==================== alu_seq_exec
==> alu_seq_exec/layers.png <==
Drawn at 1.5 px/um.
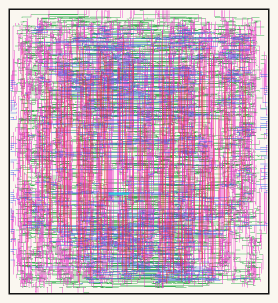

==> src/rtl/alu_seq_exec.sv <==
// EX-stage ALU: decodes ALU_op/fn_code into a 5-bit control code and executes it behind valid/ready handshakes.
// Shifts step one bit per cycle unless ALU_SEQ_BARREL_EN is defined, which selects a single-cycle barrel shifter.
//
// state | meaning
// IDLE  | no operation held, ready for a request
// SHIFT | iterative shift in progress, cnt_q bits still to move
// DONE  | result and flags valid, held until out_ready
module alu_seq_exec #(
    parameter int WIDTH   = 32,
    parameter int SHAMT_W = 5
) (
    input  logic               clk,
    input  logic               rst,
    input  logic               in_valid,
    output logic               in_ready,
    input  logic [3:0]         ALU_op,
    input  logic [5:0]         fn_code,
    input  logic [WIDTH-1:0]   op_a,
    input  logic [WIDTH-1:0]   op_b,
    input  logic [SHAMT_W-1:0] shamt,
    output logic               out_valid,
    input  logic               out_ready,
    output logic [WIDTH-1:0]   result,
    output logic               carry,
    output logic               zero,
    output logic               sign,
    output logic               illegal,
    output logic [4:0]         alu_control_signal
);

    localparam logic [4:0] C_NONE = 5'd0;
    localparam logic [4:0] C_ADD  = 5'd1;
    localparam logic [4:0] C_COMP = 5'd2;
    localparam logic [4:0] C_AND  = 5'd3;
    localparam logic [4:0] C_XOR  = 5'd4;
    localparam logic [4:0] C_SLL  = 5'd5;
    localparam logic [4:0] C_SRL  = 5'd6;
    localparam logic [4:0] C_SRA  = 5'd7;
    localparam logic [SHAMT_W-1:0] ONE = SHAMT_W'(1);

    typedef enum logic [1:0] {IDLE, SHIFT, DONE} state_t;

    state_t             state_q, state_d;
    logic [WIDTH-1:0]   acc_q, acc_d;
    logic               carry_q, carry_d, zero_q, zero_d, sign_q, sign_d, illegal_q, illegal_d;
    logic [4:0]         code_q, code_d;
    logic [SHAMT_W-1:0] cnt_q, cnt_d;

    logic [4:0]         dec_code;
    logic               dec_var, dec_shift, go_iter, accept;
    logic [SHAMT_W-1:0] dec_amt;
    logic [WIDTH:0]     sum, sll_ext, srl_ext;
    logic signed [WIDTH:0] sra_ext;
    logic [WIDTH-1:0]   fast_res, step_res;
    logic               fast_c, step_c;

    always_comb begin
        dec_code = C_NONE;
        dec_var  = 1'b0;
        if (ALU_op == 4'b0001) begin
            case (fn_code)
                6'b000000: dec_code = C_ADD;
                6'b000010: dec_code = C_COMP;
                6'b000011: dec_code = C_AND;
                6'b000100: dec_code = C_XOR;
                6'b000101: dec_code = C_SLL;
                6'b000110: dec_code = C_SRL;
                6'b000111: dec_code = C_SRA;
                6'b001000: begin dec_code = C_SLL; dec_var = 1'b1; end
                6'b001001: begin dec_code = C_SRL; dec_var = 1'b1; end
                6'b001010: begin dec_code = C_SRA; dec_var = 1'b1; end
                default:   dec_code = C_NONE;
            endcase
        end else if (ALU_op == 4'b0010) begin
            case (fn_code)
                6'b000001: dec_code = C_ADD;
                6'b000010: dec_code = C_COMP;
                default:   dec_code = C_NONE;
            endcase
        end
        dec_shift = (dec_code == C_SLL) || (dec_code == C_SRL) || (dec_code == C_SRA);
        dec_amt   = dec_var ? op_b[SHAMT_W-1:0] : shamt;
    end

    // Extended shifts keep the last bit shifted out in the extra position (0 when the amount is 0).
    always_comb begin
        sum      = {1'b0, op_a} + {1'b0, op_b};
        sll_ext  = {1'b0, op_a} << dec_amt;
        srl_ext  = {op_a, 1'b0} >> dec_amt;
        sra_ext  = $signed({op_a, 1'b0}) >>> dec_amt;
        fast_res = '0;
        fast_c   = 1'b0;
        case (dec_code)
            C_ADD:  begin fast_res = sum[WIDTH-1:0];     fast_c = sum[WIDTH];     end
            C_COMP: begin fast_res = -op_a;              fast_c = (op_a == '0);   end
            C_AND:  fast_res = op_a & op_b;
            C_XOR:  fast_res = op_a ^ op_b;
            C_SLL:  begin fast_res = sll_ext[WIDTH-1:0]; fast_c = sll_ext[WIDTH]; end
            C_SRL:  begin fast_res = srl_ext[WIDTH:1];   fast_c = srl_ext[0];     end
            C_SRA:  begin fast_res = sra_ext[WIDTH:1];   fast_c = sra_ext[0];     end
            default: ;
        endcase
    end

    always_comb begin
        step_res = acc_q;
        step_c   = 1'b0;
        case (code_q)
            C_SLL: begin step_res = {acc_q[WIDTH-2:0], 1'b0};          step_c = acc_q[WIDTH-1]; end
            C_SRL: begin step_res = {1'b0, acc_q[WIDTH-1:1]};          step_c = acc_q[0];       end
            C_SRA: begin step_res = {acc_q[WIDTH-1], acc_q[WIDTH-1:1]}; step_c = acc_q[0];       end
            default: ;
        endcase
    end

`ifdef ALU_SEQ_BARREL_EN
    assign go_iter = 1'b0;
`else
    assign go_iter = dec_shift && (dec_amt != '0);
`endif

    assign in_ready = (state_q == IDLE) || ((state_q == DONE) && out_ready);
    assign accept   = in_valid && in_ready;

    always_comb begin
        state_d   = state_q;
        acc_d     = acc_q;
        carry_d   = carry_q;
        zero_d    = zero_q;
        sign_d    = sign_q;
        illegal_d = illegal_q;
        code_d    = code_q;
        cnt_d     = cnt_q;
        case (state_q)
            SHIFT: begin
                acc_d   = step_res;
                carry_d = step_c;
                cnt_d   = cnt_q - ONE;
                if (cnt_q == ONE) begin
                    state_d = DONE;
                    zero_d  = (step_res == '0);
                    sign_d  = step_res[WIDTH-1];
                end
            end
            DONE: if (out_ready) state_d = IDLE;
            default: ;
        endcase
        // A new accept overrides the DONE->IDLE return so back-to-back ops never bubble.
        if (accept) begin
            code_d    = dec_code;
            illegal_d = (dec_code == C_NONE);
            if (go_iter) begin
                state_d = SHIFT;
                acc_d   = op_a;
                cnt_d   = dec_amt;
                carry_d = 1'b0;
            end else begin
                state_d = DONE;
                acc_d   = fast_res;
                carry_d = fast_c;
                zero_d  = (fast_res == '0);
                sign_d  = fast_res[WIDTH-1];
            end
        end
    end

    always_ff @(posedge clk or negedge rst) begin
        if (!rst) begin
            state_q   <= IDLE;
            acc_q     <= '0;
            carry_q   <= 1'b0;
            zero_q    <= 1'b0;
            sign_q    <= 1'b0;
            illegal_q <= 1'b0;
            code_q    <= C_NONE;
            cnt_q     <= '0;
        end else begin
            state_q   <= state_d;
            acc_q     <= acc_d;
            carry_q   <= carry_d;
            zero_q    <= zero_d;
            sign_q    <= sign_d;
            illegal_q <= illegal_d;
            code_q    <= code_d;
            cnt_q     <= cnt_d;
        end
    end

    assign out_valid          = (state_q == DONE);
    assign result             = acc_q;
    assign carry              = carry_q;
    assign zero               = zero_q;
    assign sign               = sign_q;
    assign illegal            = illegal_q;
    assign alu_control_signal = code_q;

endmodule

==> config.mk <==
export PLATFORM = sky130hd
export DESIGN_NAME = alu_seq_exec
export DESIGN_NICKNAME = d
export VERILOG_FILES = /design/src/rtl/alu_seq_exec.sv
export SDC_FILE = /design/constraint.sdc
export NUM_CORES = 1
export LEC_CHECK = 0
export CORE_ASPECT_RATIO = 1.1
export CORE_MARGIN = 2
export CORE_UTILIZATION = 35
export DETAILED_ROUTE_END_ITERATION = 10
export PLACE_DENSITY = 0.59
export SLEW_MARGIN = 0
export SYNTH_ARGS = -nofsm -noshare
export SYNTH_HDL_FRONTEND = slang
export SYNTH_SLANG_ARGS = --single-unit
==> constraint.sdc <==
create_clock -name clk -period 4.16 [get_ports clk]
set_clock_uncertainty 0.05 [all_clocks]
set_input_delay 0.832 -clock clk [delete_from_list [all_inputs] [get_ports clk]]
set_output_delay 0.832 -clock clk [all_outputs]
set_load 0.05 [all_outputs]
==================== corr_peak_find_flat
**src/rtl/corr_peak_find_if.sv**
```systemverilog
// rtl/corr_peak_find_if.sv - result-memory read port between the peak finder and the correlation RAM
interface corr_peak_find_if #(
    parameter int AW = 12,
    parameter int DW = 16
) ();
    logic                 rd_en;
    logic [AW-1:0]        rd_addr;
    logic signed [DW-1:0] rd_data;

    modport master (output rd_en, output rd_addr, input rd_data);
    modport slave  (input rd_en, input rd_addr, output rd_data);
endinterface

```
**src/rtl/corr_peak_find.sv**
```systemverilog
// rtl/corr_peak_find.sv - scans LEN correlation words and reports the strongest one with its centred lag
module corr_peak_find #(
    parameter int LEN = 3999,
    parameter int DW  = 16,
    parameter int AW  = 12
) (
    input  logic                 clk,
    input  logic                 reset_n,
    input  logic                 start,
    input  logic                 abs_mode,
    corr_peak_find_if.master     mem,
    output logic                 busy,
    output logic                 done,
    output logic [AW-1:0]        peak_idx,
    output logic signed [DW-1:0] peak_val,
    output logic signed [AW:0]   lag
);
    typedef enum logic [1:0] {IDLE, READ, DRAIN, DONE} state_t;

    localparam logic [AW-1:0]        LAST_ADDR = AW'(LEN - 1);
    localparam logic signed [AW:0]   CENTER    = (AW+1)'((LEN - 1) / 2);
    localparam logic signed [DW-1:0] MAX_POS   = {1'b0, {(DW-1){1'b1}}};
    localparam logic signed [DW-1:0] MIN_NEG   = {1'b1, {(DW-1){1'b0}}};

    state_t               state, state_nxt;
    logic [AW-1:0]        addr;
    logic                 vld;
    logic                 abs_q;
    logic                 have_best;
    logic [AW-1:0]        eval_idx;
    logic [AW-1:0]        best_idx;
    logic signed [DW-1:0] best_val;
    logic signed [DW-1:0] best_key;
    logic signed [DW-1:0] word_key;
    logic                 take;
    logic                 start_ok;

    always_ff @(posedge clk or negedge reset_n) begin
        if (!reset_n) begin
            state <= IDLE;
        end else begin
            state <= state_nxt;
        end
    end

    always_comb begin
        state_nxt = state;
        start_ok  = 1'b0;
        case (state)
            IDLE, DONE: begin
                if (start) begin
                    start_ok  = 1'b1;
                    state_nxt = READ;
                end
            end
            READ: begin
                if (addr == LAST_ADDR) begin
                    state_nxt = DRAIN;
                end
            end
            DRAIN: begin
                // The last word is in flight while vld is still high
                if (!vld) begin
                    state_nxt = DONE;
                end
            end
            default: state_nxt = IDLE;
        endcase
    end

    assign busy        = (state == READ) || (state == DRAIN);
    assign done        = (state == DONE);
    assign mem.rd_en   = (state == READ);
    assign mem.rd_addr = addr;

    // Magnitude of the most-negative word cannot be represented, so it saturates
    always_comb begin
        word_key = mem.rd_data;
        if (abs_q && mem.rd_data[DW-1]) begin
            word_key = (mem.rd_data == MIN_NEG) ? MAX_POS : -mem.rd_data;
        end
    end

    assign take = vld && (!have_best || (word_key > best_key));

    always_ff @(posedge clk or negedge reset_n) begin
        if (!reset_n) begin
            addr      <= '0;
            vld       <= 1'b0;
            abs_q     <= 1'b0;
            have_best <= 1'b0;
            eval_idx  <= '0;
            best_idx  <= '0;
            best_val  <= '0;
            best_key  <= '0;
            peak_idx  <= '0;
            peak_val  <= '0;
            lag       <= '0;
        end else begin
            vld <= (state == READ);
            if (start_ok) begin
                addr      <= '0;
                abs_q     <= abs_mode;
                have_best <= 1'b0;
                eval_idx  <= '0;
            end else if (state == READ) begin
                addr <= (addr == LAST_ADDR) ? '0 : addr + 1'b1;
            end
            if (vld) begin
                eval_idx <= eval_idx + 1'b1;
                if (take) begin
                    have_best <= 1'b1;
                    best_idx  <= eval_idx;
                    best_val  <= mem.rd_data;
                    best_key  <= word_key;
                end
            end
            if ((state == DRAIN) && !vld) begin
                peak_idx <= best_idx;
                peak_val <= best_val;
                lag      <= $signed({1'b0, best_idx}) - CENTER;
            end
        end
    end
endmodule

```
**src/flat_wrapper.sv**
```systemverilog
// flat-port wrapper written by rule: the top's interface ports become plain ports
module corr_peak_find_flat 
#(
    parameter int LEN = 3999,
    parameter int DW  = 16,
    parameter int AW  = 12
)
  (clk, reset_n, start, abs_mode, busy, done, peak_idx, peak_val, lag, mem_rd_en, mem_rd_addr, mem_rd_data);
  corr_peak_find_if #(.AW(AW), .DW(DW)) mem_i ();
  input  logic clk;
  input  logic reset_n;
  input  logic start;
  input  logic abs_mode;
  output logic busy;
  output logic done;
  output logic [AW-1:0] peak_idx;
  output logic signed [DW-1:0] peak_val;
  output logic signed [AW:0] lag;
  output wire logic [$bits(mem_i.rd_en)-1:0] mem_rd_en;
  output wire logic [$bits(mem_i.rd_addr)-1:0] mem_rd_addr;
  input wire logic [$bits(mem_i.rd_data)-1:0] mem_rd_data;
  assign mem_rd_en = mem_i.rd_en;
  assign mem_rd_addr = mem_i.rd_addr;
  assign mem_i.rd_data = mem_rd_data;
  corr_peak_find #(.LEN(LEN), .DW(DW), .AW(AW)) u_core (.clk(clk), .reset_n(reset_n), .start(start), .abs_mode(abs_mode), .mem(mem_i), .busy(busy), .done(done), .peak_idx(peak_idx), .peak_val(peak_val), .lag(lag));
endmodule
```
**config.mk**
```make
export PLATFORM = sky130hd
export DESIGN_NAME = corr_peak_find_flat
export DESIGN_NICKNAME = d
export VERILOG_FILES = /design/src/rtl/corr_peak_find_if.sv /design/src/rtl/corr_peak_find.sv /design/src/flat_wrapper.sv
export SDC_FILE = /design/constraint.sdc
export NUM_CORES = 1
export LEC_CHECK = 0
export CAP_MARGIN = 15
export CORE_AREA = 2 2 101 103
export CTS_CLUSTER_SIZE = 40
export DETAILED_ROUTE_END_ITERATION = 8
export DIE_AREA = 0 0 103 105
export HOLD_SLACK_MARGIN = 0.12
export PLACE_DENSITY_LB_ADDON = 0.15
export SKIP_CTS_REPAIR_TIMING = 1
export SYNTH_ARGS = -nofsm -noshare
export SYNTH_HDL_FRONTEND = slang
export SYNTH_SLANG_ARGS = --single-unit
```
**constraint.sdc**
```tcl
create_clock -name clk -period 9.4 [get_ports clk]
set_input_delay 2.82 -clock clk [delete_from_list [all_inputs] [get_ports clk]]
set_output_delay 2.82 -clock clk [all_outputs]
set_load 0.03 [all_outputs]
```

==> gallery <==
Cell classes on the final placement.
panel A
Drawn at 3 px/um.
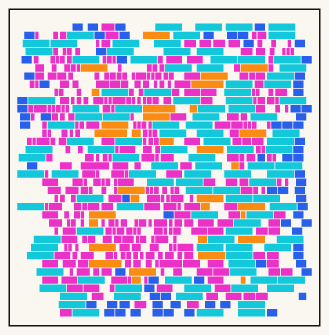
panel B
Drawn at 1.5 px/um.
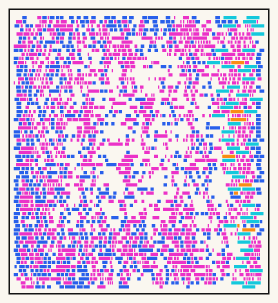
panel A: corr_peak_find_flat
panel B: alu_seq_exec

Key to panel B:
- magenta: remaining logic cells (cells 1387; share of their area 58%)
- blue: remaining buffers and delay cells (cells 774; share of their area 35%)
- orange: clock drivers and dummy loads (cells 8; share of their area 0.90%)
- cyan: sequential cells (cells 46; share of their area 6.2%)

==> alu_seq_exec/pinout.png <==
Drawn at 2 px/um. Pins as bars across the die edge, other pins in gray.
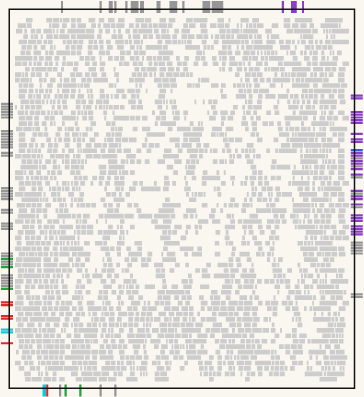
- green: shamt (pins 5; direction input; edge 3 left, 2 bottom)
- cyan: ALU_op (pins 4; direction input; edge 2 left, 2 bottom)
- purple: result (pins 32; direction output; edge 27 right, 5 top)
- red: fn_code (pins 6; direction input; edge 5 left, 1 bottom)
- blue: zero (pins 1; direction output; edge right)
IO buf count: 123
Vert. Die Dim: 188.7 um
width of the chip: 171.9 um

==> alu_seq_exec/clock_nets.png <==
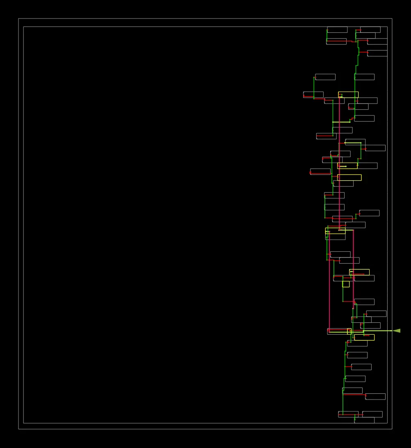
clk sinks: 46
flop count: 46

About alu_seq_exec/layers.png:
- green: M1 (wire length 28.5 mm)
- cyan: M5 (wire length 12.0 um)
- red: M4 (wire length 7290 um)
- magenta: M2 (wire length 33.8 mm)
- blue: M3 (wire length 8600 um)

==> impl_metrics.py, alu_seq_exec <==
# Flow results
metrics = {
    "finish": {
        "fillers": 2773,
        "combGateArea_um2": 10640,
    },
    "power_and_ir_drop": {
        "intPower_uw": 1550,
        "powerSeq_uw": 447,
        "comb_power_uw": 1790,
    },
    "status": {
        "outcome": "finished with violations",
        "violations": "negative setup slack",
    },
    "sta": {
        "layout_setup_ws_ps": -237.2,
        "grt_setup_unrepaired": "yes",
        "finalSetupViolCount": 5,
        "fin_tns_setup_ps": -547.5,
    },
    "route": {
        "met1_length_mm": 28.49,
        "vias": 17330,
    },
    "place": {
        "gp_congestion": 1.092,
    },
    "worst_setup_path": {
        "cp.buffers_inverters": 3,
        "r2r-start": "alu_control_signal[0]",
        "cp_slowest_cell": "or4_4",
        "worstRegToRegCells": 10,
    },
    "grt": {
        "grt_overflow_total": 0,
    },
    "synth": {
        "top_area_frac": 0.1060,
        "yosysWarnings": 0,
        "synth_area_um2": 10860,
    },
}
==> corr_peak_find_flat/layers.png <==
Drawn at 3 px/um.
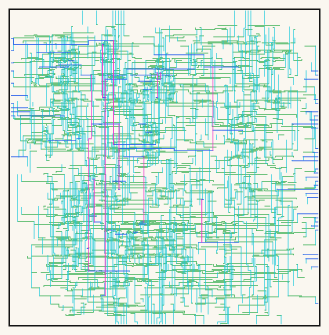
- green: M1 (wire length 5540 um)
- blue: M3 (wire length 431 um)
- cyan: M2 (wire length 5640 um)
- magenta: M4 (wire length 301 um)

==> impl_metrics.py, corr_peak_find_flat <==
# Flow results
metrics = {
    "power_and_ir_drop": {
        "intPower_uw": 1246,
        "switching_share": 0.2796,
        "p_leak_uw": 0.003272,
        "comb_power_uw": 435,
        "power-top-group": "clock",
    },
    "place": {
        "dpl-instance-area_um2": 6578,
        "hpwl_mm": 8.000,
    },
    "synth": {
        "edf_count": 0,
        "top_cells_by_count": "dfrtp_1 (114), nand2_1 (54), o21ai_0 (48), mux2_4 (38), mux2_2 (35)",
        "aoi_share": 0.09562,
        "simple_gate_share": 0.1150,
    },
    "status": {
        "outcome": "complete, no violations",
    },
    "route": {
        "wl_per_cell_um": 16.43,
        "drt_iter0_markers": 225,
        "detail-route-antenna-nets": 0,
        "drc": 0,
    },
    "clocking": {
        "cts_max_level": 4,
        "cts_sinks": 114,
        "cts_buffers": 17,
    },
    "worst_setup_path": {
        "required_ps": 9800,
        "crit_start": "mem_rd_data[1]",
    },
    "grt": {
        "grt_use_total": 0.2455,
    },
    "sta": {
        "finalSetupViolCount": 0,
        "worstMarginPinSlew_ps": 1067,
        "finalClockPeriodUsage": 0.7539,
    },
    "finish": {
        "design_area_um2": 7197,
        "top_regs": "u_core.best_key: 16 flops, u_core.best_val: 16 flops, u_core.peak_val: 16 flops",
        "fin_cells": 725,
    },
}

==================== fetch_unit_flat
<file path="config.mk">
export PLATFORM = sky130hd
export DESIGN_NAME = fetch_unit_flat
export DESIGN_NICKNAME = d
export VERILOG_FILES = /design/src/rtl/fetch_unit_if.sv /design/src/rtl/fetch_unit.sv /design/src/flat_wrapper.sv
export SDC_FILE = /design/constraint.sdc
export NUM_CORES = 1
export LEC_CHECK = 0
export CAP_MARGIN = 40
export CORE_MARGIN = 8
export CORE_UTILIZATION = 40
export CTS_CLUSTER_SIZE = 12
export DETAILED_ROUTE_END_ITERATION = 10
export MAX_ROUTING_LAYER = met4
export PLACE_DENSITY_LB_ADDON = 0.3
export SLEW_MARGIN = 20
export SYNTH_ARGS = -nofsm -noshare
export SYNTH_HDL_FRONTEND = slang
export SYNTH_SLANG_ARGS = --single-unit
</file>
<file path="constraint.sdc">
create_clock -name clk -period 6.8 [get_ports clk]
set_input_delay 2.04 -clock clk [delete_from_list [all_inputs] [get_ports clk]]
set_output_delay 2.04 -clock clk [all_outputs]
set_load 0.02 [all_outputs]
</file>
<file path="src/rtl/fetch_unit_if.sv">
// Fetch front-end bus: control/datapath side (master) and fetch unit (slave).
// Groups sequencing controls, redirect/LUT writes, imem port and decoder-facing outputs.
interface fetch_unit_if #(
  parameter int PC_W  = 10,
  parameter int CNT_W = 16
);
  logic             start;
  logic [PC_W-1:0]  start_pc;
  logic             done;
  logic             stall;
  logic             redirect_en;
  logic [1:0]       redirect_kind;
  logic [PC_W-1:0]  redirect_val;
  logic             call_en;
  logic             lut_we;
  logic [1:0]       lut_idx;
  logic [PC_W-1:0]  lut_data;
  logic [PC_W-1:0]  imem_addr;
  logic [8:0]       imem_rdata;
  logic [8:0]       instr_o;
  logic             instr_valid;
  logic [PC_W-1:0]  pc_o;
  logic             halted;
  logic [CNT_W-1:0] retired;

  modport master (
    output start, start_pc, done, stall, redirect_en, redirect_kind, redirect_val,
           call_en, lut_we, lut_idx, lut_data, imem_rdata,
    input  imem_addr, instr_o, instr_valid, pc_o, halted, retired
  );

  modport slave (
    input  start, start_pc, done, stall, redirect_en, redirect_kind, redirect_val,
           call_en, lut_we, lut_idx, lut_data, imem_rdata,
    output imem_addr, instr_o, instr_valid, pc_o, halted, retired
  );
endinterface

</file>
<file path="src/rtl/fetch_unit.sv">
// Instruction fetch/sequencing: PC, long-jump table, link register, retired counter.
// Zero-bubble redirects via combinational imem_addr; stall re-reads the current word.
module fetch_unit #(
  parameter int PC_W  = 10,
  parameter int CNT_W = 16
) (
  input logic          clk,
  input logic          rst_n,
  fetch_unit_if.slave  bus
);

  typedef enum logic [1:0] {S_IDLE, S_RUN, S_HALT} state_t;

  state_t           r_state;
  logic [PC_W-1:0]  r_pc;
  logic [PC_W-1:0]  r_link;
  logic [PC_W-1:0]  r_lut [4];
  logic [CNT_W-1:0] r_retired;

  logic [PC_W-1:0]  w_target;
  logic [PC_W-1:0]  w_next;
  logic [PC_W-1:0]  w_pc_inc;
  logic             w_run;
  logic             w_take_redirect;

  assign w_run           = (r_state == S_RUN);
  assign w_pc_inc        = r_pc + PC_W'(1);
  assign w_take_redirect = w_run && !bus.done && !bus.stall && bus.redirect_en;

  always_comb begin
    w_target = '0;
    unique case (bus.redirect_kind)
      2'd0: w_target = r_pc + bus.redirect_val;
      2'd1: w_target = bus.redirect_val;
      2'd2: w_target = r_lut[bus.redirect_val[1:0]];
      2'd3: w_target = r_link;
      default: w_target = '0;
    endcase
  end

  // Halt wins over stall, stall wins over redirect.
  always_comb begin
    w_next = bus.start_pc;
    if (w_run) begin
      if (bus.done)             w_next = bus.start_pc;
      else if (bus.stall)       w_next = r_pc;
      else if (bus.redirect_en) w_next = w_target;
      else                      w_next = w_pc_inc;
    end
  end

  always_ff @(posedge clk or negedge rst_n) begin
    if (!rst_n) begin
      r_state   <= S_IDLE;
      r_pc      <= '0;
      r_link    <= '0;
      r_retired <= '0;
      for (int i = 0; i < 4; i++) r_lut[i] <= '0;
    end else begin
      // Table writes land after the same-cycle LJP read, so that read sees the old entry.
      if (bus.lut_we) r_lut[bus.lut_idx] <= bus.lut_data;

      unique case (r_state)
        S_IDLE, S_HALT: begin
          if (bus.start) begin
            r_state   <= S_RUN;
            r_pc      <= bus.start_pc;
            r_retired <= '0;
          end
        end
        S_RUN: begin
          r_pc <= w_next;
          if (bus.done) r_state <= S_HALT;
          if ((bus.done || !bus.stall) && (r_retired != '1))
            r_retired <= r_retired + CNT_W'(1);
          if (w_take_redirect && bus.call_en) r_link <= w_pc_inc;
        end
        default: r_state <= S_IDLE;
      endcase
    end
  end

  assign bus.imem_addr   = w_next;
  assign bus.instr_valid = w_run;
  assign bus.halted      = (r_state == S_HALT);
  assign bus.instr_o     = w_run ? bus.imem_rdata : 9'h000;
  assign bus.pc_o        = r_pc;
  assign bus.retired     = r_retired;

endmodule

</file>
<file path="src/flat_wrapper.sv">
// flat-port wrapper written by rule: the top's interface ports become plain ports
module fetch_unit_flat 
#(
  parameter int PC_W  = 10,
  parameter int CNT_W = 16
)
  (clk, rst_n, bus_start, bus_start_pc, bus_done, bus_stall, bus_redirect_en, bus_redirect_kind, bus_redirect_val, bus_call_en, bus_lut_we, bus_lut_idx, bus_lut_data, bus_imem_rdata, bus_imem_addr, bus_instr_o, bus_instr_valid, bus_pc_o, bus_halted, bus_retired);
  fetch_unit_if #(.PC_W(PC_W), .CNT_W(CNT_W)) bus_i ();
  input logic clk;
  input logic rst_n;
  input wire logic [$bits(bus_i.start)-1:0] bus_start;
  input wire logic [$bits(bus_i.start_pc)-1:0] bus_start_pc;
  input wire logic [$bits(bus_i.done)-1:0] bus_done;
  input wire logic [$bits(bus_i.stall)-1:0] bus_stall;
  input wire logic [$bits(bus_i.redirect_en)-1:0] bus_redirect_en;
  input wire logic [$bits(bus_i.redirect_kind)-1:0] bus_redirect_kind;
  input wire logic [$bits(bus_i.redirect_val)-1:0] bus_redirect_val;
  input wire logic [$bits(bus_i.call_en)-1:0] bus_call_en;
  input wire logic [$bits(bus_i.lut_we)-1:0] bus_lut_we;
  input wire logic [$bits(bus_i.lut_idx)-1:0] bus_lut_idx;
  input wire logic [$bits(bus_i.lut_data)-1:0] bus_lut_data;
  input wire logic [$bits(bus_i.imem_rdata)-1:0] bus_imem_rdata;
  output wire logic [$bits(bus_i.imem_addr)-1:0] bus_imem_addr;
  output wire logic [$bits(bus_i.instr_o)-1:0] bus_instr_o;
  output wire logic [$bits(bus_i.instr_valid)-1:0] bus_instr_valid;
  output wire logic [$bits(bus_i.pc_o)-1:0] bus_pc_o;
  output wire logic [$bits(bus_i.halted)-1:0] bus_halted;
  output wire logic [$bits(bus_i.retired)-1:0] bus_retired;
  assign bus_i.start = bus_start;
  assign bus_i.start_pc = bus_start_pc;
  assign bus_i.done = bus_done;
  assign bus_i.stall = bus_stall;
  assign bus_i.redirect_en = bus_redirect_en;
  assign bus_i.redirect_kind = bus_redirect_kind;
  assign bus_i.redirect_val = bus_redirect_val;
  assign bus_i.call_en = bus_call_en;
  assign bus_i.lut_we = bus_lut_we;
  assign bus_i.lut_idx = bus_lut_idx;
  assign bus_i.lut_data = bus_lut_data;
  assign bus_i.imem_rdata = bus_imem_rdata;
  assign bus_imem_addr = bus_i.imem_addr;
  assign bus_instr_o = bus_i.instr_o;
  assign bus_instr_valid = bus_i.instr_valid;
  assign bus_pc_o = bus_i.pc_o;
  assign bus_halted = bus_i.halted;
  assign bus_retired = bus_i.retired;
  fetch_unit #(.PC_W(PC_W), .CNT_W(CNT_W)) u_core (.clk(clk), .rst_n(rst_n), .bus(bus_i));
endmodule
</file>
==================== fp_norm_stage
===== config.mk =====
export PLATFORM = sky130hd
export DESIGN_NAME = fp_norm_stage
export DESIGN_NICKNAME = d
export VERILOG_FILES = /design/src/rtl/fp_norm_pkg.sv /design/src/rtl/lzc64.sv /design/src/rtl/fp_norm_stage.sv
export SDC_FILE = /design/constraint.sdc
export NUM_CORES = 1
export LEC_CHECK = 0
export CAP_MARGIN = 20
export CORE_MARGIN = 5
export CORE_UTILIZATION = 25
export DETAILED_ROUTE_END_ITERATION = 6
export GPL_ROUTABILITY_DRIVEN = 0
export REMOVE_ABC_BUFFERS = 1
export SLEW_MARGIN = 30
export SYNTH_ARGS = -nofsm -noshare
export SYNTH_HDL_FRONTEND = slang
export SYNTH_HIERARCHICAL = 1
export SYNTH_SLANG_ARGS = --single-unit

===== constraint.sdc =====
create_clock -name clk -period 5 [get_ports clk]
set_input_delay 0.75 -clock clk [delete_from_list [all_inputs] [get_ports clk]]
set_output_delay 0.75 -clock clk [all_outputs]
set_load 0.1 [all_outputs]

===== src/rtl/fp_norm_pkg.sv =====
// Shared types and constants for the fpadd normalization stage: datapath widths,
// rounding-mode encodings and the rounder sideband bundle.
package fp_norm_pkg;

    localparam int W     = 64;
    localparam int SHW   = 6;
    localparam int EXP_W = 11;

    // Any rm with bit 2 set selects round-to-nearest-away; RNA is its canonical form.
    typedef enum logic [2:0] {
        RNE = 3'b000,
        RZ  = 3'b001,
        RU  = 3'b010,
        RD  = 3'b011,
        RNA = 3'b100
    } rm_e;

    typedef struct packed {
        logic       Asign;
        logic [2:0] rm;
        logic [1:0] P;
        logic       OvEn;
        logic       UnEn;
        logic [3:0] sel_inv;
        logic       Invalid;
        logic       DenormIn;
        logic       convert;
    } side_t;

    localparam int SIDE_W = $bits(side_t);

    function automatic logic is_rna(input logic [2:0] rm);
        return rm[2];
    endfunction

endpackage


===== src/rtl/lzc64.sv =====
// Combinational 64-bit leading-zero counter built from a tree of 2-bit
// count/valid merges; the count is forced to 0 for an all-zero input.
module lzc64 (
    input  logic [63:0] data_i,
    output logic [5:0]  count_o,
    output logic        zero_o
);

    // Returns {any_one, count}. Level l merges pairs of l-bit counts into (l+1)-bit
    // counts in place: the upper half wins when it holds a one, otherwise the lower
    // half's count gets the 2^l offset for the zeros above it.
    function automatic logic [6:0] lzc_tree(input logic [63:0] d);
        logic [5:0] cnt [32];
        logic       vld [32];
        for (int i = 0; i < 32; i++) begin
            vld[i] = d[2*i+1] | d[2*i];
            cnt[i] = {5'd0, ~d[2*i+1]};
        end
        for (int l = 1; l < 6; l++) begin
            for (int i = 0; i < (32 >> l); i++) begin
                if (vld[2*i+1])
                    cnt[i] = cnt[2*i+1];
                else
                    cnt[i] = cnt[2*i] | (6'd1 << l);
                vld[i] = vld[2*i+1] | vld[2*i];
            end
        end
        return {vld[0], cnt[0]};
    endfunction

    logic [6:0] tree;

    assign tree    = lzc_tree(data_i);
    assign zero_o  = ~tree[6];
    assign count_o = tree[6] ? tree[5:0] : 6'd0;

endmodule


===== src/rtl/fp_norm_stage.sv =====
// Two-stage normalization pipeline between the significand adder and the rounder:
// S1 captures the sum with its leading-zero count, S2 left-justifies it to bit 63.
module fp_norm_stage
    import fp_norm_pkg::*;
(
    input  logic              clk,
    input  logic              reset_n,
    input  logic              flush,
    input  logic              in_valid,
    output logic              in_ready,
    input  logic [W-1:0]      in_sum,
    input  logic [EXP_W-1:0]  in_exp,
    input  logic [SIDE_W-1:0] in_side,
    output logic              out_valid,
    input  logic              out_ready,
    output logic [W-1:0]      A,
    output logic [EXP_W-1:0]  Aexp,
    output logic [SHW-1:0]    norm_shift,
    output logic              exp_valid,
    output logic [SIDE_W-1:0] out_side
);

    logic [SHW-1:0]    lz;
    logic              lz_zero;

    logic              s1_valid_q, s1_valid_d;
    logic [W-1:0]      s1_sum_q;
    logic [EXP_W-1:0]  s1_exp_q;
    logic [SIDE_W-1:0] s1_side_q;
    logic [SHW-1:0]    s1_lz_q;
    logic              s1_z_q;

    logic              s2_valid_q, s2_valid_d;
    logic [W-1:0]      a_q;
    logic [EXP_W-1:0]  aexp_q;
    logic [SHW-1:0]    shift_q;
    logic              expv_q;
    logic [SIDE_W-1:0] side_q;

    logic              s2_take, s1_take, s1_load, s2_load;

    lzc64 u_lzc (
        .data_i  (in_sum),
        .count_o (lz),
        .zero_o  (lz_zero)
    );

    // A stage may take new data when it is empty or its contents leave this cycle,
    // so in_ready ripples combinationally back from out_ready.
    assign s2_take  = out_ready | ~s2_valid_q;
    assign s1_take  = s2_take | ~s1_valid_q;
    assign in_ready = s1_take;
    assign s1_load  = in_valid & s1_take;
    assign s2_load  = s1_valid_q & s2_take;

    always_comb begin
        s1_valid_d = s1_take ? in_valid : s1_valid_q;
        s2_valid_d = s2_take ? s1_valid_q : s2_valid_q;
        if (flush) begin
            s1_valid_d = 1'b0;
            s2_valid_d = 1'b0;
        end
    end

    // NOTE: all state updates use non-blocking assignments so every flop samples
    // pre-edge values regardless of process ordering.
    // NOTE: data registers are reset as well because the rounder sees all-zero
    // outputs while the pipeline is held in reset.
    always_ff @(posedge clk or negedge reset_n) begin
        if (!reset_n) begin
            s1_valid_q <= 1'b0;
            s1_sum_q   <= '0;
            s1_exp_q   <= '0;
            s1_side_q  <= '0;
            s1_lz_q    <= '0;
            s1_z_q     <= 1'b0;
        end else begin
            s1_valid_q <= s1_valid_d;
            if (s1_load) begin
                s1_sum_q  <= in_sum;
                s1_exp_q  <= in_exp;
                s1_side_q <= in_side;
                s1_lz_q   <= lz;
                s1_z_q    <= lz_zero;
            end
        end
    end

    always_ff @(posedge clk or negedge reset_n) begin
        if (!reset_n) begin
            s2_valid_q <= 1'b0;
            a_q        <= '0;
            aexp_q     <= '0;
            shift_q    <= '0;
            expv_q     <= 1'b0;
            side_q     <= '0;
        end else begin
            s2_valid_q <= s2_valid_d;
            if (s2_load) begin
                a_q     <= s1_sum_q << s1_lz_q;
                aexp_q  <= s1_exp_q;
                shift_q <= s1_lz_q;
                expv_q  <= ~s1_z_q;
                side_q  <= s1_side_q;
            end
        end
    end

    assign out_valid  = s2_valid_q;
    assign A          = a_q;
    assign Aexp       = aexp_q;
    assign norm_shift = shift_q;
    assign exp_valid  = expv_q;
    assign out_side   = side_q;

endmodule


==> fetch_unit_flat/util_map.png <==
Drawn at 3 px/um. The die is cut into 12 by 12 equal tiles; black is low, pale yellow is high, 0 to 100% covered.
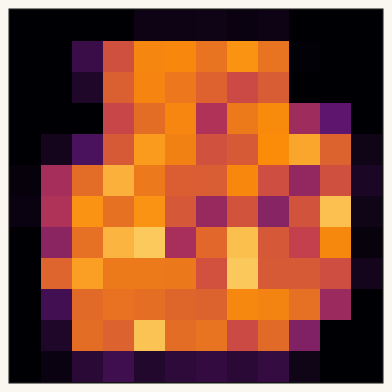
- nearly empty tiles: 23%
- mean over tiles: 39%
- emptiest ninth of the die: top left
- densest ninth of the die: middle
- tiles over 75% full: 9.0%
core area: 11420 um2
final core occ: 0.5447
fp util: 0.4087

==> fetch_unit_flat/layers.png <==
Drawn at 2 px/um.
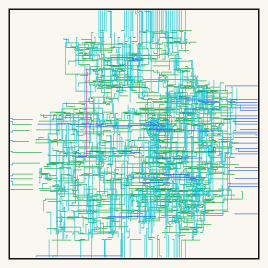
- cyan: M2 (wire length 6620 um)
- green: M1 (wire length 5670 um)
- magenta: M4 (wire length 142 um)
- blue: M3 (wire length 803 um)
drt wl/cell: 18.78 um
Via Count: 3988
GRT Util Overall: 0.1814

==> impl_metrics.py, fetch_unit_flat <==
# Flow results
metrics = {
    "power_and_ir_drop": {
        "p_clk_frac": 0.245,
        "p_leak_uw": 0.002615,
    },
    "sta": {
        "fmax_ghz": 0.1492,
        "finalHoldViolations": 0,
    },
    "finish": {
        "combGateArea_um2": 2571,
        "ff_count": 78,
        "nonClockBufferCount": 126,
    },
    "clocking": {
        "clkLatencyLatePin_ps": 340,
        "clk_pin_slew_ps": 60,
        "post_cts_buffers": 0,
    },
    "status": {
        "outcome": "complete, no violations",
    },
    "die": {
        "dieArea_um2": 15380,
        "die_x_um": 124.0,
    },
    "route": {
        "post_drt_via_cell_ratio": 5.657,
    },
    "synth": {
        "ys_types": 56,
        "ys_sh_adder": 0.03378,
        "synth_area_leader_cell": "dfrtp_1",
    },
    "worst_setup_path": {
        "path_cells": "clkdlybuf4s50_1, ha_1, a211oi_1, o21bai_1, a21oi_1, nor2_1, o311ai_1, o221ai_1, nand3_1, dlygate4sd2_1",
        "critical_path.top_delay_family": "AND-OR/OR-AND gates",
    },
}
==> fp_norm_stage/layers.png <==
Drawn at 1 px/um.
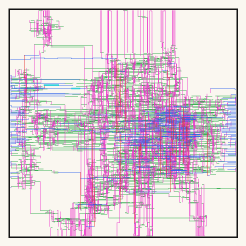
- cyan: M5 (wire length 21.2 um)
- blue: M3 (wire length 3850 um)
- green: M1 (wire length 17400 um)
- magenta: M2 (wire length 18000 um)
- red: M4 (wire length 1160 um)
Via Count: 9676
GRT Util Overall: 0.1573
drt wl/cell: 22.39 um

==> fp_norm_stage/pinout.png <==
Drawn at 1.5 px/um. Pins as bars across the die edge, other pins in gray.
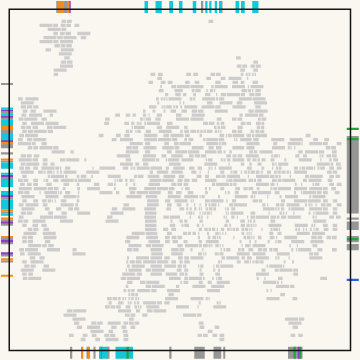
- cyan: in_sum (pins 64; direction input; edge 24 left, 24 top, 16 bottom)
- purple: in_exp (pins 11; direction input; edge 8 left, 2 bottom, 1 top)
- orange: in_side (pins 15; direction input; edge 9 left, 4 top, 2 bottom)
- blue: reset_n (pins 1; direction input; edge right)
- green: norm_shift (pins 6; direction output; edge 3 bottom, 3 right)
- all pins by edge: 59 left, 51 right, 48 bottom, 36 top
IO buf count: 193
Vert. Die Dim: 226.5 um
width of the chip: 226.5 um

==> impl_metrics.py, fp_norm_stage <==
# Flow results
metrics = {
    "finish": {
        "drive_gt1_frac": 0.2410,
        "num_antenna_cells": 5,
        "regArea_um2": 4911,
        "comb_area_share": 0.4352,
    },
    "synth": {
        "syn_area_per_cell_um2": 11.42,
        "synth.area.top_cells": "dfrtp_1 (42%), mux2_2 (15%), mux4_2 (10%)",
    },
    "clocking": {
        "clockBufferDepth": 2,
        "post_cts_buffers": 0,
    },
    "grt": {
        "top_usage_layer": "met2",
        "grt_pass1_wl_mm": 61.04,
        "grt_overflow_total": 0,
    },
    "worst_setup_path": {
        "critical_path.top_delay_family": "buffers and inverters",
        "cp.buffers_inverters": 2,
        "crit_start": "out_ready",
    },
    "flow_run": {
        "openroad.warnings": 25,
        "max-cap-violations": 0,
    },
    "sta": {
        "whs_ps": 309.8,
    },
    "status": {
        "outcome": "complete, no violations",
    },
    "route": {
        "drt_iter0_markers": 1108,
    },
    "place": {
        "hpwl_mm": 30.73,
    },
}

==> layout pictures side by side <==
The clock network.
shot_01.png
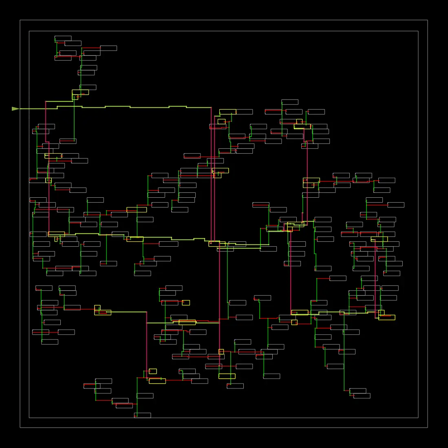
shot_02.png
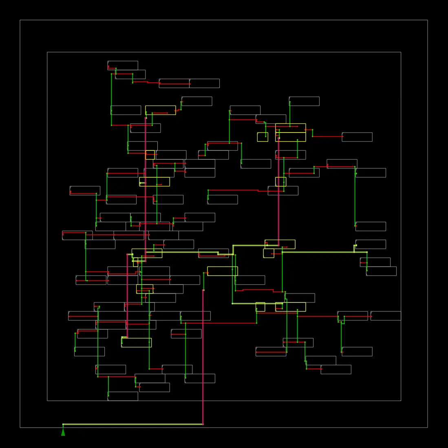
shot_02.png -> fetch_unit_flat
shot_01.png -> fp_norm_stage


==================== stream_demux_1t2_64
==> stream_demux_1t2_64/pinout.png <==
Drawn at 2 px/um. Pins as bars across the die edge, other pins in gray.
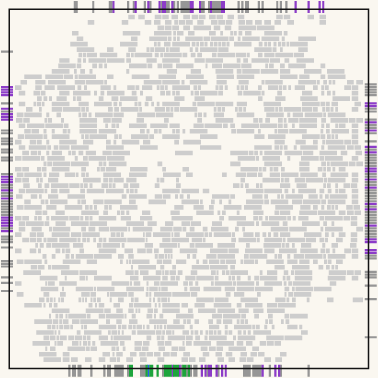

[src/rtl/stream_demux_1t2_64_pkg.sv]
// Shared defaults and channel-index constants for the 1-to-2 stream demux.
package stream_demux_1t2_64_pkg;
    localparam int DEF_WIDTH = 64;
    localparam int DEF_CNT_W = 16;

    localparam logic CH0 = 1'b0;
    localparam logic CH1 = 1'b1;
endpackage

[src/rtl/stream_demux_1t2_64_chan_fifo2.sv]
// Two-entry per-channel FIFO: head register feeds the output, tail holds the second word.
module demux_chan_fifo2 #(
    parameter int WIDTH = 64
) (
    input  logic             clk,
    input  logic             rst_n,
    input  logic             i_push,
    input  logic [WIDTH-1:0] i_push_data,
    input  logic             i_pop,
    output logic             o_full,
    output logic             o_empty,
    output logic [WIDTH-1:0] o_head
);
    logic [1:0]       r_occ;
    logic [WIDTH-1:0] r_head;
    logic [WIDTH-1:0] r_tail;
    logic             w_push;
    logic             w_pop;

    assign o_full  = (r_occ == 2'd2);
    assign o_empty = (r_occ == 2'd0);
    assign o_head  = r_head;

    // Push while full and pop while empty are dropped here so callers need not guard.
    assign w_push = i_push && !o_full;
    assign w_pop  = i_pop && !o_empty;

    always_ff @(posedge clk or negedge rst_n) begin
        if (!rst_n) begin
            r_occ  <= 2'd0;
            r_head <= '0;
            r_tail <= '0;
        end else begin
            case ({w_push, w_pop})
                2'b10: begin
                    if (r_occ == 2'd0) r_head <= i_push_data;
                    else               r_tail <= i_push_data;
                    r_occ <= r_occ + 2'd1;
                end
                2'b01: begin
                    r_head <= r_tail;
                    r_occ  <= r_occ - 2'd1;
                end
                2'b11: begin
                    // Occupancy holds; the new word lands behind whatever remains.
                    if (r_occ == 2'd1) begin
                        r_head <= i_push_data;
                    end else begin
                        r_head <= r_tail;
                        r_tail <= i_push_data;
                    end
                end
                default: ;
            endcase
        end
    end
endmodule

[src/rtl/stream_demux_1t2_64.sv]
// 1-to-2 registered stream demux: select steering, two channel FIFOs, per-channel counters.
module stream_demux_1t2_64
    import stream_demux_1t2_64_pkg::*;
#(
    parameter int WIDTH = DEF_WIDTH,
    parameter int CNT_W = DEF_CNT_W
) (
    input  logic             clk,
    input  logic             rst_n,
    input  logic             in_valid,
    output logic             in_ready,
    input  logic             in_sel,
    input  logic [WIDTH-1:0] in_data,
    output logic             out0_valid,
    input  logic             out0_ready,
    output logic [WIDTH-1:0] out0_data,
    output logic             out1_valid,
    input  logic             out1_ready,
    output logic [WIDTH-1:0] out1_data,
    input  logic             cnt_clr,
    output logic [CNT_W-1:0] cnt0,
    output logic [CNT_W-1:0] cnt1
);
    logic             w_full0, w_full1;
    logic             w_empty0, w_empty1;
    logic             w_push0, w_push1;
    logic [CNT_W-1:0] r_cnt0, r_cnt1;

    // Ready depends only on the selected channel's registered full bit.
    assign in_ready = (in_sel == CH1) ? !w_full1 : !w_full0;
    assign w_push0  = in_valid && in_ready && (in_sel == CH0);
    assign w_push1  = in_valid && in_ready && (in_sel == CH1);

    demux_chan_fifo2 #(.WIDTH(WIDTH)) u_chan0 (
        .clk         (clk),
        .rst_n       (rst_n),
        .i_push      (w_push0),
        .i_push_data (in_data),
        .i_pop       (out0_ready),
        .o_full      (w_full0),
        .o_empty     (w_empty0),
        .o_head      (out0_data)
    );

    demux_chan_fifo2 #(.WIDTH(WIDTH)) u_chan1 (
        .clk         (clk),
        .rst_n       (rst_n),
        .i_push      (w_push1),
        .i_push_data (in_data),
        .i_pop       (out1_ready),
        .o_full      (w_full1),
        .o_empty     (w_empty1),
        .o_head      (out1_data)
    );

    assign out0_valid = !w_empty0;
    assign out1_valid = !w_empty1;

    always_ff @(posedge clk or negedge rst_n) begin
        if (!rst_n) begin
            r_cnt0 <= '0;
            r_cnt1 <= '0;
        end else if (cnt_clr) begin
            r_cnt0 <= '0;
            r_cnt1 <= '0;
        end else begin
            if (w_push0) r_cnt0 <= r_cnt0 + 1'b1;
            if (w_push1) r_cnt1 <= r_cnt1 + 1'b1;
        end
    end

    assign cnt0 = r_cnt0;
    assign cnt1 = r_cnt1;
endmodule

[config.mk]
export PLATFORM = sky130hd
export DESIGN_NAME = stream_demux_1t2_64
export DESIGN_NICKNAME = d
export VERILOG_FILES = /design/src/rtl/stream_demux_1t2_64_pkg.sv /design/src/rtl/stream_demux_1t2_64_chan_fifo2.sv /design/src/rtl/stream_demux_1t2_64.sv
export SDC_FILE = /design/constraint.sdc
export NUM_CORES = 1
export LEC_CHECK = 0
export CAP_MARGIN = 0
export CORE_MARGIN = 2
export CORE_UTILIZATION = 46
export CTS_CLUSTER_SIZE = 12
export DETAILED_ROUTE_END_ITERATION = 8
export PLACE_DENSITY = 0.71
export SLEW_MARGIN = 20
export SYNTH_ARGS = -nofsm -noshare
export SYNTH_HDL_FRONTEND = slang
export SYNTH_HIERARCHICAL = 1
export SYNTH_SLANG_ARGS = --single-unit
export TNS_END_PERCENT = 5
[constraint.sdc]
create_clock -name clk -period 8.3 [get_ports clk]
set_input_delay 2.075 -clock clk [delete_from_list [all_inputs] [get_ports clk]]
set_output_delay 2.075 -clock clk [all_outputs]
set_load 0.05 [all_outputs]
==================== seg7_disp_arb
File: config.mk
export PLATFORM = sky130hd
export DESIGN_NAME = seg7_disp_arb
export DESIGN_NICKNAME = d
export VERILOG_FILES = /design/src/rtl/seg7_disp_arb.sv
export SDC_FILE = /design/constraint.sdc
export NUM_CORES = 1
export LEC_CHECK = 0
export CAP_MARGIN = 30
export CORE_ASPECT_RATIO = 1.25
export CORE_MARGIN = 2
export CORE_UTILIZATION = 42
export CTS_BUF_LIST = sky130_fd_sc_hd__clkbuf_16
export DETAILED_ROUTE_END_ITERATION = 8
export HOLD_SLACK_MARGIN = 0.05
export PLACE_DENSITY = 0.82
export SLEW_MARGIN = 30
export SYNTH_ARGS = -nofsm -noshare
export SYNTH_HDL_FRONTEND = slang
export SYNTH_SLANG_ARGS = --single-unit
File: constraint.sdc
create_clock -name clk -period 2.9 [get_ports clk]
set_input_delay 0.58 -clock clk [delete_from_list [all_inputs] [get_ports clk]]
set_output_delay 0.58 -clock clk [all_outputs]
set_load 0.1 [all_outputs]
File: src/rtl/seg7_disp_arb.sv
// Display-ownership arbiter: grants one of four sources the 32-bit display word,
// enforces a minimum dwell per owner and rotates by round-robin or fixed priority.
module seg7_disp_arb #(
  parameter int unsigned DWELL_W = 24
) (
  input  logic               clk,
  input  logic               rst,
  input  logic [3:0]         req,
  input  logic [127:0]       req_data,
  input  logic               pri_mode,
  input  logic [DWELL_W-1:0] dwell_cycles,
  input  logic               freeze,
  output logic [3:0]         gnt,
  output logic [1:0]         o_src,
  output logic               o_valid,
  output logic [31:0]        o_data,
  output logic [3:0]         done
);

  typedef enum logic [1:0] {StIdle, StShow, StExpired} state_e;

  state_e             state_q, state_d;
  logic [DWELL_W-1:0] cnt_q, cnt_d;
  logic [3:0]         gnt_q, gnt_d;
  logic [1:0]         src_q, src_d;
  logic [1:0]         ptr_q, ptr_d;
  logic [31:0]        data_q, data_d;
  logic [3:0]         done_q, done_d;

  logic               do_grant;
  logic [3:0]         cand;
  logic [3:0]         others;
  logic [1:0]         win;

  // Fixed priority: lowest index wins. Round-robin: search from p+1, owner p last.
  function automatic logic [1:0] arb(input logic [3:0] r, input logic mode,
                                     input logic [1:0] p);
    logic [1:0] idx;
    logic       found;
    arb   = 2'd0;
    found = 1'b0;
    if (mode) begin
      for (int i = 3; i >= 0; i--) begin
        if (r[i]) arb = 2'(i);
      end
    end else begin
      for (int i = 1; i <= 4; i++) begin
        idx = p + 2'(i);
        if (r[idx] && !found) begin
          arb   = idx;
          found = 1'b1;
        end
      end
    end
    return arb;
  endfunction

  always_ff @(posedge clk) begin
    if (rst) begin
      state_q <= StIdle;
      cnt_q   <= '0;
      gnt_q   <= '0;
      src_q   <= '0;
      ptr_q   <= 2'd3;
      data_q  <= '0;
      done_q  <= '0;
    end else begin
      state_q <= state_d;
      cnt_q   <= cnt_d;
      gnt_q   <= gnt_d;
      src_q   <= src_d;
      ptr_q   <= ptr_d;
      data_q  <= data_d;
      done_q  <= done_d;
    end
  end

  always_comb begin
    state_d  = state_q;
    cnt_d    = cnt_q;
    gnt_d    = gnt_q;
    src_d    = src_q;
    ptr_d    = ptr_q;
    do_grant = 1'b0;
    cand     = '0;
    others   = req & ~gnt_q;

    unique case (state_q)
      StIdle: begin
        if (|req) begin
          do_grant = 1'b1;
          cand     = req;
        end
      end
      StShow, StExpired: begin
        if (!req[src_q]) begin
          // Owner released: dwell forfeited and freeze ignored.
          if (|others) begin
            do_grant = 1'b1;
            cand     = others;
          end else begin
            state_d = StIdle;
            gnt_d   = '0;
          end
        end else if (state_q == StShow) begin
          if (!freeze) begin
            cnt_d = cnt_q - DWELL_W'(1);
            if (cnt_q <= DWELL_W'(1)) state_d = StExpired;
          end
        end else if ((|others) && !freeze) begin
          do_grant = 1'b1;
          cand     = others;
        end
      end
      default: state_d = StIdle;
    endcase

    win = arb(cand, pri_mode, ptr_q);
    if (do_grant) begin
      state_d = StShow;
      gnt_d   = 4'b0001 << win;
      src_d   = win;
      ptr_d   = win;
      cnt_d   = (dwell_cycles == '0) ? DWELL_W'(1) : dwell_cycles;
    end
  end

  always_comb begin
    data_d = data_q;
    if (|gnt_d) data_d = req_data[32*src_d +: 32];
    done_d = gnt_q & ~gnt_d;
  end

  always_comb begin
    gnt     = gnt_q;
    o_src   = src_q;
    o_valid = (state_q != StIdle);
    o_data  = data_q;
    done    = done_q;
  end

endmodule

==================== dot_motion_ctrl_flat
--- src/rtl/dot_motion_ctrl_if.sv ---
// Pin bundle between the flappy-dot motion controller and its neighbours.
// Carries the raw button, renderer collision flag and dot position/state outputs.
// The slave side is the controller; the master side drives button/collide and observes.
interface dot_motion_ctrl_if #(
    parameter int Y_W = 7
);
    logic           i_key_press;
    logic           i_collide;
    logic [Y_W-1:0] o_dot_y;
    logic           o_up;
    logic [1:0]     o_state;
    logic           o_game_over;
    logic           o_move_tick;

    modport slave (
        input  i_key_press,
        input  i_collide,
        output o_dot_y,
        output o_up,
        output o_state,
        output o_game_over,
        output o_move_tick
    );

    modport master (
        output i_key_press,
        output i_collide,
        input  o_dot_y,
        input  o_up,
        input  o_state,
        input  o_game_over,
        input  o_move_tick
    );
endinterface

--- src/rtl/dot_motion_ctrl.sv ---
// Flappy-dot game controller: button->flap events, flight timer, paced vertical steps, IDLE/FLY/FALL/DEAD.
// Latency: a button press changes state on the 3rd clock edge after key_press falls; other outputs are registered.
// No backpressure: button and collide are sampled every cycle, outputs update unconditionally.
module dot_motion_ctrl #(
    parameter int FLY_TICKS  = 35000000,
    parameter int STEP_TICKS = 1000000,
    parameter int Y_MAX      = 119,
    parameter int Y_START    = 60,
    parameter int Y_W        = 7
) (
    input  logic              i_clk50,
    input  logic              i_resetn,
    dot_motion_ctrl_if.slave  io_bus
);
    localparam int CW = (STEP_TICKS > 2) ? $clog2(STEP_TICKS) : 1;

    localparam logic [CW-1:0]  STEP_LAST = CW'(STEP_TICKS - 1);
    localparam logic [27:0]    FLY_LOAD  = 28'(FLY_TICKS - 1);
    localparam logic [Y_W-1:0] Y_START_N = Y_W'(Y_START);
    localparam logic [Y_W-1:0] Y_MAX_N   = Y_W'(Y_MAX);
    localparam logic [Y_W:0]   Y_MAX_W   = (Y_W + 1)'(Y_MAX);
    localparam logic [Y_W-1:0] Y_ONE     = Y_W'(1);

    typedef enum logic [1:0] {
        S_IDLE = 2'd0,
        S_FLY  = 2'd1,
        S_FALL = 2'd2,
        S_DEAD = 2'd3
    } state_t;

    state_t         r_state;
    logic [Y_W-1:0] r_dot_y;
    logic           r_up;
    logic           r_game_over;
    logic           r_move_tick;
    logic [27:0]    r_timer;
    logic [CW-1:0]  r_step_cnt;
    logic           r_s1;
    logic           r_s2;
    logic           r_kp;

    logic           w_press;
    logic           w_run;
    logic           w_step;
    logic [Y_W-1:0] w_y_up;
    logic [Y_W:0]   w_y_dn_wide;
    logic           w_floor;
    logic [Y_W-1:0] w_y_fall;

    // Two-flop synchronizer for the asynchronous button, then an edge register; all idle high (released).
    always_ff @(posedge i_clk50 or negedge i_resetn) begin
        if (!i_resetn) begin
            r_s1 <= 1'b1;
            r_s2 <= 1'b1;
            r_kp <= 1'b1;
        end else begin
            r_s1 <= io_bus.i_key_press;
            r_s2 <= r_s1;
            r_kp <= r_s2;
        end
    end

    // A press is the single cycle where the synchronized button has just gone low.
    assign w_press     = r_kp & ~r_s2;
    assign w_run       = (r_state == S_FLY) || (r_state == S_FALL);
    assign w_step      = w_run && (r_step_cnt == STEP_LAST);
    assign w_y_up      = (r_dot_y == '0) ? '0 : (r_dot_y - Y_ONE);
    assign w_y_dn_wide = {1'b0, r_dot_y} + {{Y_W{1'b0}}, 1'b1};
    assign w_floor     = (w_y_dn_wide >= Y_MAX_W);
    assign w_y_fall    = w_floor ? Y_MAX_N : w_y_dn_wide[Y_W-1:0];

    // Game FSM with step pacing and flight timer; priority collide > floor > press > expiry > step.
    always_ff @(posedge i_clk50 or negedge i_resetn) begin
        if (!i_resetn) begin
            r_state     <= S_IDLE;
            r_dot_y     <= Y_START_N;
            r_up        <= 1'b0;
            r_game_over <= 1'b0;
            r_move_tick <= 1'b0;
            r_timer     <= '0;
            r_step_cnt  <= '0;
        end else begin
            r_move_tick <= 1'b0;

            // Step counter only advances while the dot is in the air.
            if (w_run) begin
                r_step_cnt <= w_step ? '0 : (r_step_cnt + 1'b1);
            end

            // Flight timer counts down only while climbing; loads below override this.
            if (r_state == S_FLY && r_timer != '0) begin
                r_timer <= r_timer - 28'd1;
            end

            case (r_state)
                S_IDLE: begin
                    r_dot_y <= Y_START_N;
                    if (w_press) begin
                        r_state    <= S_FLY;
                        r_up       <= 1'b1;
                        r_timer    <= FLY_LOAD;
                        r_step_cnt <= '0;
                    end
                end
                S_FLY, S_FALL: begin
                    if (io_bus.i_collide) begin
                        // Collision kills immediately and suppresses any step this edge.
                        r_state     <= S_DEAD;
                        r_up        <= 1'b0;
                        r_game_over <= 1'b1;
                    end else begin
                        // The step direction follows the state the dot was in before this edge.
                        if (w_step) begin
                            r_move_tick <= 1'b1;
                            r_dot_y     <= (r_state == S_FLY) ? w_y_up : w_y_fall;
                        end
                        if (r_state == S_FALL && w_step && w_floor) begin
                            r_state     <= S_DEAD;
                            r_up        <= 1'b0;
                            r_game_over <= 1'b1;
                        end else if (w_press) begin
                            r_state <= S_FLY;
                            r_up    <= 1'b1;
                            r_timer <= FLY_LOAD;
                        end else if (r_state == S_FLY && r_timer == '0) begin
                            r_state <= S_FALL;
                            r_up    <= 1'b0;
                        end
                    end
                end
                S_DEAD: begin
                    if (w_press) begin
                        r_state     <= S_IDLE;
                        r_dot_y     <= Y_START_N;
                        r_game_over <= 1'b0;
                    end
                end
                default: begin
                    r_state <= S_IDLE;
                end
            endcase
        end
    end

    assign io_bus.o_dot_y     = r_dot_y;
    assign io_bus.o_up        = r_up;
    assign io_bus.o_state     = r_state;
    assign io_bus.o_game_over = r_game_over;
    assign io_bus.o_move_tick = r_move_tick;
endmodule

--- src/flat_wrapper.sv ---
// flat-port wrapper written by rule: the top's interface ports become plain ports
module dot_motion_ctrl_flat 
#(
    parameter int FLY_TICKS  = 35000000,
    parameter int STEP_TICKS = 1000000,
    parameter int Y_MAX      = 119,
    parameter int Y_START    = 60,
    parameter int Y_W        = 7
)
  (i_clk50, i_resetn, io_bus_i_key_press, io_bus_i_collide, io_bus_o_dot_y, io_bus_o_up, io_bus_o_state, io_bus_o_game_over, io_bus_o_move_tick);
  dot_motion_ctrl_if #(.Y_W(Y_W)) io_bus_i ();
  input  logic i_clk50;
  input  logic i_resetn;
  input wire logic [$bits(io_bus_i.i_key_press)-1:0] io_bus_i_key_press;
  input wire logic [$bits(io_bus_i.i_collide)-1:0] io_bus_i_collide;
  output wire logic [$bits(io_bus_i.o_dot_y)-1:0] io_bus_o_dot_y;
  output wire logic [$bits(io_bus_i.o_up)-1:0] io_bus_o_up;
  output wire logic [$bits(io_bus_i.o_state)-1:0] io_bus_o_state;
  output wire logic [$bits(io_bus_i.o_game_over)-1:0] io_bus_o_game_over;
  output wire logic [$bits(io_bus_i.o_move_tick)-1:0] io_bus_o_move_tick;
  assign io_bus_i.i_key_press = io_bus_i_key_press;
  assign io_bus_i.i_collide = io_bus_i_collide;
  assign io_bus_o_dot_y = io_bus_i.o_dot_y;
  assign io_bus_o_up = io_bus_i.o_up;
  assign io_bus_o_state = io_bus_i.o_state;
  assign io_bus_o_game_over = io_bus_i.o_game_over;
  assign io_bus_o_move_tick = io_bus_i.o_move_tick;
  dot_motion_ctrl #(.FLY_TICKS(FLY_TICKS), .STEP_TICKS(STEP_TICKS), .Y_MAX(Y_MAX), .Y_START(Y_START), .Y_W(Y_W)) u_core (.i_clk50(i_clk50), .i_resetn(i_resetn), .io_bus(io_bus_i));
endmodule
--- config.mk ---
export PLATFORM = sky130hd
export DESIGN_NAME = dot_motion_ctrl_flat
export DESIGN_NICKNAME = d
export VERILOG_FILES = /design/src/rtl/dot_motion_ctrl_if.sv /design/src/rtl/dot_motion_ctrl.sv /design/src/flat_wrapper.sv
export SDC_FILE = /design/constraint.sdc
export NUM_CORES = 1
export LEC_CHECK = 0
export ABC_AREA = 1
export ABC_CLOCK_PERIOD_IN_PS = 1870
export CAP_MARGIN = 20
export CORE_MARGIN = 8
export CORE_UTILIZATION = 30
export CTS_CLUSTER_DIAMETER = 50
export DETAILED_ROUTE_END_ITERATION = 10
export PLACE_DENSITY_LB_ADDON = 0.08
export SLEW_MARGIN = 20
export SYNTH_ARGS = -nofsm -noshare
export SYNTH_HDL_FRONTEND = slang
export SYNTH_SLANG_ARGS = --single-unit
--- constraint.sdc ---
create_clock -name i_clk50 -period 1.87 [get_ports i_clk50]
set_input_delay 0.561 -clock i_clk50 [delete_from_list [all_inputs] [get_ports i_clk50]]
set_output_delay 0.561 -clock i_clk50 [all_outputs]
set_load 0.02 [all_outputs]
==> seg7_disp_arb/util_map.png <==
Drawn at 3 px/um. The die is cut into 9 by 12 equal tiles; black is low, pale yellow is high, 0 to 100% covered.
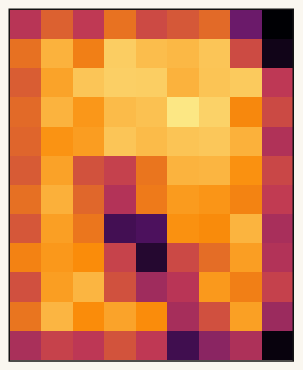
- densest ninth of the die: top middle
- tiles over 75% full: 42%
- nearly empty tiles: 0.90%
- mean over tiles: 65%
fp util: 0.4268
core area: 10000 um2

==> impl_metrics.py, seg7_disp_arb <==
# Flow results
metrics = {
    "status": {
        "outcome": "complete, no violations",
    },
    "worst_setup_path": {
        "ff2ff_setup_slack_ps": 20,
        "cp-endpoint": "o_data[2]",
        "r2r-end": "o_data[2]",
        "critical_path.top_delay_family": "AND-OR/OR-AND gates",
    },
    "clocking": {
        "clk_pin_slew_ps": 60,
        "clkLatencyLatePin_ps": 340,
        "root_buffer": "clkbuf_16",
    },
    "finish": {
        "nClkBuffers": 9,
        "sh_seq_area": 0.1940,
        "nNetsFinal": 917,
        "combGateArea_um2": 2851,
        "drive_gt1_frac": 0.2143,
    },
    "flow_run": {
        "max-cap-violations": 0,
    },
    "grt": {
        "antenna_found_initial": 0,
    },
    "route": {
        "vias": 5170,
        "topRoutingLayerUsed": "met4",
        "drc": 0,
        "post_drt_via_cell_ratio": 5.842,
        "wirelength_mm": 16.28,
        "drt_first_pass_iters": 4,
    },
    "sta": {
        "finalClockSkew_ps": 8.567,
        "fin_tns_setup_ps": 0,
    },
    "place": {
        "placed_cells": 853,
    },
    "synth": {
        "fp_nets": 677,
        "top_cells_by_count": "dfxtp_1 (70), nand2_1 (65), mux2i_1 (64), nor2_1 (35), o221ai_1 (34)",
        "synth_area_leader_cell": "dfxtp_1",
        "yosys-stat-area_um2": 4269,
        "top_area_frac": 0.3283,
    },
    "power_and_ir_drop": {
        "p_clk_frac": 0.142,
    },
}
==> dot_motion_ctrl_flat/layers.png <==
Drawn at 2 px/um.
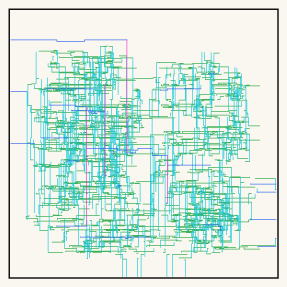
- blue: M3 (wire length 372 um)
- green: M1 (wire length 5270 um)
- magenta: M4 (wire length 186 um)
- cyan: M2 (wire length 5610 um)
Routed WL: 11.43 mm
GRT Util Overall: 0.1311
Via Count: 3894
drt wl/cell: 13.51 um

==> dot_motion_ctrl_flat/util_map.png <==
Drawn at 3 px/um. The die is cut into 13 by 13 equal tiles; black is low, pale yellow is high, 0 to 100% covered.
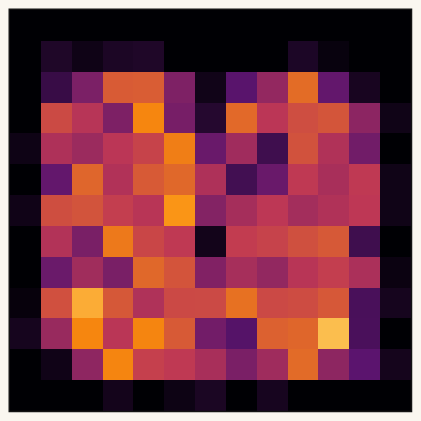
- densest ninth of the die: middle
- nearly empty tiles: 24%
- tiles over 75% full: 1.8%
- fullest tile: 86%
- mean over tiles: 31%

==> impl_metrics.py, dot_motion_ctrl_flat <==
# Flow results
metrics = {
    "flow_run": {
        "openroad.warnings": 36,
    },
    "synth": {
        "aoi_share": 0.07929,
        "synth.area.top_cells": "dfrtp_1 (34%), nand2_1 (12%), nor2_1 (8.2%)",
        "yosys-stat-area_um2": 4150,
        "ys_cells": 564,
    },
    "status": {
        "outcome": "complete, no violations",
    },
    "power_and_ir_drop": {
        "p_clk_frac": 0.226,
        "switching_share": 0.4366,
        "p_leak_uw": 0.002650,
    },
    "worst_setup_path": {
        "ff2ff_setup_slack_ps": 10,
        "crit_start": "u_core.io_bus.o_dot_y[2]",
    },
    "finish": {
        "nClkBuffers": 9,
        "inverters": 71,
        "fin_cells": 846,
    },
    "route": {
        "topRoutingLayerUsed": "met4",
    },
    "die": {
        "core_area_um2": 13720,
    },
    "clocking": {
        "cts_sinks": 63,
        "post_cts_buffers": 2,
    },
    "sta": {
        "maxSlewViolCount": 0,
    },
    "grt": {
        "top_usage_layer": "met2",
        "grt_pass1_wl_mm": 18.85,
    },
}
==> stream_demux_1t2_64/clock_nets.png <==
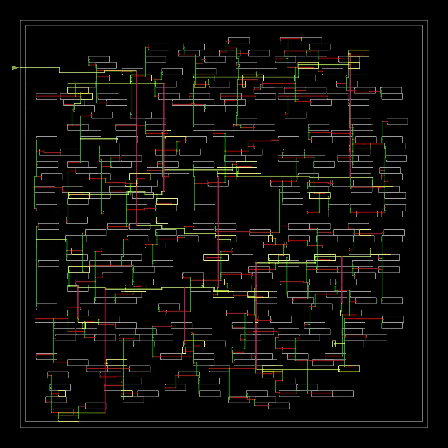
Layout clock buffers: 45
clock latency (worst-skew pair): 550 ps

==> stream_demux_1t2_64/layers.png <==
Drawn at 1.5 px/um.
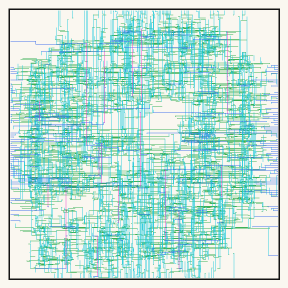
- blue: M3 (wire length 2500 um)
- magenta: M4 (wire length 588 um)
- cyan: M2 (wire length 18800 um)
- green: M1 (wire length 16900 um)
Via Count: 10980
drt wl/cell: 21.47 um

## Picture notes: stream_demux_1t2_64/pinout.png
- green: cnt1 (pins 16; direction output; edge bottom)
- blue: in_sel (pins 1; direction input; edge bottom)
- purple: in_data (pins 64; direction input; edge 18 left, 17 top, 17 right, 12 bottom)

==> impl_metrics.py, stream_demux_1t2_64 <==
# Flow results
metrics = {
    "min_path": {
        "hold_path.class": "flop to flop",
        "min_to": "u_chan1/r_tail[0]",
        "hold-path-cell-count": 1,
    },
    "power_and_ir_drop": {
        "powerSeq_uw": 2540,
        "cellPowerDensity_nw_per_um2": 444.6,
        "p_comb_frac": 0.495,
        "p_switching_uw": 3332,
    },
    "worst_setup_path": {
        "cp_slowest_cell": "clkdlybuf4s50_1",
        "r2r-end": "u_chan1/r_tail[26]",
        "r2r-start": "u_chan1/r_occ[0]",
        "end_kind": "output port",
        "max_stage_delay_ps": 820,
    },
    "die": {
        "fp_util": 0.4638,
        "taps": 396,
    },
    "sta": {
        "min_period_ps": 5684,
    },
    "synth": {
        "xor_share": 0.01680,
        "simple_gate_share": 0.08525,
        "top_cell": "dfrtp_1",
    },
    "place": {
        "gp_congestion": 0.8159,
    },
    "status": {
        "outcome": "complete, no violations",
    },
    "clocking": {
        "clockBufferDepth": 3,
    },
}

==================== hilo_muldiv_unit
--- src/rtl/hilo_muldiv_unit.sv ---
`default_nettype none
//------------------------------------------------------------------------------
// Module      : hilo_muldiv_unit
// Description : HI/LO register owner with iterative shift-add multiply and
//               restoring divide; serves MTHI/MTLO/MFHI/MFLO and stalls the
//               datapath while an operation is in flight.
//               Optional macro HILO_ZERO_SKIP_EN: zero-operand fast path.
// Revision    : 1.0 - initial release
//------------------------------------------------------------------------------

`ifndef ALU_MUL
`define ALU_MUL 4'b1010
`endif
`ifndef ALU_DIV
`define ALU_DIV 4'b1011
`endif

module hilo_muldiv_unit #(
    parameter int XLEN = 32
) (
    input  logic            clk,
    input  logic            rst,
    input  logic            issue_valid,
    input  logic [21:0]     control_word,
    input  logic [XLEN-1:0] rs_data,
    input  logic [XLEN-1:0] rt_data,
    output logic [XLEN-1:0] rd_data,
    output logic            stall,
    output logic            busy,
    output logic            done,
    output logic [XLEN-1:0] hi,
    output logic [XLEN-1:0] lo
);

    localparam int c_CNT_W = $clog2(XLEN);

    typedef enum logic [1:0] {
        S_IDLE  = 2'd0,
        S_CALC  = 2'd1,
        S_FIXUP = 2'd2
    } state_t;

    state_t              state_q, state_d;
    logic [c_CNT_W-1:0]  cnt_q, cnt_d;
    logic [2*XLEN-1:0]   acc_q, acc_d;
    logic [XLEN-1:0]     opnd_q, opnd_d;
    logic                is_div_q, is_div_d;
    logic                neg_lo_q, neg_lo_d;
    logic                neg_hi_q, neg_hi_d;
    logic [XLEN-1:0]     hi_q, hi_d;
    logic [XLEN-1:0]     lo_q, lo_d;
    logic                done_q, done_d;

    // Control word decode
    logic       hi_wr, hi_rd, lo_wr, lo_rd, unsigned_op;
    logic [3:0] aluop;
    logic       op_md, is_mul, is_div, mthi, mtlo, mfhi, mflo, hilo_touch;
    logic       unused_cw;

    assign hi_wr       = control_word[21];
    assign hi_rd       = control_word[20];
    assign lo_wr       = control_word[19];
    assign lo_rd       = control_word[18];
    assign unsigned_op = control_word[17];
    assign aluop       = control_word[6:3];
    assign unused_cw   = ^{control_word[16:7], control_word[2:0]};

    assign op_md      = issue_valid & hi_wr & lo_wr;
    assign is_mul     = op_md & (aluop == `ALU_MUL);
    assign is_div     = op_md & (aluop == `ALU_DIV);
    assign mthi       = issue_valid & hi_wr & ~lo_wr;
    assign mtlo       = issue_valid & lo_wr & ~hi_wr;
    assign mfhi       = issue_valid & hi_rd & ~hi_wr;
    assign mflo       = issue_valid & lo_rd & ~lo_wr;
    assign hilo_touch = issue_valid & (|control_word[21:18]);

    // Operand magnitudes for signed operations
    logic            a_neg, b_neg, rt_zero;
    logic [XLEN-1:0] a_mag, b_mag;

    assign a_neg   = ~unsigned_op & rs_data[XLEN-1];
    assign b_neg   = ~unsigned_op & rt_data[XLEN-1];
    assign a_mag   = a_neg ? (-rs_data) : rs_data;
    assign b_mag   = b_neg ? (-rt_data) : rt_data;
    assign rt_zero = (rt_data == '0);

`ifdef HILO_ZERO_SKIP_EN
    logic skip_zero;
    assign skip_zero = is_div ? rt_zero : (rt_zero | (rs_data == '0));
`endif

    // Iteration datapaths: acc holds {upper, lower} for both algorithms
    logic [XLEN:0]   mul_sum;
    logic [XLEN+1:0] div_trial;

    assign mul_sum   = {1'b0, acc_q[2*XLEN-1:XLEN]} + (acc_q[0] ? {1'b0, opnd_q} : '0);
    assign div_trial = {1'b0, acc_q[2*XLEN-1:XLEN-1]} - {2'b00, opnd_q};

    logic [2*XLEN-1:0] prod_fix;
    logic [XLEN-1:0]   quo_fix, rem_fix;

    assign prod_fix = neg_lo_q ? (-acc_q) : acc_q;
    assign quo_fix  = neg_lo_q ? (-acc_q[XLEN-1:0]) : acc_q[XLEN-1:0];
    assign rem_fix  = neg_hi_q ? (-acc_q[2*XLEN-1:XLEN]) : acc_q[2*XLEN-1:XLEN];

    always_comb begin
        state_d  = state_q;
        cnt_d    = cnt_q;
        acc_d    = acc_q;
        opnd_d   = opnd_q;
        is_div_d = is_div_q;
        neg_lo_d = neg_lo_q;
        neg_hi_d = neg_hi_q;
        hi_d     = hi_q;
        lo_d     = lo_q;
        done_d   = 1'b0;

        case (state_q)
            S_IDLE: begin
                if (mthi) hi_d = rs_data;
                if (mtlo) lo_d = rs_data;
                if (is_mul || is_div) begin
                    state_d  = S_CALC;
                    cnt_d    = '0;
                    is_div_d = is_div;
                    if (is_div && rt_zero) begin
                        // A zero divisor shifts the raw dividend into the remainder
                        // and yields an all-ones quotient with no sign correction.
                        acc_d    = {{XLEN{1'b0}}, rs_data};
                        opnd_d   = '0;
                        neg_lo_d = 1'b0;
                        neg_hi_d = 1'b0;
                    end else if (is_div) begin
                        acc_d    = {{XLEN{1'b0}}, a_mag};
                        opnd_d   = b_mag;
                        neg_lo_d = a_neg ^ b_neg;
                        neg_hi_d = a_neg;
                    end else begin
                        acc_d    = {{XLEN{1'b0}}, b_mag};
                        opnd_d   = a_mag;
                        neg_lo_d = a_neg ^ b_neg;
                        neg_hi_d = a_neg ^ b_neg;
                    end
`ifdef HILO_ZERO_SKIP_EN
                    if (skip_zero) begin
                        state_d  = S_FIXUP;
                        acc_d    = is_div ? {rs_data, {XLEN{1'b1}}} : '0;
                        neg_lo_d = 1'b0;
                        neg_hi_d = 1'b0;
                    end
`endif
                end
            end
            S_CALC: begin
                if (is_div_q) begin
                    if (div_trial[XLEN+1])
                        acc_d = {acc_q[2*XLEN-2:0], 1'b0};
                    else
                        acc_d = {div_trial[XLEN-1:0], acc_q[XLEN-2:0], 1'b1};
                end else begin
                    acc_d = {mul_sum, acc_q[XLEN-1:1]};
                end
                cnt_d = cnt_q + c_CNT_W'(1);
                if (cnt_q == c_CNT_W'(XLEN-1))
                    state_d = S_FIXUP;
            end
            S_FIXUP: begin
                state_d = S_IDLE;
                done_d  = 1'b1;
                if (is_div_q) begin
                    hi_d = rem_fix;
                    lo_d = quo_fix;
                end else begin
                    hi_d = prod_fix[2*XLEN-1:XLEN];
                    lo_d = prod_fix[XLEN-1:0];
                end
            end
            default: state_d = S_IDLE;
        endcase
    end

    always_ff @(posedge clk) begin
        if (rst) begin
            state_q  <= S_IDLE;
            cnt_q    <= '0;
            acc_q    <= '0;
            opnd_q   <= '0;
            is_div_q <= 1'b0;
            neg_lo_q <= 1'b0;
            neg_hi_q <= 1'b0;
            hi_q     <= '0;
            lo_q     <= '0;
            done_q   <= 1'b0;
        end else begin
            state_q  <= state_d;
            cnt_q    <= cnt_d;
            acc_q    <= acc_d;
            opnd_q   <= opnd_d;
            is_div_q <= is_div_d;
            neg_lo_q <= neg_lo_d;
            neg_hi_q <= neg_hi_d;
            hi_q     <= hi_d;
            lo_q     <= lo_d;
            done_q   <= done_d;
        end
    end

    always_comb begin
        rd_data = '0;
        if (mfhi)      rd_data = hi_q;
        else if (mflo) rd_data = lo_q;
    end

    assign busy  = (state_q != S_IDLE);
    assign stall = (busy | (state_q == S_FIXUP)) & hilo_touch;
    assign done  = done_q;
    assign hi    = hi_q;
    assign lo    = lo_q;

endmodule

`default_nettype wire

--- config.mk ---
export PLATFORM = sky130hd
export DESIGN_NAME = hilo_muldiv_unit
export DESIGN_NICKNAME = d
export VERILOG_FILES = /design/src/rtl/hilo_muldiv_unit.sv
export SDC_FILE = /design/constraint.sdc
export NUM_CORES = 1
export LEC_CHECK = 0
export CORE_MARGIN = 2
export CORE_UTILIZATION = 40
export CTS_CLUSTER_SIZE = 24
export DETAILED_ROUTE_END_ITERATION = 10
export PLACE_DENSITY = 0.66
export SLEW_MARGIN = 20
export SYNTH_ARGS = -nofsm -noshare
export SYNTH_HDL_FRONTEND = slang
export SYNTH_SLANG_ARGS = --single-unit
export TNS_END_PERCENT = 50
--- constraint.sdc ---
create_clock -name clk -period 9.4 [get_ports clk]
set_input_delay 1.41 -clock clk [delete_from_list [all_inputs] [get_ports clk]]
set_output_delay 1.41 -clock clk [all_outputs]
set_load 0.01 [all_outputs]
==================== spi_slave_sck_ctrl_flat
==> config.mk <==
export PLATFORM = sky130hd
export DESIGN_NAME = spi_slave_sck_ctrl_flat
export DESIGN_NICKNAME = d
export VERILOG_FILES = /design/src/rtl/spi_slave_pkg.sv /design/src/rtl/spi_slave_sck_ctrl_if.sv /design/src/rtl/spi_pad_sync.sv /design/src/rtl/spi_slave_sck_ctrl.sv /design/src/flat_wrapper.sv
export SDC_FILE = /design/constraint.sdc
export NUM_CORES = 1
export LEC_CHECK = 0
export ABC_AREA = 0
export CAP_MARGIN = 40
export CORE_MARGIN = 3
export CORE_UTILIZATION = 45
export CTS_CLUSTER_DIAMETER = 30
export CTS_CLUSTER_SIZE = 10
export DETAILED_ROUTE_END_ITERATION = 6
export PLACE_DENSITY = 0.71
export SETUP_SLACK_MARGIN = 0.02
export SYNTH_ARGS = -nofsm -noshare
export SYNTH_HDL_FRONTEND = slang
export SYNTH_SLANG_ARGS = --single-unit
==> constraint.sdc <==
create_clock -name clk -period 1.3 [get_ports clk]
set_input_delay 0.13 -clock clk [delete_from_list [all_inputs] [get_ports clk]]
set_output_delay 0.13 -clock clk [all_outputs]
set_load 0.1 [all_outputs]
==> src/rtl/spi_slave_pkg.sv <==
// Shared definitions for the SPI slave front end: mode encoding and default sizing.
package spi_slave_pkg;

  typedef enum logic [1:0] {
    SPI_MODE0 = 2'b00,
    SPI_MODE1 = 2'b01,
    SPI_MODE2 = 2'b10,
    SPI_MODE3 = 2'b11
  } spi_mode_t;

  localparam int DEF_SPI_MAX_WIDTH_LOG = 4;
  localparam int DEF_SYNC_STAGES       = 2;

endpackage

==> src/rtl/spi_slave_sck_ctrl_if.sv <==
// Pad, configuration and strobe bundle between the SPI pads/config and the clock front end.
interface spi_slave_sck_ctrl_if #(
  parameter int SPI_MAX_WIDTH_LOG = spi_slave_pkg::DEF_SPI_MAX_WIDTH_LOG
);
  logic                         cpol;
  logic                         cpha;
  logic [SPI_MAX_WIDTH_LOG-1:0] spi_width;
  logic                         sck;
  logic                         cs;
  logic                         spi_start;
  logic                         spi_finish;
  logic                         frame_abort;
  logic                         busy;
  logic                         sample_strobe;
  logic                         shift_strobe;
  logic [SPI_MAX_WIDTH_LOG-1:0] bit_index;
  logic                         word_done;

  modport slave (
    input  cpol, cpha, spi_width, sck, cs,
    output spi_start, spi_finish, frame_abort, busy,
           sample_strobe, shift_strobe, bit_index, word_done
  );

  modport master (
    output cpol, cpha, spi_width, sck, cs,
    input  spi_start, spi_finish, frame_abort, busy,
           sample_strobe, shift_strobe, bit_index, word_done
  );
endinterface

==> src/rtl/spi_pad_sync.sv <==
// Multi-flop synchroniser for one asynchronous pad; reset value chosen per pad.
module spi_pad_sync #(
  parameter int   STAGES    = 2,
  parameter logic RESET_VAL = 1'b0
) (
  input  logic clk,
  input  logic rst_n,
  input  logic pad,
  output logic synced
);
  logic [STAGES-1:0] sync_reg;

  always_ff @(posedge clk or negedge rst_n) begin
    if (!rst_n) begin
      sync_reg <= {STAGES{RESET_VAL}};
    end else begin
      sync_reg <= {sync_reg[STAGES-2:0], pad};
    end
  end

  assign synced = sync_reg[STAGES-1];
endmodule

==> src/rtl/spi_slave_sck_ctrl.sv <==
// SPI slave clock/select front end: pad sync, CPOL/CPHA strobe decode, bit counting and
// word framing with abort detection. All outputs come straight from registers.
module spi_slave_sck_ctrl
  import spi_slave_pkg::*;
#(
  parameter int SPI_MAX_WIDTH_LOG = DEF_SPI_MAX_WIDTH_LOG,
  parameter int SYNC_STAGES       = DEF_SYNC_STAGES
) (
  input logic                 clk,
  input logic                 rst_n,
  spi_slave_sck_ctrl_if.slave bus
);
  logic sck_sync;
  logic cs_sync;

  spi_pad_sync #(.STAGES(SYNC_STAGES), .RESET_VAL(1'b0)) u_sck_sync (
    .clk(clk), .rst_n(rst_n), .pad(bus.sck), .synced(sck_sync)
  );

  spi_pad_sync #(.STAGES(SYNC_STAGES), .RESET_VAL(1'b1)) u_cs_sync (
    .clk(clk), .rst_n(rst_n), .pad(bus.cs), .synced(cs_sync)
  );

  logic                         sck_prev_reg;
  logic                         cs_prev_reg;
  logic [SYNC_STAGES-1:0]       fill_reg;
  logic                         armed_reg;
  spi_mode_t                    mode_reg;
  logic [SPI_MAX_WIDTH_LOG-1:0] width_reg;
  logic [SPI_MAX_WIDTH_LOG-1:0] bit_cnt_reg;
  logic                         suppress_reg;
  logic                         start_reg;
  logic                         finish_reg;
  logic                         abort_reg;
  logic                         busy_reg;
  logic                         sample_reg;
  logic                         shift_reg;
  logic                         word_done_reg;

  logic start_det;
  logic finish_det;
  logic h_now;
  logic h_prev;
  logic lead;
  logic trail;
  logic sample_next;
  logic shift_next;
  logic last_bit;

  // Framing is only armed once the cs chain holds a genuine high sample, so a cs
  // held low across reset release cannot look like a falling edge.
  always_comb begin
    h_now       = sck_sync ^ mode_reg[1];
    h_prev      = sck_prev_reg ^ mode_reg[1];
    start_det   = armed_reg && cs_prev_reg && !cs_sync;
    finish_det  = busy_reg && !cs_prev_reg && cs_sync;
    lead        = busy_reg && !finish_det && h_now && !h_prev;
    trail       = busy_reg && !finish_det && !h_now && h_prev;
    sample_next = mode_reg[0] ? trail : lead;
    shift_next  = mode_reg[0] ? (lead && !suppress_reg) : trail;
    last_bit    = (bit_cnt_reg == width_reg);
  end

  always_ff @(posedge clk or negedge rst_n) begin
    if (!rst_n) begin
      sck_prev_reg  <= 1'b0;
      cs_prev_reg   <= 1'b1;
      fill_reg      <= '0;
      armed_reg     <= 1'b0;
      mode_reg      <= SPI_MODE0;
      width_reg     <= '0;
      bit_cnt_reg   <= '0;
      suppress_reg  <= 1'b0;
      start_reg     <= 1'b0;
      finish_reg    <= 1'b0;
      abort_reg     <= 1'b0;
      busy_reg      <= 1'b0;
      sample_reg    <= 1'b0;
      shift_reg     <= 1'b0;
      word_done_reg <= 1'b0;
    end else begin
      sck_prev_reg  <= sck_sync;
      cs_prev_reg   <= cs_sync;
      fill_reg      <= {fill_reg[SYNC_STAGES-2:0], 1'b1};
      if (fill_reg[SYNC_STAGES-1] && cs_sync) begin
        armed_reg <= 1'b1;
      end

      start_reg     <= start_det;
      finish_reg    <= finish_det;
      abort_reg     <= finish_det && (bit_cnt_reg != '0);
      sample_reg    <= sample_next;
      shift_reg     <= shift_next;
      word_done_reg <= sample_next && last_bit;

      if (start_det) begin
        busy_reg  <= 1'b1;
        mode_reg  <= spi_mode_t'({bus.cpol, bus.cpha});
        width_reg <= bus.spi_width;
      end else if (finish_det) begin
        busy_reg <= 1'b0;
      end

      // Re-arm the preloaded-bit suppression at every word boundary.
      if (start_det || (sample_next && last_bit)) begin
        suppress_reg <= 1'b1;
      end else if (lead) begin
        suppress_reg <= 1'b0;
      end

      // The index advances one cycle after the strobe so it names the bit being sampled.
      if (start_det || finish_det) begin
        bit_cnt_reg <= '0;
      end else if (sample_reg) begin
        bit_cnt_reg <= last_bit ? '0 : bit_cnt_reg + 1'b1;
      end
    end
  end

  assign bus.spi_start     = start_reg;
  assign bus.spi_finish    = finish_reg;
  assign bus.frame_abort   = abort_reg;
  assign bus.busy          = busy_reg;
  assign bus.sample_strobe = sample_reg;
  assign bus.shift_strobe  = shift_reg;
  assign bus.bit_index     = bit_cnt_reg;
  assign bus.word_done     = word_done_reg;
endmodule

==> src/flat_wrapper.sv <==
// flat-port wrapper written by rule: the top's interface ports become plain ports
module spi_slave_sck_ctrl_flat import spi_slave_pkg::*;
#(
  parameter int SPI_MAX_WIDTH_LOG = DEF_SPI_MAX_WIDTH_LOG,
  parameter int SYNC_STAGES       = DEF_SYNC_STAGES
)
  (clk, rst_n, bus_cpol, bus_cpha, bus_spi_width, bus_sck, bus_cs, bus_spi_start, bus_spi_finish, bus_frame_abort, bus_busy, bus_sample_strobe, bus_shift_strobe, bus_bit_index, bus_word_done);
  spi_slave_sck_ctrl_if #(.SPI_MAX_WIDTH_LOG(SPI_MAX_WIDTH_LOG)) bus_i ();
  input logic clk;
  input logic rst_n;
  input wire logic [$bits(bus_i.cpol)-1:0] bus_cpol;
  input wire logic [$bits(bus_i.cpha)-1:0] bus_cpha;
  input wire logic [$bits(bus_i.spi_width)-1:0] bus_spi_width;
  input wire logic [$bits(bus_i.sck)-1:0] bus_sck;
  input wire logic [$bits(bus_i.cs)-1:0] bus_cs;
  output wire logic [$bits(bus_i.spi_start)-1:0] bus_spi_start;
  output wire logic [$bits(bus_i.spi_finish)-1:0] bus_spi_finish;
  output wire logic [$bits(bus_i.frame_abort)-1:0] bus_frame_abort;
  output wire logic [$bits(bus_i.busy)-1:0] bus_busy;
  output wire logic [$bits(bus_i.sample_strobe)-1:0] bus_sample_strobe;
  output wire logic [$bits(bus_i.shift_strobe)-1:0] bus_shift_strobe;
  output wire logic [$bits(bus_i.bit_index)-1:0] bus_bit_index;
  output wire logic [$bits(bus_i.word_done)-1:0] bus_word_done;
  assign bus_i.cpol = bus_cpol;
  assign bus_i.cpha = bus_cpha;
  assign bus_i.spi_width = bus_spi_width;
  assign bus_i.sck = bus_sck;
  assign bus_i.cs = bus_cs;
  assign bus_spi_start = bus_i.spi_start;
  assign bus_spi_finish = bus_i.spi_finish;
  assign bus_frame_abort = bus_i.frame_abort;
  assign bus_busy = bus_i.busy;
  assign bus_sample_strobe = bus_i.sample_strobe;
  assign bus_shift_strobe = bus_i.shift_strobe;
  assign bus_bit_index = bus_i.bit_index;
  assign bus_word_done = bus_i.word_done;
  spi_slave_sck_ctrl #(.SPI_MAX_WIDTH_LOG(SPI_MAX_WIDTH_LOG), .SYNC_STAGES(SYNC_STAGES)) u_core (.clk(clk), .rst_n(rst_n), .bus(bus_i));
endmodule

==> layout pictures side by side <==
Signal wires by layer.
picture 1
Drawn at 1.5 px/um.
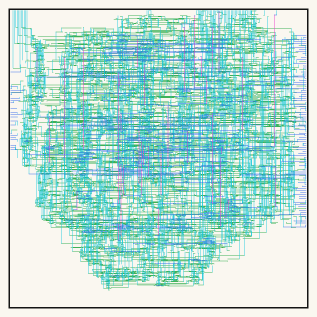
picture 2
Drawn at 4 px/um.
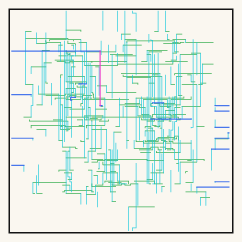
- spi_slave_sck_ctrl_flat = picture 2
- hilo_muldiv_unit = picture 1
The one with the most wire is picture 1.

==> hilo_muldiv_unit/clock_nets.png <==
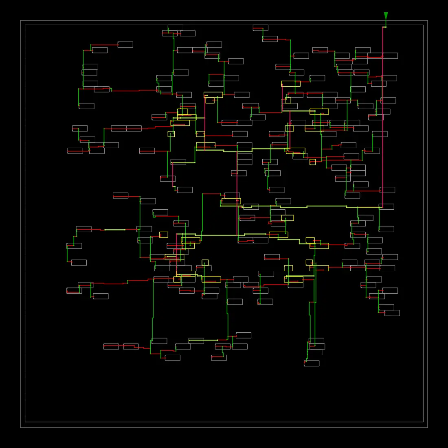
clock latency (worst-skew pair): 450 ps
Clk power: 734 uW
flop count: 171

==> impl_metrics.py, hilo_muldiv_unit <==
# Flow results
metrics = {
    "status": {
        "outcome": "complete, no violations",
    },
    "place": {
        "dp_slack_ps": 3958,
        "gp_congestion": 0.9463,
    },
    "sta": {
        "finalClockSkew_ps": 12.97,
        "finalHoldViolations": 0,
        "fin_tns_setup_ps": 0,
        "finalSetupViolCount": 0,
    },
    "finish": {
        "fillers": 3723,
        "inverters": 61,
        "sh_seq_area": 0.1938,
        "largest_register_ffs": 64,
        "lay_top_count": "nor2_1",
        "final-clk-cell-share": 0.03336,
        "area_delta_synth_final_pct": 17.26,
        "drive_gt1_frac": 0.04554,
    },
    "grt": {
        "grtUsageMet2": 0.4370,
        "antenna_found_initial": 1,
    },
    "worst_setup_path": {
        "end_kind": "output port",
        "r2r-start": "acc_q[31]",
    },
    "die": {
        "rows": 71,
        "core_area_um2": 37400,
    },
    "synth": {
        "ys_top_logic_family": "AND-OR/OR-AND gates",
        "mux_share": 0.07017,
        "synthArstFlopShare": 0,
        "edf_count": 0,
        "synth.area.top_cells": "dfxtp_1 (23%), mux2i_1 (6.6%), xnor2_1 (6.0%)",
    },
    "min_path": {
        "min_to": "opnd_q[2]",
    },
    "route": {
        "post_drt_via_cell_ratio": 6.108,
    },
    "clocking": {
        "cts_tree": "built",
    },
    "power_and_ir_drop": {
        "switching_share": 0.3260,
    },
}
==> spi_slave_sck_ctrl_flat/pinout.png <==
Drawn at 6 px/um. Pins as bars across the die edge, other pins in gray.
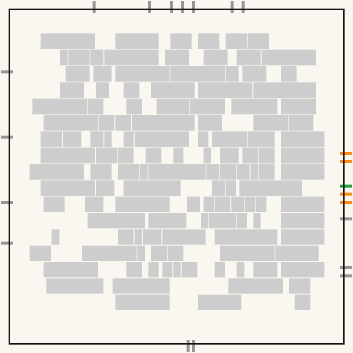
- orange: bus_bit_index (pins 4; direction output; edge right)
- green: bus_sample_strobe (pins 1; direction output; edge right)
Vert. Die Dim: 55.52 um
width of the chip: 55.52 um
IO buf count: 20

==> spi_slave_sck_ctrl_flat/util_map.png <==
Drawn at 6 px/um. The die is cut into 11 by 11 equal tiles; black is low, pale yellow is high, 0 to 100% covered.
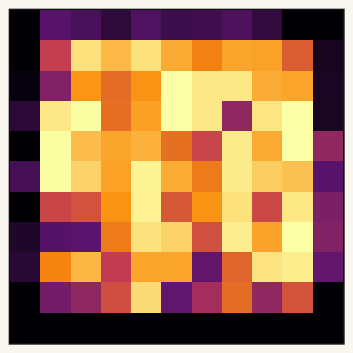
- densest ninth of the die: middle
- nearly empty tiles: 16%
- fullest tile: 100%
- mean over tiles: 54%
- tiles over 75% full: 42%

==> impl_metrics.py, spi_slave_sck_ctrl_flat <==
# Flow results
metrics = {
    "finish": {
        "design_area_um2": 1689,
        "nNetsFinal": 139,
        "final-clk-cell-share": 0.01556,
        "nClkBuffers": 4,
        "ff_count": 27,
        "fin_cells": 154,
        "lay_top_cells": "dfrtp_1 (18), buf_12 (12), buf_4 (11)",
        "drive_gt1_frac": 0.4524,
    },
    "grt": {
        "antenna_found_initial": 0,
        "grt_max_degree": 28,
    },
    "worst_setup_path": {
        "path_cells": "buf_4, ha_2, nand3b_1, a31oi_2",
        "cp_slowest_cell": "dfrtp_4",
        "r2r-end": "u_core.bus.bit_index[2]",
    },
    "sta": {
        "fmax_ghz": 0.7801,
    },
    "clocking": {
        "clockBufferDepth": 2,
        "root_buffer": "clkbuf_4",
        "cts_sinks": 27,
    },
    "route": {
        "wl_met3_um": 82,
        "detail-route-antenna-nets": 0,
    },
    "power_and_ir_drop": {
        "p_total_uw": 2490,
        "intPower_uw": 1578,
        "p_clk_frac": 0.138,
    },
    "status": {
        "outcome": "complete, no violations",
    },
    "synth": {
        "yosys-stat-area_um2": 1104,
    },
    "die": {
        "fp_util": 0.4849,
    },
}

==================== controller_input_processor
==> controller_input_processor/util_map.png <==
Drawn at 4 px/um. The die is cut into 8 by 8 equal tiles; black is low, pale yellow is high, 0 to 100% covered.
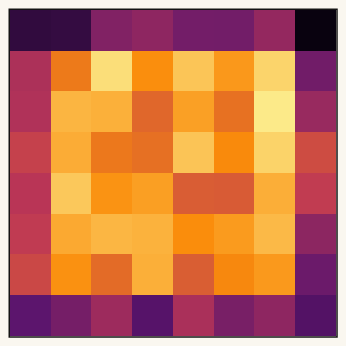

==> config.mk <==
export PLATFORM = sky130hd
export DESIGN_NAME = controller_input_processor
export DESIGN_NICKNAME = d
export VERILOG_FILES = /design/src/rtl/controller_pkg.sv /design/src/rtl/controller_input_debouncer.sv /design/src/rtl/controller_input_processor.sv
export SDC_FILE = /design/constraint.sdc
export NUM_CORES = 1
export LEC_CHECK = 0
export ABC_AREA = 1
export ABC_CLOCK_PERIOD_IN_PS = 5200
export CAP_MARGIN = 0
export CORE_MARGIN = 3
export CORE_UTILIZATION = 60
export DETAILED_ROUTE_END_ITERATION = 7
export GPL_TIMING_DRIVEN = 0
export PLACE_DENSITY_LB_ADDON = 0.05
export SYNTH_ARGS = -nofsm -noshare
export SYNTH_HDL_FRONTEND = slang
export SYNTH_SLANG_ARGS = --single-unit
==> constraint.sdc <==
create_clock -name clk -period 5.2 [get_ports clk]
set_input_delay 0.52 -clock clk [delete_from_list [all_inputs] [get_ports clk]]
set_output_delay 0.52 -clock clk [all_outputs]
set_load 0.01 [all_outputs]
==> src/rtl/controller_pkg.sv <==
// Shared widths, bit positions and button typedef for the controller input path.
// Used by controller_input_processor and input_debouncer.
package controller_pkg;

  localparam int STATE_W = 7;
  localparam int BTN_W   = 6;

  // State-word bit positions
  localparam int IDX_CENTER = 0;
  localparam int IDX_LEFT   = 1;
  localparam int IDX_RIGHT  = 2;
  localparam int IDX_UP     = 3;
  localparam int IDX_DOWN   = 4;
  localparam int IDX_ATTACK = 5;
  localparam int IDX_PARRY  = 6;

  localparam logic [STATE_W-1:0] CENTER = 7'b0000001;
  localparam logic [STATE_W-1:0] LEFT   = 7'b0000010;
  localparam logic [STATE_W-1:0] RIGHT  = 7'b0000100;
  localparam logic [STATE_W-1:0] UP     = 7'b0001000;
  localparam logic [STATE_W-1:0] DOWN   = 7'b0010000;

  // Raw-bus positions within one player's 6-bit slice
  localparam int RAW_LEFT   = 0;
  localparam int RAW_RIGHT  = 1;
  localparam int RAW_UP     = 2;
  localparam int RAW_DOWN   = 3;
  localparam int RAW_ATTACK = 4;
  localparam int RAW_PARRY  = 5;

  // Active-high pressed view of one player's slice, same bit order as the raw bus
  typedef struct packed {
    logic parry;
    logic attack;
    logic down;
    logic up;
    logic right;
    logic left;
  } btn_t;

  function automatic logic [STATE_W-1:0] with_center(input logic [STATE_W-1:0] w);
    logic [STATE_W-1:0] r;
    r = w;
    r[IDX_CENTER] = (w[IDX_DOWN:IDX_LEFT] == 4'b0000);
    return r;
  endfunction

endpackage

==> src/rtl/controller_input_debouncer.sv <==
// One active-low line: 2-flop synchroniser then a saturating-free counter debouncer.
// stable_l follows the synchronised input after DEBOUNCE_CYCLES agreeing clocks; press_pulse marks stable 1->0.
module input_debouncer #(
  parameter int DEBOUNCE_CYCLES = 4
) (
  input  logic clk,
  input  logic reset,
  input  logic raw_l,
  output logic stable_l,
  output logic press_pulse
);

  localparam int CNT_W = $clog2(DEBOUNCE_CYCLES + 1);
  localparam logic [CNT_W-1:0] CNT_LAST = CNT_W'(DEBOUNCE_CYCLES - 1);

  logic             sync1;
  logic             sync2;
  logic [CNT_W-1:0] cnt;

  always_ff @(posedge clk or posedge reset) begin
    if (reset) begin
      sync1       <= 1'b1;
      sync2       <= 1'b1;
      stable_l    <= 1'b1;
      cnt         <= '0;
      press_pulse <= 1'b0;
    end else begin
      sync1       <= raw_l;
      sync2       <= sync1;
      press_pulse <= 1'b0;
      if (sync2 == stable_l) begin
        cnt <= '0;
      end else if (cnt == CNT_LAST) begin
        // The clock that would reach DEBOUNCE_CYCLES accepts the change instead
        cnt         <= '0;
        stable_l    <= sync2;
        press_pulse <= ~sync2;
      end else begin
        cnt <= cnt + CNT_W'(1);
      end
    end
  end

endmodule

==> src/rtl/controller_input_processor.sv <==
// Per-player debounce and encode of active-low controller lines into a registered 7-bit word plus press pulses.
// Latency DEBOUNCE_CYCLES+2 clocks from capture; define CTRL_DIAGONAL_EN for diagonal direction encoding.
module controller_input_processor
  import controller_pkg::*;
#(
  parameter int N_PLAYERS       = 2,
  parameter int DEBOUNCE_CYCLES = 4
) (
  input  logic                   clk,
  input  logic                   reset,
  input  logic [N_PLAYERS*6-1:0] btn_l,
  output logic [N_PLAYERS*7-1:0] state_out,
  output logic [N_PLAYERS-1:0]   attack_pulse,
  output logic [N_PLAYERS-1:0]   parry_pulse
);

  logic [N_PLAYERS*BTN_W-1:0]   stable_l;
  logic [N_PLAYERS-1:0]         attack_press;
  logic [N_PLAYERS-1:0]         parry_press;
  logic [N_PLAYERS*STATE_W-1:0] state_nxt;

  for (genvar p = 0; p < N_PLAYERS; p++) begin : g_player
    for (genvar b = 0; b < BTN_W; b++) begin : g_line
      logic press;

      input_debouncer #(
        .DEBOUNCE_CYCLES(DEBOUNCE_CYCLES)
      ) u_deb (
        .clk        (clk),
        .reset      (reset),
        .raw_l      (btn_l[p*BTN_W + b]),
        .stable_l   (stable_l[p*BTN_W + b]),
        .press_pulse(press)
      );

      if (b == RAW_ATTACK) begin : g_atk
        assign attack_press[p] = press;
      end else if (b == RAW_PARRY) begin : g_par
        assign parry_press[p] = press;
      end else begin : g_dir
        logic unused_press;
        assign unused_press = press;
      end
    end
  end

  function automatic logic [STATE_W-1:0] encode(input btn_t b);
    logic [STATE_W-1:0] w;
    w = '0;
`ifdef CTRL_DIAGONAL_EN
    // Opposing pairs cancel; horizontal and vertical combine freely
    if (b.left && !b.right)      w[IDX_LEFT]  = 1'b1;
    else if (b.right && !b.left) w[IDX_RIGHT] = 1'b1;
    if (b.up && !b.down)         w[IDX_UP]    = 1'b1;
    else if (b.down && !b.up)    w[IDX_DOWN]  = 1'b1;
`else
    if (b.left)       w = LEFT;
    else if (b.right) w = RIGHT;
    else if (b.up)    w = UP;
    else if (b.down)  w = DOWN;
`endif
    w[IDX_ATTACK] = b.attack;
    w[IDX_PARRY]  = b.parry;
    return with_center(w);
  endfunction

  always_comb begin
    state_nxt = '0;
    for (int p = 0; p < N_PLAYERS; p++) begin
      state_nxt[p*STATE_W +: STATE_W] = encode(btn_t'(~stable_l[p*BTN_W +: BTN_W]));
    end
  end

  always_ff @(posedge clk or posedge reset) begin
    if (reset) begin
      state_out    <= {N_PLAYERS{CENTER}};
      attack_pulse <= '0;
      parry_pulse  <= '0;
    end else begin
      state_out    <= state_nxt;
      attack_pulse <= attack_press;
      parry_pulse  <= parry_press;
    end
  end

endmodule

==================== uart_tx_arbiter
File: src/rtl/uart_tx_arbiter_pkg.sv
// uart_tx_arbiter_pkg
//   Shared definitions for the UART transmit arbiter slice: FSM state
//   encoding and default sizing. Imported by the arbiter top and rr_pick.
package uart_tx_arbiter_pkg;

   localparam int DEF_NUM_REQ = 4;
   localparam int DEF_DATA_W  = 32;
   // Must exceed one full serializer frame time, otherwise good transfers abort.
   localparam int DEF_TIMEOUT = 4096;

   typedef enum logic [1:0] {
      IDLE  = 2'd0,
      START = 2'd1,
      WAIT  = 2'd2,
      DONE  = 2'd3
   } arbState_t;

endpackage

File: src/rtl/uart_tx_arbiter_rr_pick.sv
// rr_pick
//   Combinational round-robin picker. Scans req starting one above lastIdx,
//   wrapping at NUM_REQ, and returns the first asserted index.
// Ports:
//   req     in   NUM_REQ  request vector
//   lastIdx in   IDX_W    index granted most recently (lowest priority now)
//   winner  out  IDX_W    chosen index (0 when valid is low)
//   valid   out  1        at least one request present
module rr_pick import uart_tx_arbiter_pkg::*; #(
   parameter int NUM_REQ = DEF_NUM_REQ,
   parameter int IDX_W   = $clog2(NUM_REQ)
) (
   input  logic [NUM_REQ-1:0] req,
   input  logic [IDX_W-1:0]   lastIdx,
   output logic [IDX_W-1:0]   winner,
   output logic               valid
);

   // cand[k] is the index holding priority rank k (0 = highest).
   logic [NUM_REQ-1:0][IDX_W-1:0] cand;

   for (genvar k = 0; k < NUM_REQ; k++) begin : gCand
      assign cand[k] = IDX_W'((int'(lastIdx) + k + 1) % NUM_REQ);
   end

   // Walk from lowest to highest priority so the last hit written wins;
   // avoids an early-exit loop.
   always_comb begin
      winner = '0;
      valid  = 1'b0;
      for (int k = NUM_REQ - 1; k >= 0; k--) begin
         if (req[cand[k]]) begin
            winner = cand[k];
            valid  = 1'b1;
         end
      end
   end

endmodule

File: src/rtl/uart_tx_arbiter.sv
// uart_tx_arbiter
//   Shares one UART serializer between NUM_REQ requesters. Round-robin picks
//   a winner in IDLE, latches its word, pulses tx_start, waits for tx_done
//   (or the watchdog) and then acks the winner. All outputs are registered.
// Ports:
//   clk          in   1               system clock, rising edge
//   rst_n        in   1               async active-low reset
//   req          in   NUM_REQ         level requests, held until ack
//   req_data     in   NUM_REQ*DATA_W  flattened words, slice i = requester i
//   grant        out  NUM_REQ         one-hot, requester whose word is in flight
//   ack          out  NUM_REQ         one-hot one-cycle pulse, word transmitted
//   timeout_err  out  1               one-cycle pulse, transfer aborted
//   busy         out  1               high outside IDLE
//   tx_start     out  1               one-cycle start pulse to serializer
//   tx_data      out  DATA_W          latched word to serializer
//   tx_done      in   1               serializer end-of-frame, used only in WAIT
module uart_tx_arbiter import uart_tx_arbiter_pkg::*; #(
   parameter int NUM_REQ = DEF_NUM_REQ,
   parameter int DATA_W  = DEF_DATA_W,
   parameter int TIMEOUT = DEF_TIMEOUT
) (
   input  logic                      clk,
   input  logic                      rst_n,
   input  logic [NUM_REQ-1:0]        req,
   input  logic [NUM_REQ*DATA_W-1:0] req_data,
   output logic [NUM_REQ-1:0]        grant,
   output logic [NUM_REQ-1:0]        ack,
   output logic                      timeout_err,
   output logic                      busy,
   output logic                      tx_start,
   output logic [DATA_W-1:0]         tx_data,
   input  logic                      tx_done
);

   localparam int IDX_W = $clog2(NUM_REQ);
   localparam int CNT_W = $clog2(TIMEOUT);
   localparam logic [CNT_W-1:0] CNT_MAX = CNT_W'(TIMEOUT - 1);

   arbState_t                     state, stateNxt;
   logic [IDX_W-1:0]              lastIdx, lastIdxNxt;
   logic [IDX_W-1:0]              winIdx, winIdxNxt;
   logic [CNT_W-1:0]              waitCnt, waitCntNxt;
   logic [NUM_REQ-1:0]            grantNxt, ackNxt;
   logic                          timeoutErrNxt, busyNxt, txStartNxt;
   logic [DATA_W-1:0]             txDataNxt;
   logic [IDX_W-1:0]              pickIdx;
   logic                          pickValid;
   logic [NUM_REQ-1:0][DATA_W-1:0] reqWord;

   // Same bit layout as the flat port: reqWord[i] == slice i.
   assign reqWord = req_data;

   rr_pick #(
      .NUM_REQ (NUM_REQ),
      .IDX_W   (IDX_W)
   ) uPick (
      .req     (req),
      .lastIdx (lastIdx),
      .winner  (pickIdx),
      .valid   (pickValid)
   );

   always_ff @(posedge clk or negedge rst_n) begin
      if (!rst_n) begin
         state       <= IDLE;
         lastIdx     <= IDX_W'(NUM_REQ - 1);
         winIdx      <= '0;
         waitCnt     <= '0;
         grant       <= '0;
         ack         <= '0;
         timeout_err <= 1'b0;
         busy        <= 1'b0;
         tx_start    <= 1'b0;
         tx_data     <= '0;
      end else begin
         state       <= stateNxt;
         lastIdx     <= lastIdxNxt;
         winIdx      <= winIdxNxt;
         waitCnt     <= waitCntNxt;
         grant       <= grantNxt;
         ack         <= ackNxt;
         timeout_err <= timeoutErrNxt;
         busy        <= busyNxt;
         tx_start    <= txStartNxt;
         tx_data     <= txDataNxt;
      end
   end

   // Outputs are registered, so each state computes the values seen during
   // the following state: tx_start is high in the first WAIT cycle, and
   // ack / timeout_err are high during DONE. Abort is decided on the WAIT
   // exit edge, so no separate abort flag needs to be carried into DONE.
   always_comb begin
      stateNxt      = state;
      lastIdxNxt    = lastIdx;
      winIdxNxt     = winIdx;
      waitCntNxt    = waitCnt;
      grantNxt      = grant;
      ackNxt        = '0;
      timeoutErrNxt = 1'b0;
      busyNxt       = busy;
      txStartNxt    = 1'b0;
      txDataNxt     = tx_data;
      unique case (state)
         IDLE: begin
            if (pickValid) begin
               winIdxNxt = pickIdx;
               txDataNxt = reqWord[pickIdx];
               grantNxt  = NUM_REQ'(1) << pickIdx;
               busyNxt   = 1'b1;
               stateNxt  = START;
            end
         end
         START: begin
            txStartNxt = 1'b1;
            waitCntNxt = '0;
            stateNxt   = WAIT;
         end
         WAIT: begin
            // tx_done is checked first so a coincident timeout is not an error.
            if (tx_done) begin
               ackNxt   = grant;
               stateNxt = DONE;
            end else if (waitCnt == CNT_MAX) begin
               timeoutErrNxt = 1'b1;
               stateNxt      = DONE;
            end else begin
               waitCntNxt = waitCnt + 1'b1;
            end
         end
         DONE: begin
            // An aborted winner also becomes lowest priority, so it retries
            // only after the others have had their turn.
            grantNxt   = '0;
            busyNxt    = 1'b0;
            lastIdxNxt = winIdx;
            stateNxt   = IDLE;
         end
         default: stateNxt = IDLE;
      endcase
   end

endmodule

File: config.mk
export PLATFORM = sky130hd
export DESIGN_NAME = uart_tx_arbiter
export DESIGN_NICKNAME = d
export VERILOG_FILES = /design/src/rtl/uart_tx_arbiter_pkg.sv /design/src/rtl/uart_tx_arbiter_rr_pick.sv /design/src/rtl/uart_tx_arbiter.sv
export SDC_FILE = /design/constraint.sdc
export NUM_CORES = 1
export LEC_CHECK = 0
export ABC_AREA = 1
export CAP_MARGIN = 25
export CORE_ASPECT_RATIO = 0.7
export CORE_UTILIZATION = 35
export DETAILED_ROUTE_END_ITERATION = 10
export PLACE_DENSITY = 0.73
export SYNTH_ARGS = -nofsm -noshare
export SYNTH_HDL_FRONTEND = slang
export SYNTH_SLANG_ARGS = --single-unit
File: constraint.sdc
create_clock -name clk -period 2.6 [get_ports clk]
set_clock_uncertainty 0.15 [all_clocks]
set_input_delay 0.65 -clock clk [delete_from_list [all_inputs] [get_ports clk]]
set_output_delay 0.65 -clock clk [all_outputs]
set_load 0.005 [all_outputs]
==================== mem_issue_queue
**config.mk**
```make
export PLATFORM = sky130hd
export DESIGN_NAME = mem_issue_queue
export DESIGN_NICKNAME = d
export VERILOG_FILES = /design/src/rtl/mem_issue_queue.sv
export SDC_FILE = /design/constraint.sdc
export NUM_CORES = 1
export LEC_CHECK = 0
export CORE_AREA = 2 2 201 203
export CTS_CLUSTER_DIAMETER = 200
export DETAILED_ROUTE_END_ITERATION = 16
export DIE_AREA = 0 0 203 205
export PLACE_DENSITY = 0.76
export SYNTH_ARGS = -nofsm -noshare
export SYNTH_HDL_FRONTEND = slang
export SYNTH_SLANG_ARGS = --single-unit
```
**constraint.sdc**
```tcl
create_clock -name clk -period 5.39 [get_ports clk]
set_clock_uncertainty 0.05 [all_clocks]
set_input_delay 0.539 -clock clk [delete_from_list [all_inputs] [get_ports clk]]
set_output_delay 0.539 -clock clk [all_outputs]
set_load 0.05 [all_outputs]
```
**src/rtl/mem_issue_queue.sv**
```systemverilog
// In-order memory-op issue queue with CDB operand snooping ahead of the MMU.
// Optional stall counters are enabled with MEM_ISSUE_QUEUE_PERF_EN.
module mem_issue_queue #(
  parameter int DEPTH    = 4,
  parameter int DATA_W   = 32,
  parameter int RSV_ID_W = 4,
  parameter int INSTR_W  = 6,
  parameter int CDB_W    = RSV_ID_W + DATA_W
) (
  input  logic                    clk,
  input  logic                    rst,
  input  logic                    in_valid,
  output logic                    in_ready,
  input  logic [RSV_ID_W-1:0]     in_rsv_id,
  input  logic [INSTR_W-1:0]      in_opcode,
  input  logic [DATA_W-1:0]       in_base,
  input  logic                    in_base_ok,
  input  logic [DATA_W-1:0]       in_offset,
  input  logic [DATA_W-1:0]       in_data,
  input  logic                    in_data_ok,
  input  logic [CDB_W-1:0]        cdb,
  input  logic                    cdb_fire,
  output logic                    mmu_valid,
  input  logic                    mmu_ready,
  output logic [RSV_ID_W-1:0]     mmu_rsv_id,
  output logic [INSTR_W-1:0]      mmu_opcode,
  output logic [DATA_W-1:0]       mmu_address,
  output logic [DATA_W-1:0]       mmu_data,
  output logic [$clog2(DEPTH):0]  count
`ifdef MEM_ISSUE_QUEUE_PERF_EN
  ,
  output logic [31:0]             perf_stall_operand,
  output logic [31:0]             perf_stall_mmu
`endif
);
  localparam int PTR_W = $clog2(DEPTH);

  logic [RSV_ID_W-1:0] rsv_id_q  [DEPTH];
  logic [RSV_ID_W-1:0] rsv_id_d  [DEPTH];
  logic [INSTR_W-1:0]  opcode_q  [DEPTH];
  logic [INSTR_W-1:0]  opcode_d  [DEPTH];
  logic [DATA_W-1:0]   base_q    [DEPTH];
  logic [DATA_W-1:0]   base_d    [DEPTH];
  logic [DATA_W-1:0]   offset_q  [DEPTH];
  logic [DATA_W-1:0]   offset_d  [DEPTH];
  logic [DATA_W-1:0]   data_q    [DEPTH];
  logic [DATA_W-1:0]   data_d    [DEPTH];
  logic [DEPTH-1:0]    base_ok_q, base_ok_d;
  logic [DEPTH-1:0]    data_ok_q, data_ok_d;

  logic [PTR_W-1:0] head_q, head_d, tail_q, tail_d;
  logic [PTR_W:0]   count_q, count_d;

  logic [RSV_ID_W-1:0] cdb_tag;
  logic [DATA_W-1:0]   cdb_val;
  logic [DEPTH-1:0]    occupied;
  logic                nonempty, head_ok, push, pop;

  assign cdb_tag = cdb[CDB_W-1 -: RSV_ID_W];
  assign cdb_val = cdb[DATA_W-1:0];

  // An entry is live when its distance from head is below the occupancy.
  for (genvar gi = 0; gi < DEPTH; gi++) begin : g_occ
    assign occupied[gi] = {1'b0, PTR_W'(gi) - head_q} < count_q;
  end

  assign nonempty    = (count_q != '0);
  assign head_ok     = base_ok_q[head_q] && data_ok_q[head_q];
  assign mmu_valid   = nonempty && head_ok;
  assign in_ready    = (count_q < (PTR_W+1)'(DEPTH));
  assign push        = in_valid && in_ready;
  assign pop         = mmu_valid && mmu_ready;
  assign count       = count_q;
  assign mmu_rsv_id  = nonempty ? rsv_id_q[head_q] : '0;
  assign mmu_opcode  = nonempty ? opcode_q[head_q] : '0;
  assign mmu_address = nonempty ? base_q[head_q] + offset_q[head_q] : '0;
  assign mmu_data    = nonempty ? data_q[head_q] : '0;

  always_comb begin
    rsv_id_d  = rsv_id_q;
    opcode_d  = opcode_q;
    base_d    = base_q;
    offset_d  = offset_q;
    data_d    = data_q;
    base_ok_d = base_ok_q;
    data_ok_d = data_ok_q;
    head_d    = head_q;
    tail_d    = tail_q;
    count_d   = count_q;

    for (int i = 0; i < DEPTH; i++) begin
      if (occupied[i] && cdb_fire && !base_ok_q[i] && base_q[i][RSV_ID_W-1:0] == cdb_tag) begin
        base_d[i]    = cdb_val;
        base_ok_d[i] = 1'b1;
      end
      if (occupied[i] && cdb_fire && !data_ok_q[i] && data_q[i][RSV_ID_W-1:0] == cdb_tag) begin
        data_d[i]    = cdb_val;
        data_ok_d[i] = 1'b1;
      end
    end

    if (pop) begin
      base_ok_d[head_q] = 1'b0;
      data_ok_d[head_q] = 1'b0;
      head_d            = head_q + 1'b1;
    end

    // The tail slot is never live while a push is allowed, so it cannot
    // collide with the snoop or pop updates above.
    if (push) begin
      rsv_id_d[tail_q]  = in_rsv_id;
      opcode_d[tail_q]  = in_opcode;
      offset_d[tail_q]  = in_offset;
      base_d[tail_q]    = in_base;
      base_ok_d[tail_q] = in_base_ok;
      data_d[tail_q]    = in_data;
      data_ok_d[tail_q] = in_data_ok;
      if (!in_base_ok && cdb_fire && in_base[RSV_ID_W-1:0] == cdb_tag) begin
        base_d[tail_q]    = cdb_val;
        base_ok_d[tail_q] = 1'b1;
      end
      if (!in_data_ok && cdb_fire && in_data[RSV_ID_W-1:0] == cdb_tag) begin
        data_d[tail_q]    = cdb_val;
        data_ok_d[tail_q] = 1'b1;
      end
      tail_d = tail_q + 1'b1;
    end

    if (push && !pop)      count_d = count_q + 1'b1;
    else if (pop && !push) count_d = count_q - 1'b1;
  end

  always_ff @(posedge clk) begin
    if (rst) begin
      head_q    <= '0;
      tail_q    <= '0;
      count_q   <= '0;
      base_ok_q <= '0;
      data_ok_q <= '0;
    end else begin
      head_q    <= head_d;
      tail_q    <= tail_d;
      count_q   <= count_d;
      base_ok_q <= base_ok_d;
      data_ok_q <= data_ok_d;
    end
  end

  always_ff @(posedge clk) begin
    rsv_id_q <= rsv_id_d;
    opcode_q <= opcode_d;
    base_q   <= base_d;
    offset_q <= offset_d;
    data_q   <= data_d;
  end

`ifdef MEM_ISSUE_QUEUE_PERF_EN
  logic [31:0] perf_op_q, perf_op_d, perf_mmu_q, perf_mmu_d;

  always_comb begin
    perf_op_d  = perf_op_q;
    perf_mmu_d = perf_mmu_q;
    if (nonempty && !head_ok && perf_op_q != '1)  perf_op_d  = perf_op_q + 1'b1;
    if (mmu_valid && !mmu_ready && perf_mmu_q != '1) perf_mmu_d = perf_mmu_q + 1'b1;
  end

  always_ff @(posedge clk) begin
    if (rst) begin
      perf_op_q  <= '0;
      perf_mmu_q <= '0;
    end else begin
      perf_op_q  <= perf_op_d;
      perf_mmu_q <= perf_mmu_d;
    end
  end

  assign perf_stall_operand = perf_op_q;
  assign perf_stall_mmu     = perf_mmu_q;
`endif
endmodule

```

## Gallery

Signal wires by layer.
image #1
Drawn at 2 px/um.
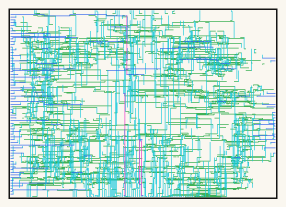
image #2
Drawn at 1.5 px/um.
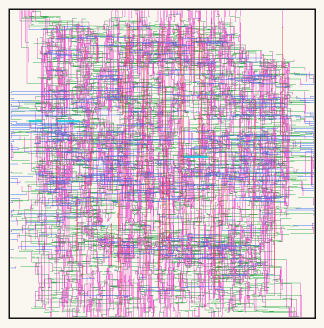
image #3
Drawn at 3 px/um.
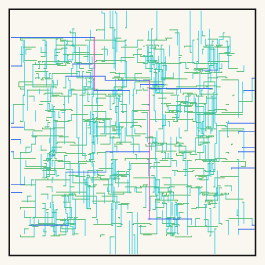
image #3: controller_input_processor
image #1: uart_tx_arbiter
image #2: mem_issue_queue
The one with the largest die is image #2.
The one with the least wire is image #3.

Key to image #1:
- blue: M3 (wire length 826 um)
- cyan: M2 (wire length 5870 um)
- green: M1 (wire length 6230 um)
- magenta: M4 (wire length 130 um)

==> controller_input_processor/pinout.png <==
Drawn at 4 px/um. Pins as bars across the die edge, other pins in gray.
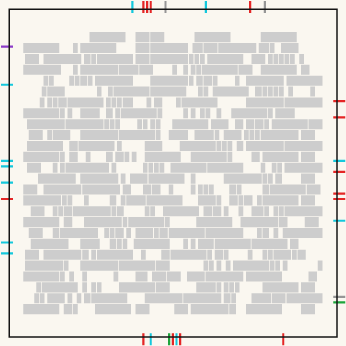
- green: attack_pulse (pins 2; direction output; edge 1 right, 1 bottom)
- red: state_out (pins 14; direction output; edge 5 right, 4 bottom, 4 top, 1 left)
- purple: clk (pins 1; direction input; edge left)
- cyan: btn_l (pins 12; direction input; edge 6 left, 2 bottom, 2 right, 2 top)
- all pins by edge: 9 right, 8 left, 8 top, 7 bottom
width of the chip: 81.59 um
IO buf count: 31
Vert. Die Dim: 81.59 um

## Picture notes: controller_input_processor/util_map.png
- tiles over 75% full: 39%
- mean over tiles: 60%
- fullest tile: 95%

==> impl_metrics.py, controller_input_processor <==
# Flow results
metrics = {
    "status": {
        "outcome": "complete, no violations",
    },
    "min_path": {
        "hold_path.class": "flop to flop",
    },
    "power_and_ir_drop": {
        "p_comb_frac": 0.234,
        "comb_power_uw": 459,
    },
    "route": {
        "wl_per_cell_um": 10.39,
        "wl_met2_mm": 2.360,
    },
    "synth": {
        "xor_share": 0,
        "simple_gate_share": 0.1810,
    },
    "worst_setup_path": {
        "r2r-end": "g_player[0].g_line[5].u_deb.cnt[2]",
        "cp.buffers_inverters": 1,
        "r2r-start": "g_player[0].g_line[5].u_deb.cnt[0]",
    },
    "finish": {
        "nClkBuffers": 9,
        "area_share_nonclk_buffers": 0.08318,
    },
    "clocking": {
        "cts_resized": 0,
        "cts_buffers": 9,
    },
}
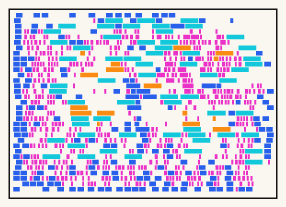
(uart_tx_arbiter/class_map.png)
Drawn at 2 px/um.
- cyan: sequential cells (cells 61; share of their area 24%)
- magenta: remaining logic cells (cells 578; share of their area 39%)
- blue: remaining buffers and delay cells (cells 195; share of their area 32%)
- orange: clock drivers and dummy loads (cells 16; share of their area 4.8%)
core area: 11730 um2
register fraction of the total cell area: 0.2352

==> impl_metrics.py, uart_tx_arbiter <==
# Flow results
metrics = {
    "status": {
        "outcome": "complete, no violations",
    },
    "worst_setup_path": {
        "r2r-start": "lastIdx[0]",
        "cp.depth": 15,
        "cp-endpoint": "tx_data[16]",
        "cpMostUsedCell": "nand2_1",
        "path_class": "primary input to flop",
    },
    "synth": {
        "fp_nets": 815,
        "xor_share": 0.006246,
        "top_cells_by_count": "nand2_1 (309), nand3_1 (104), inv_1 (90), dfrtp_1 (59), nor2_1 (20)",
        "syn_area_per_cell_um2": 6.241,
        "netlist_instances": 674,
    },
    "power_and_ir_drop": {
        "p_clk_uw": 1190,
        "powerSeq_uw": 1550,
    },
    "place": {
        "placed_cells": 991,
    },
    "route": {
        "drt_first_pass_iters": 6,
        "detail-route-antenna-nets": 0,
    },
    "finish": {
        "largest_class": "combinational gates",
        "top_regs": "tx_data: 32 flops, waitCnt: 12 flops",
    },
    "sta": {
        "fmax_ghz": 0.4136,
    },
    "die": {
        "die_x_um": 133.0,
    },
}
==> mem_issue_queue/util_map.png <==
Drawn at 2 px/um. The die is cut into 20 by 20 equal tiles; black is low, pale yellow is high, 0 to 100% covered.
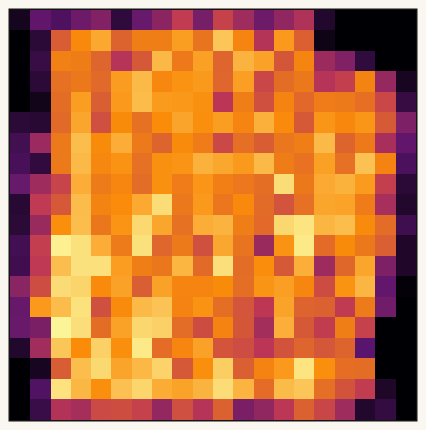
- fullest tile: 98%
- tiles over 75% full: 32%
- nearly empty tiles: 6.8%
- mean over tiles: 59%
core area: 39370 um2
fp util: 0.5472
final core occ: 0.6406

==> impl_metrics.py, mem_issue_queue <==
# Flow results
metrics = {
    "status": {
        "outcome": "complete, no violations",
    },
    "route": {
        "drt_first_pass_iters": 5,
        "met1_length_mm": 24.70,
        "vias": 16980,
        "wirelength_mm": 63.28,
        "drt_iter0_markers": 1953,
    },
    "synth": {
        "edf_count": 168,
        "xor_share": 0.02277,
        "ys_cells": 2003,
        "ys_types": 74,
        "top_cell": "nand2_1",
        "ys_seq_elements": 439,
    },
    "sta": {
        "slew_headroom": 0.2928,
    },
    "finish": {
        "top_regs": "base_q: 128 flops, data_q: 128 flops, offset_q: 128 flops",
        "combGateArea_um2": 9983,
        "drive_gt1_frac": 0.1227,
    },
    "clocking": {
        "cts_max_level": 2,
        "cts_buffers": 46,
    },
    "min_path": {
        "hold-path-cell-count": 2,
        "min_from": "data_q[95]",
    },
    "die": {
        "rows": 73,
    },
    "worst_setup_path": {
        "cp_slowest_cell": "clkdlybuf4s50_1",
        "critical_path.top_delay_family": "buffers and inverters",
    },
    "grt": {
        "grt_pass1_vias": 16860,
    },
    "power_and_ir_drop": {
        "comb_power_uw": 6190,
    },
}


==> layout pictures side by side <==
The clock network.
(a)
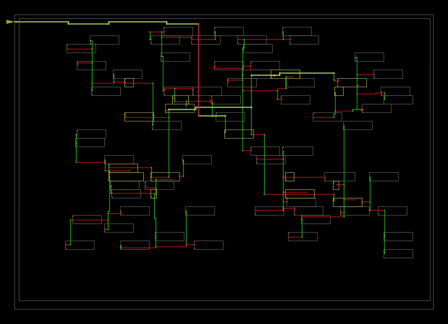
(b)
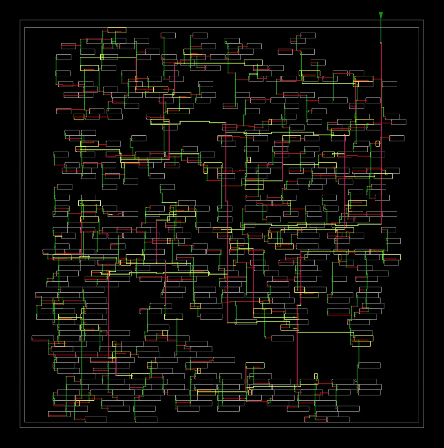
(c)
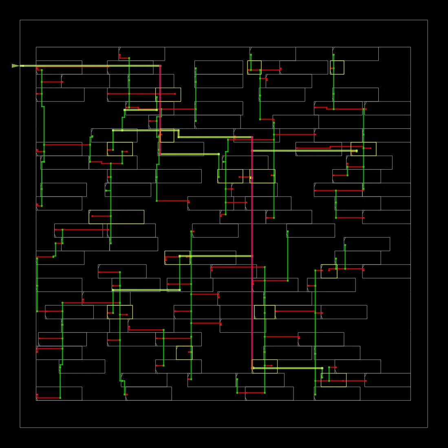
(d)
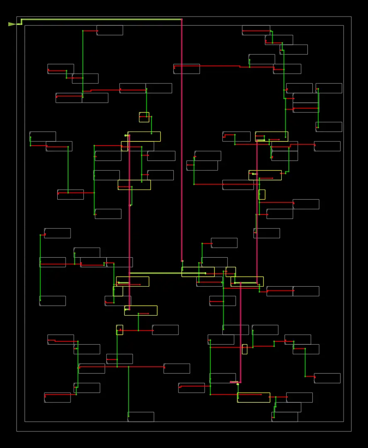
(e)
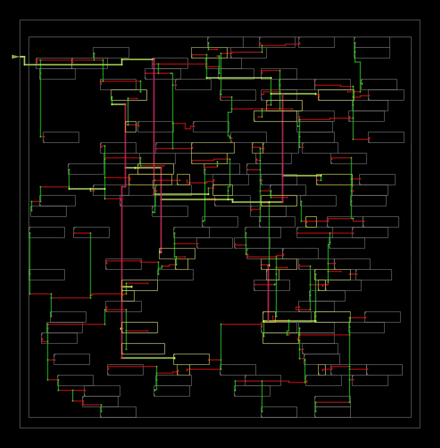
(f)
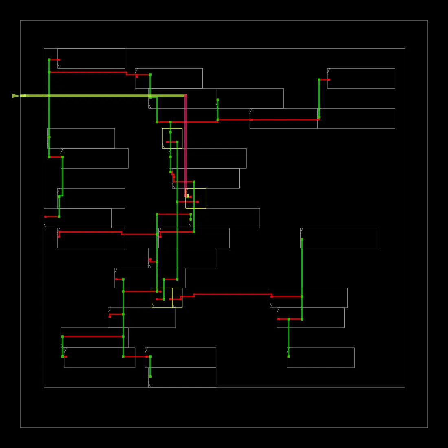
- uart_tx_arbiter = (a)
- spi_slave_sck_ctrl_flat = (f)
- seg7_disp_arb = (d)
- mem_issue_queue = (b)
- controller_input_processor = (c)
- corr_peak_find_flat = (e)
The one with the fewest clock buffers is (f).
The one with the most sequential cells is (b).


## Gallery

Cell classes on the final placement.
Plate I
Drawn at 4 px/um.
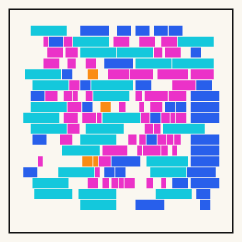
Plate II
Drawn at 1.5 px/um.
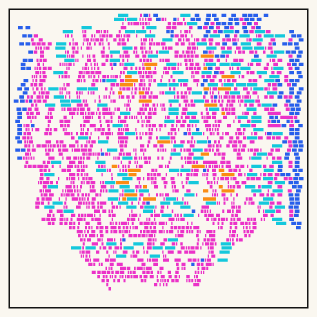
Plate III
Drawn at 1.5 px/um.
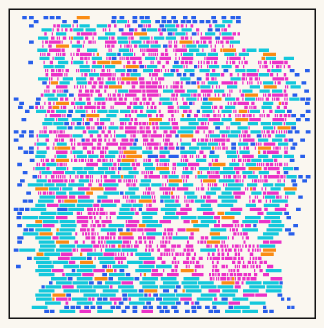
Plate IV
Drawn at 2 px/um.
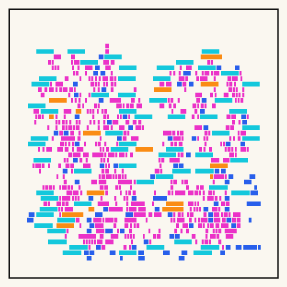
Plate V
Drawn at 2 px/um.
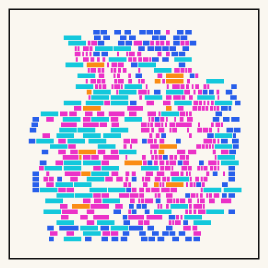
Plate VI
Drawn at 3 px/um.
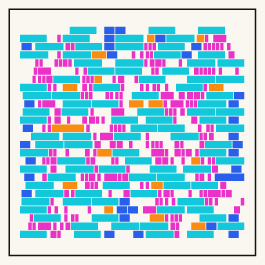
Plate V comes from fetch_unit_flat.
Plate IV comes from dot_motion_ctrl_flat.
Plate III comes from mem_issue_queue.
Plate I comes from spi_slave_sck_ctrl_flat.
Plate VI comes from controller_input_processor.
Plate II comes from hilo_muldiv_unit.
Of these, fewest cells: Plate I
Of these, fewest sequential cells: Plate I

Power and IR drop assume default switching activity.
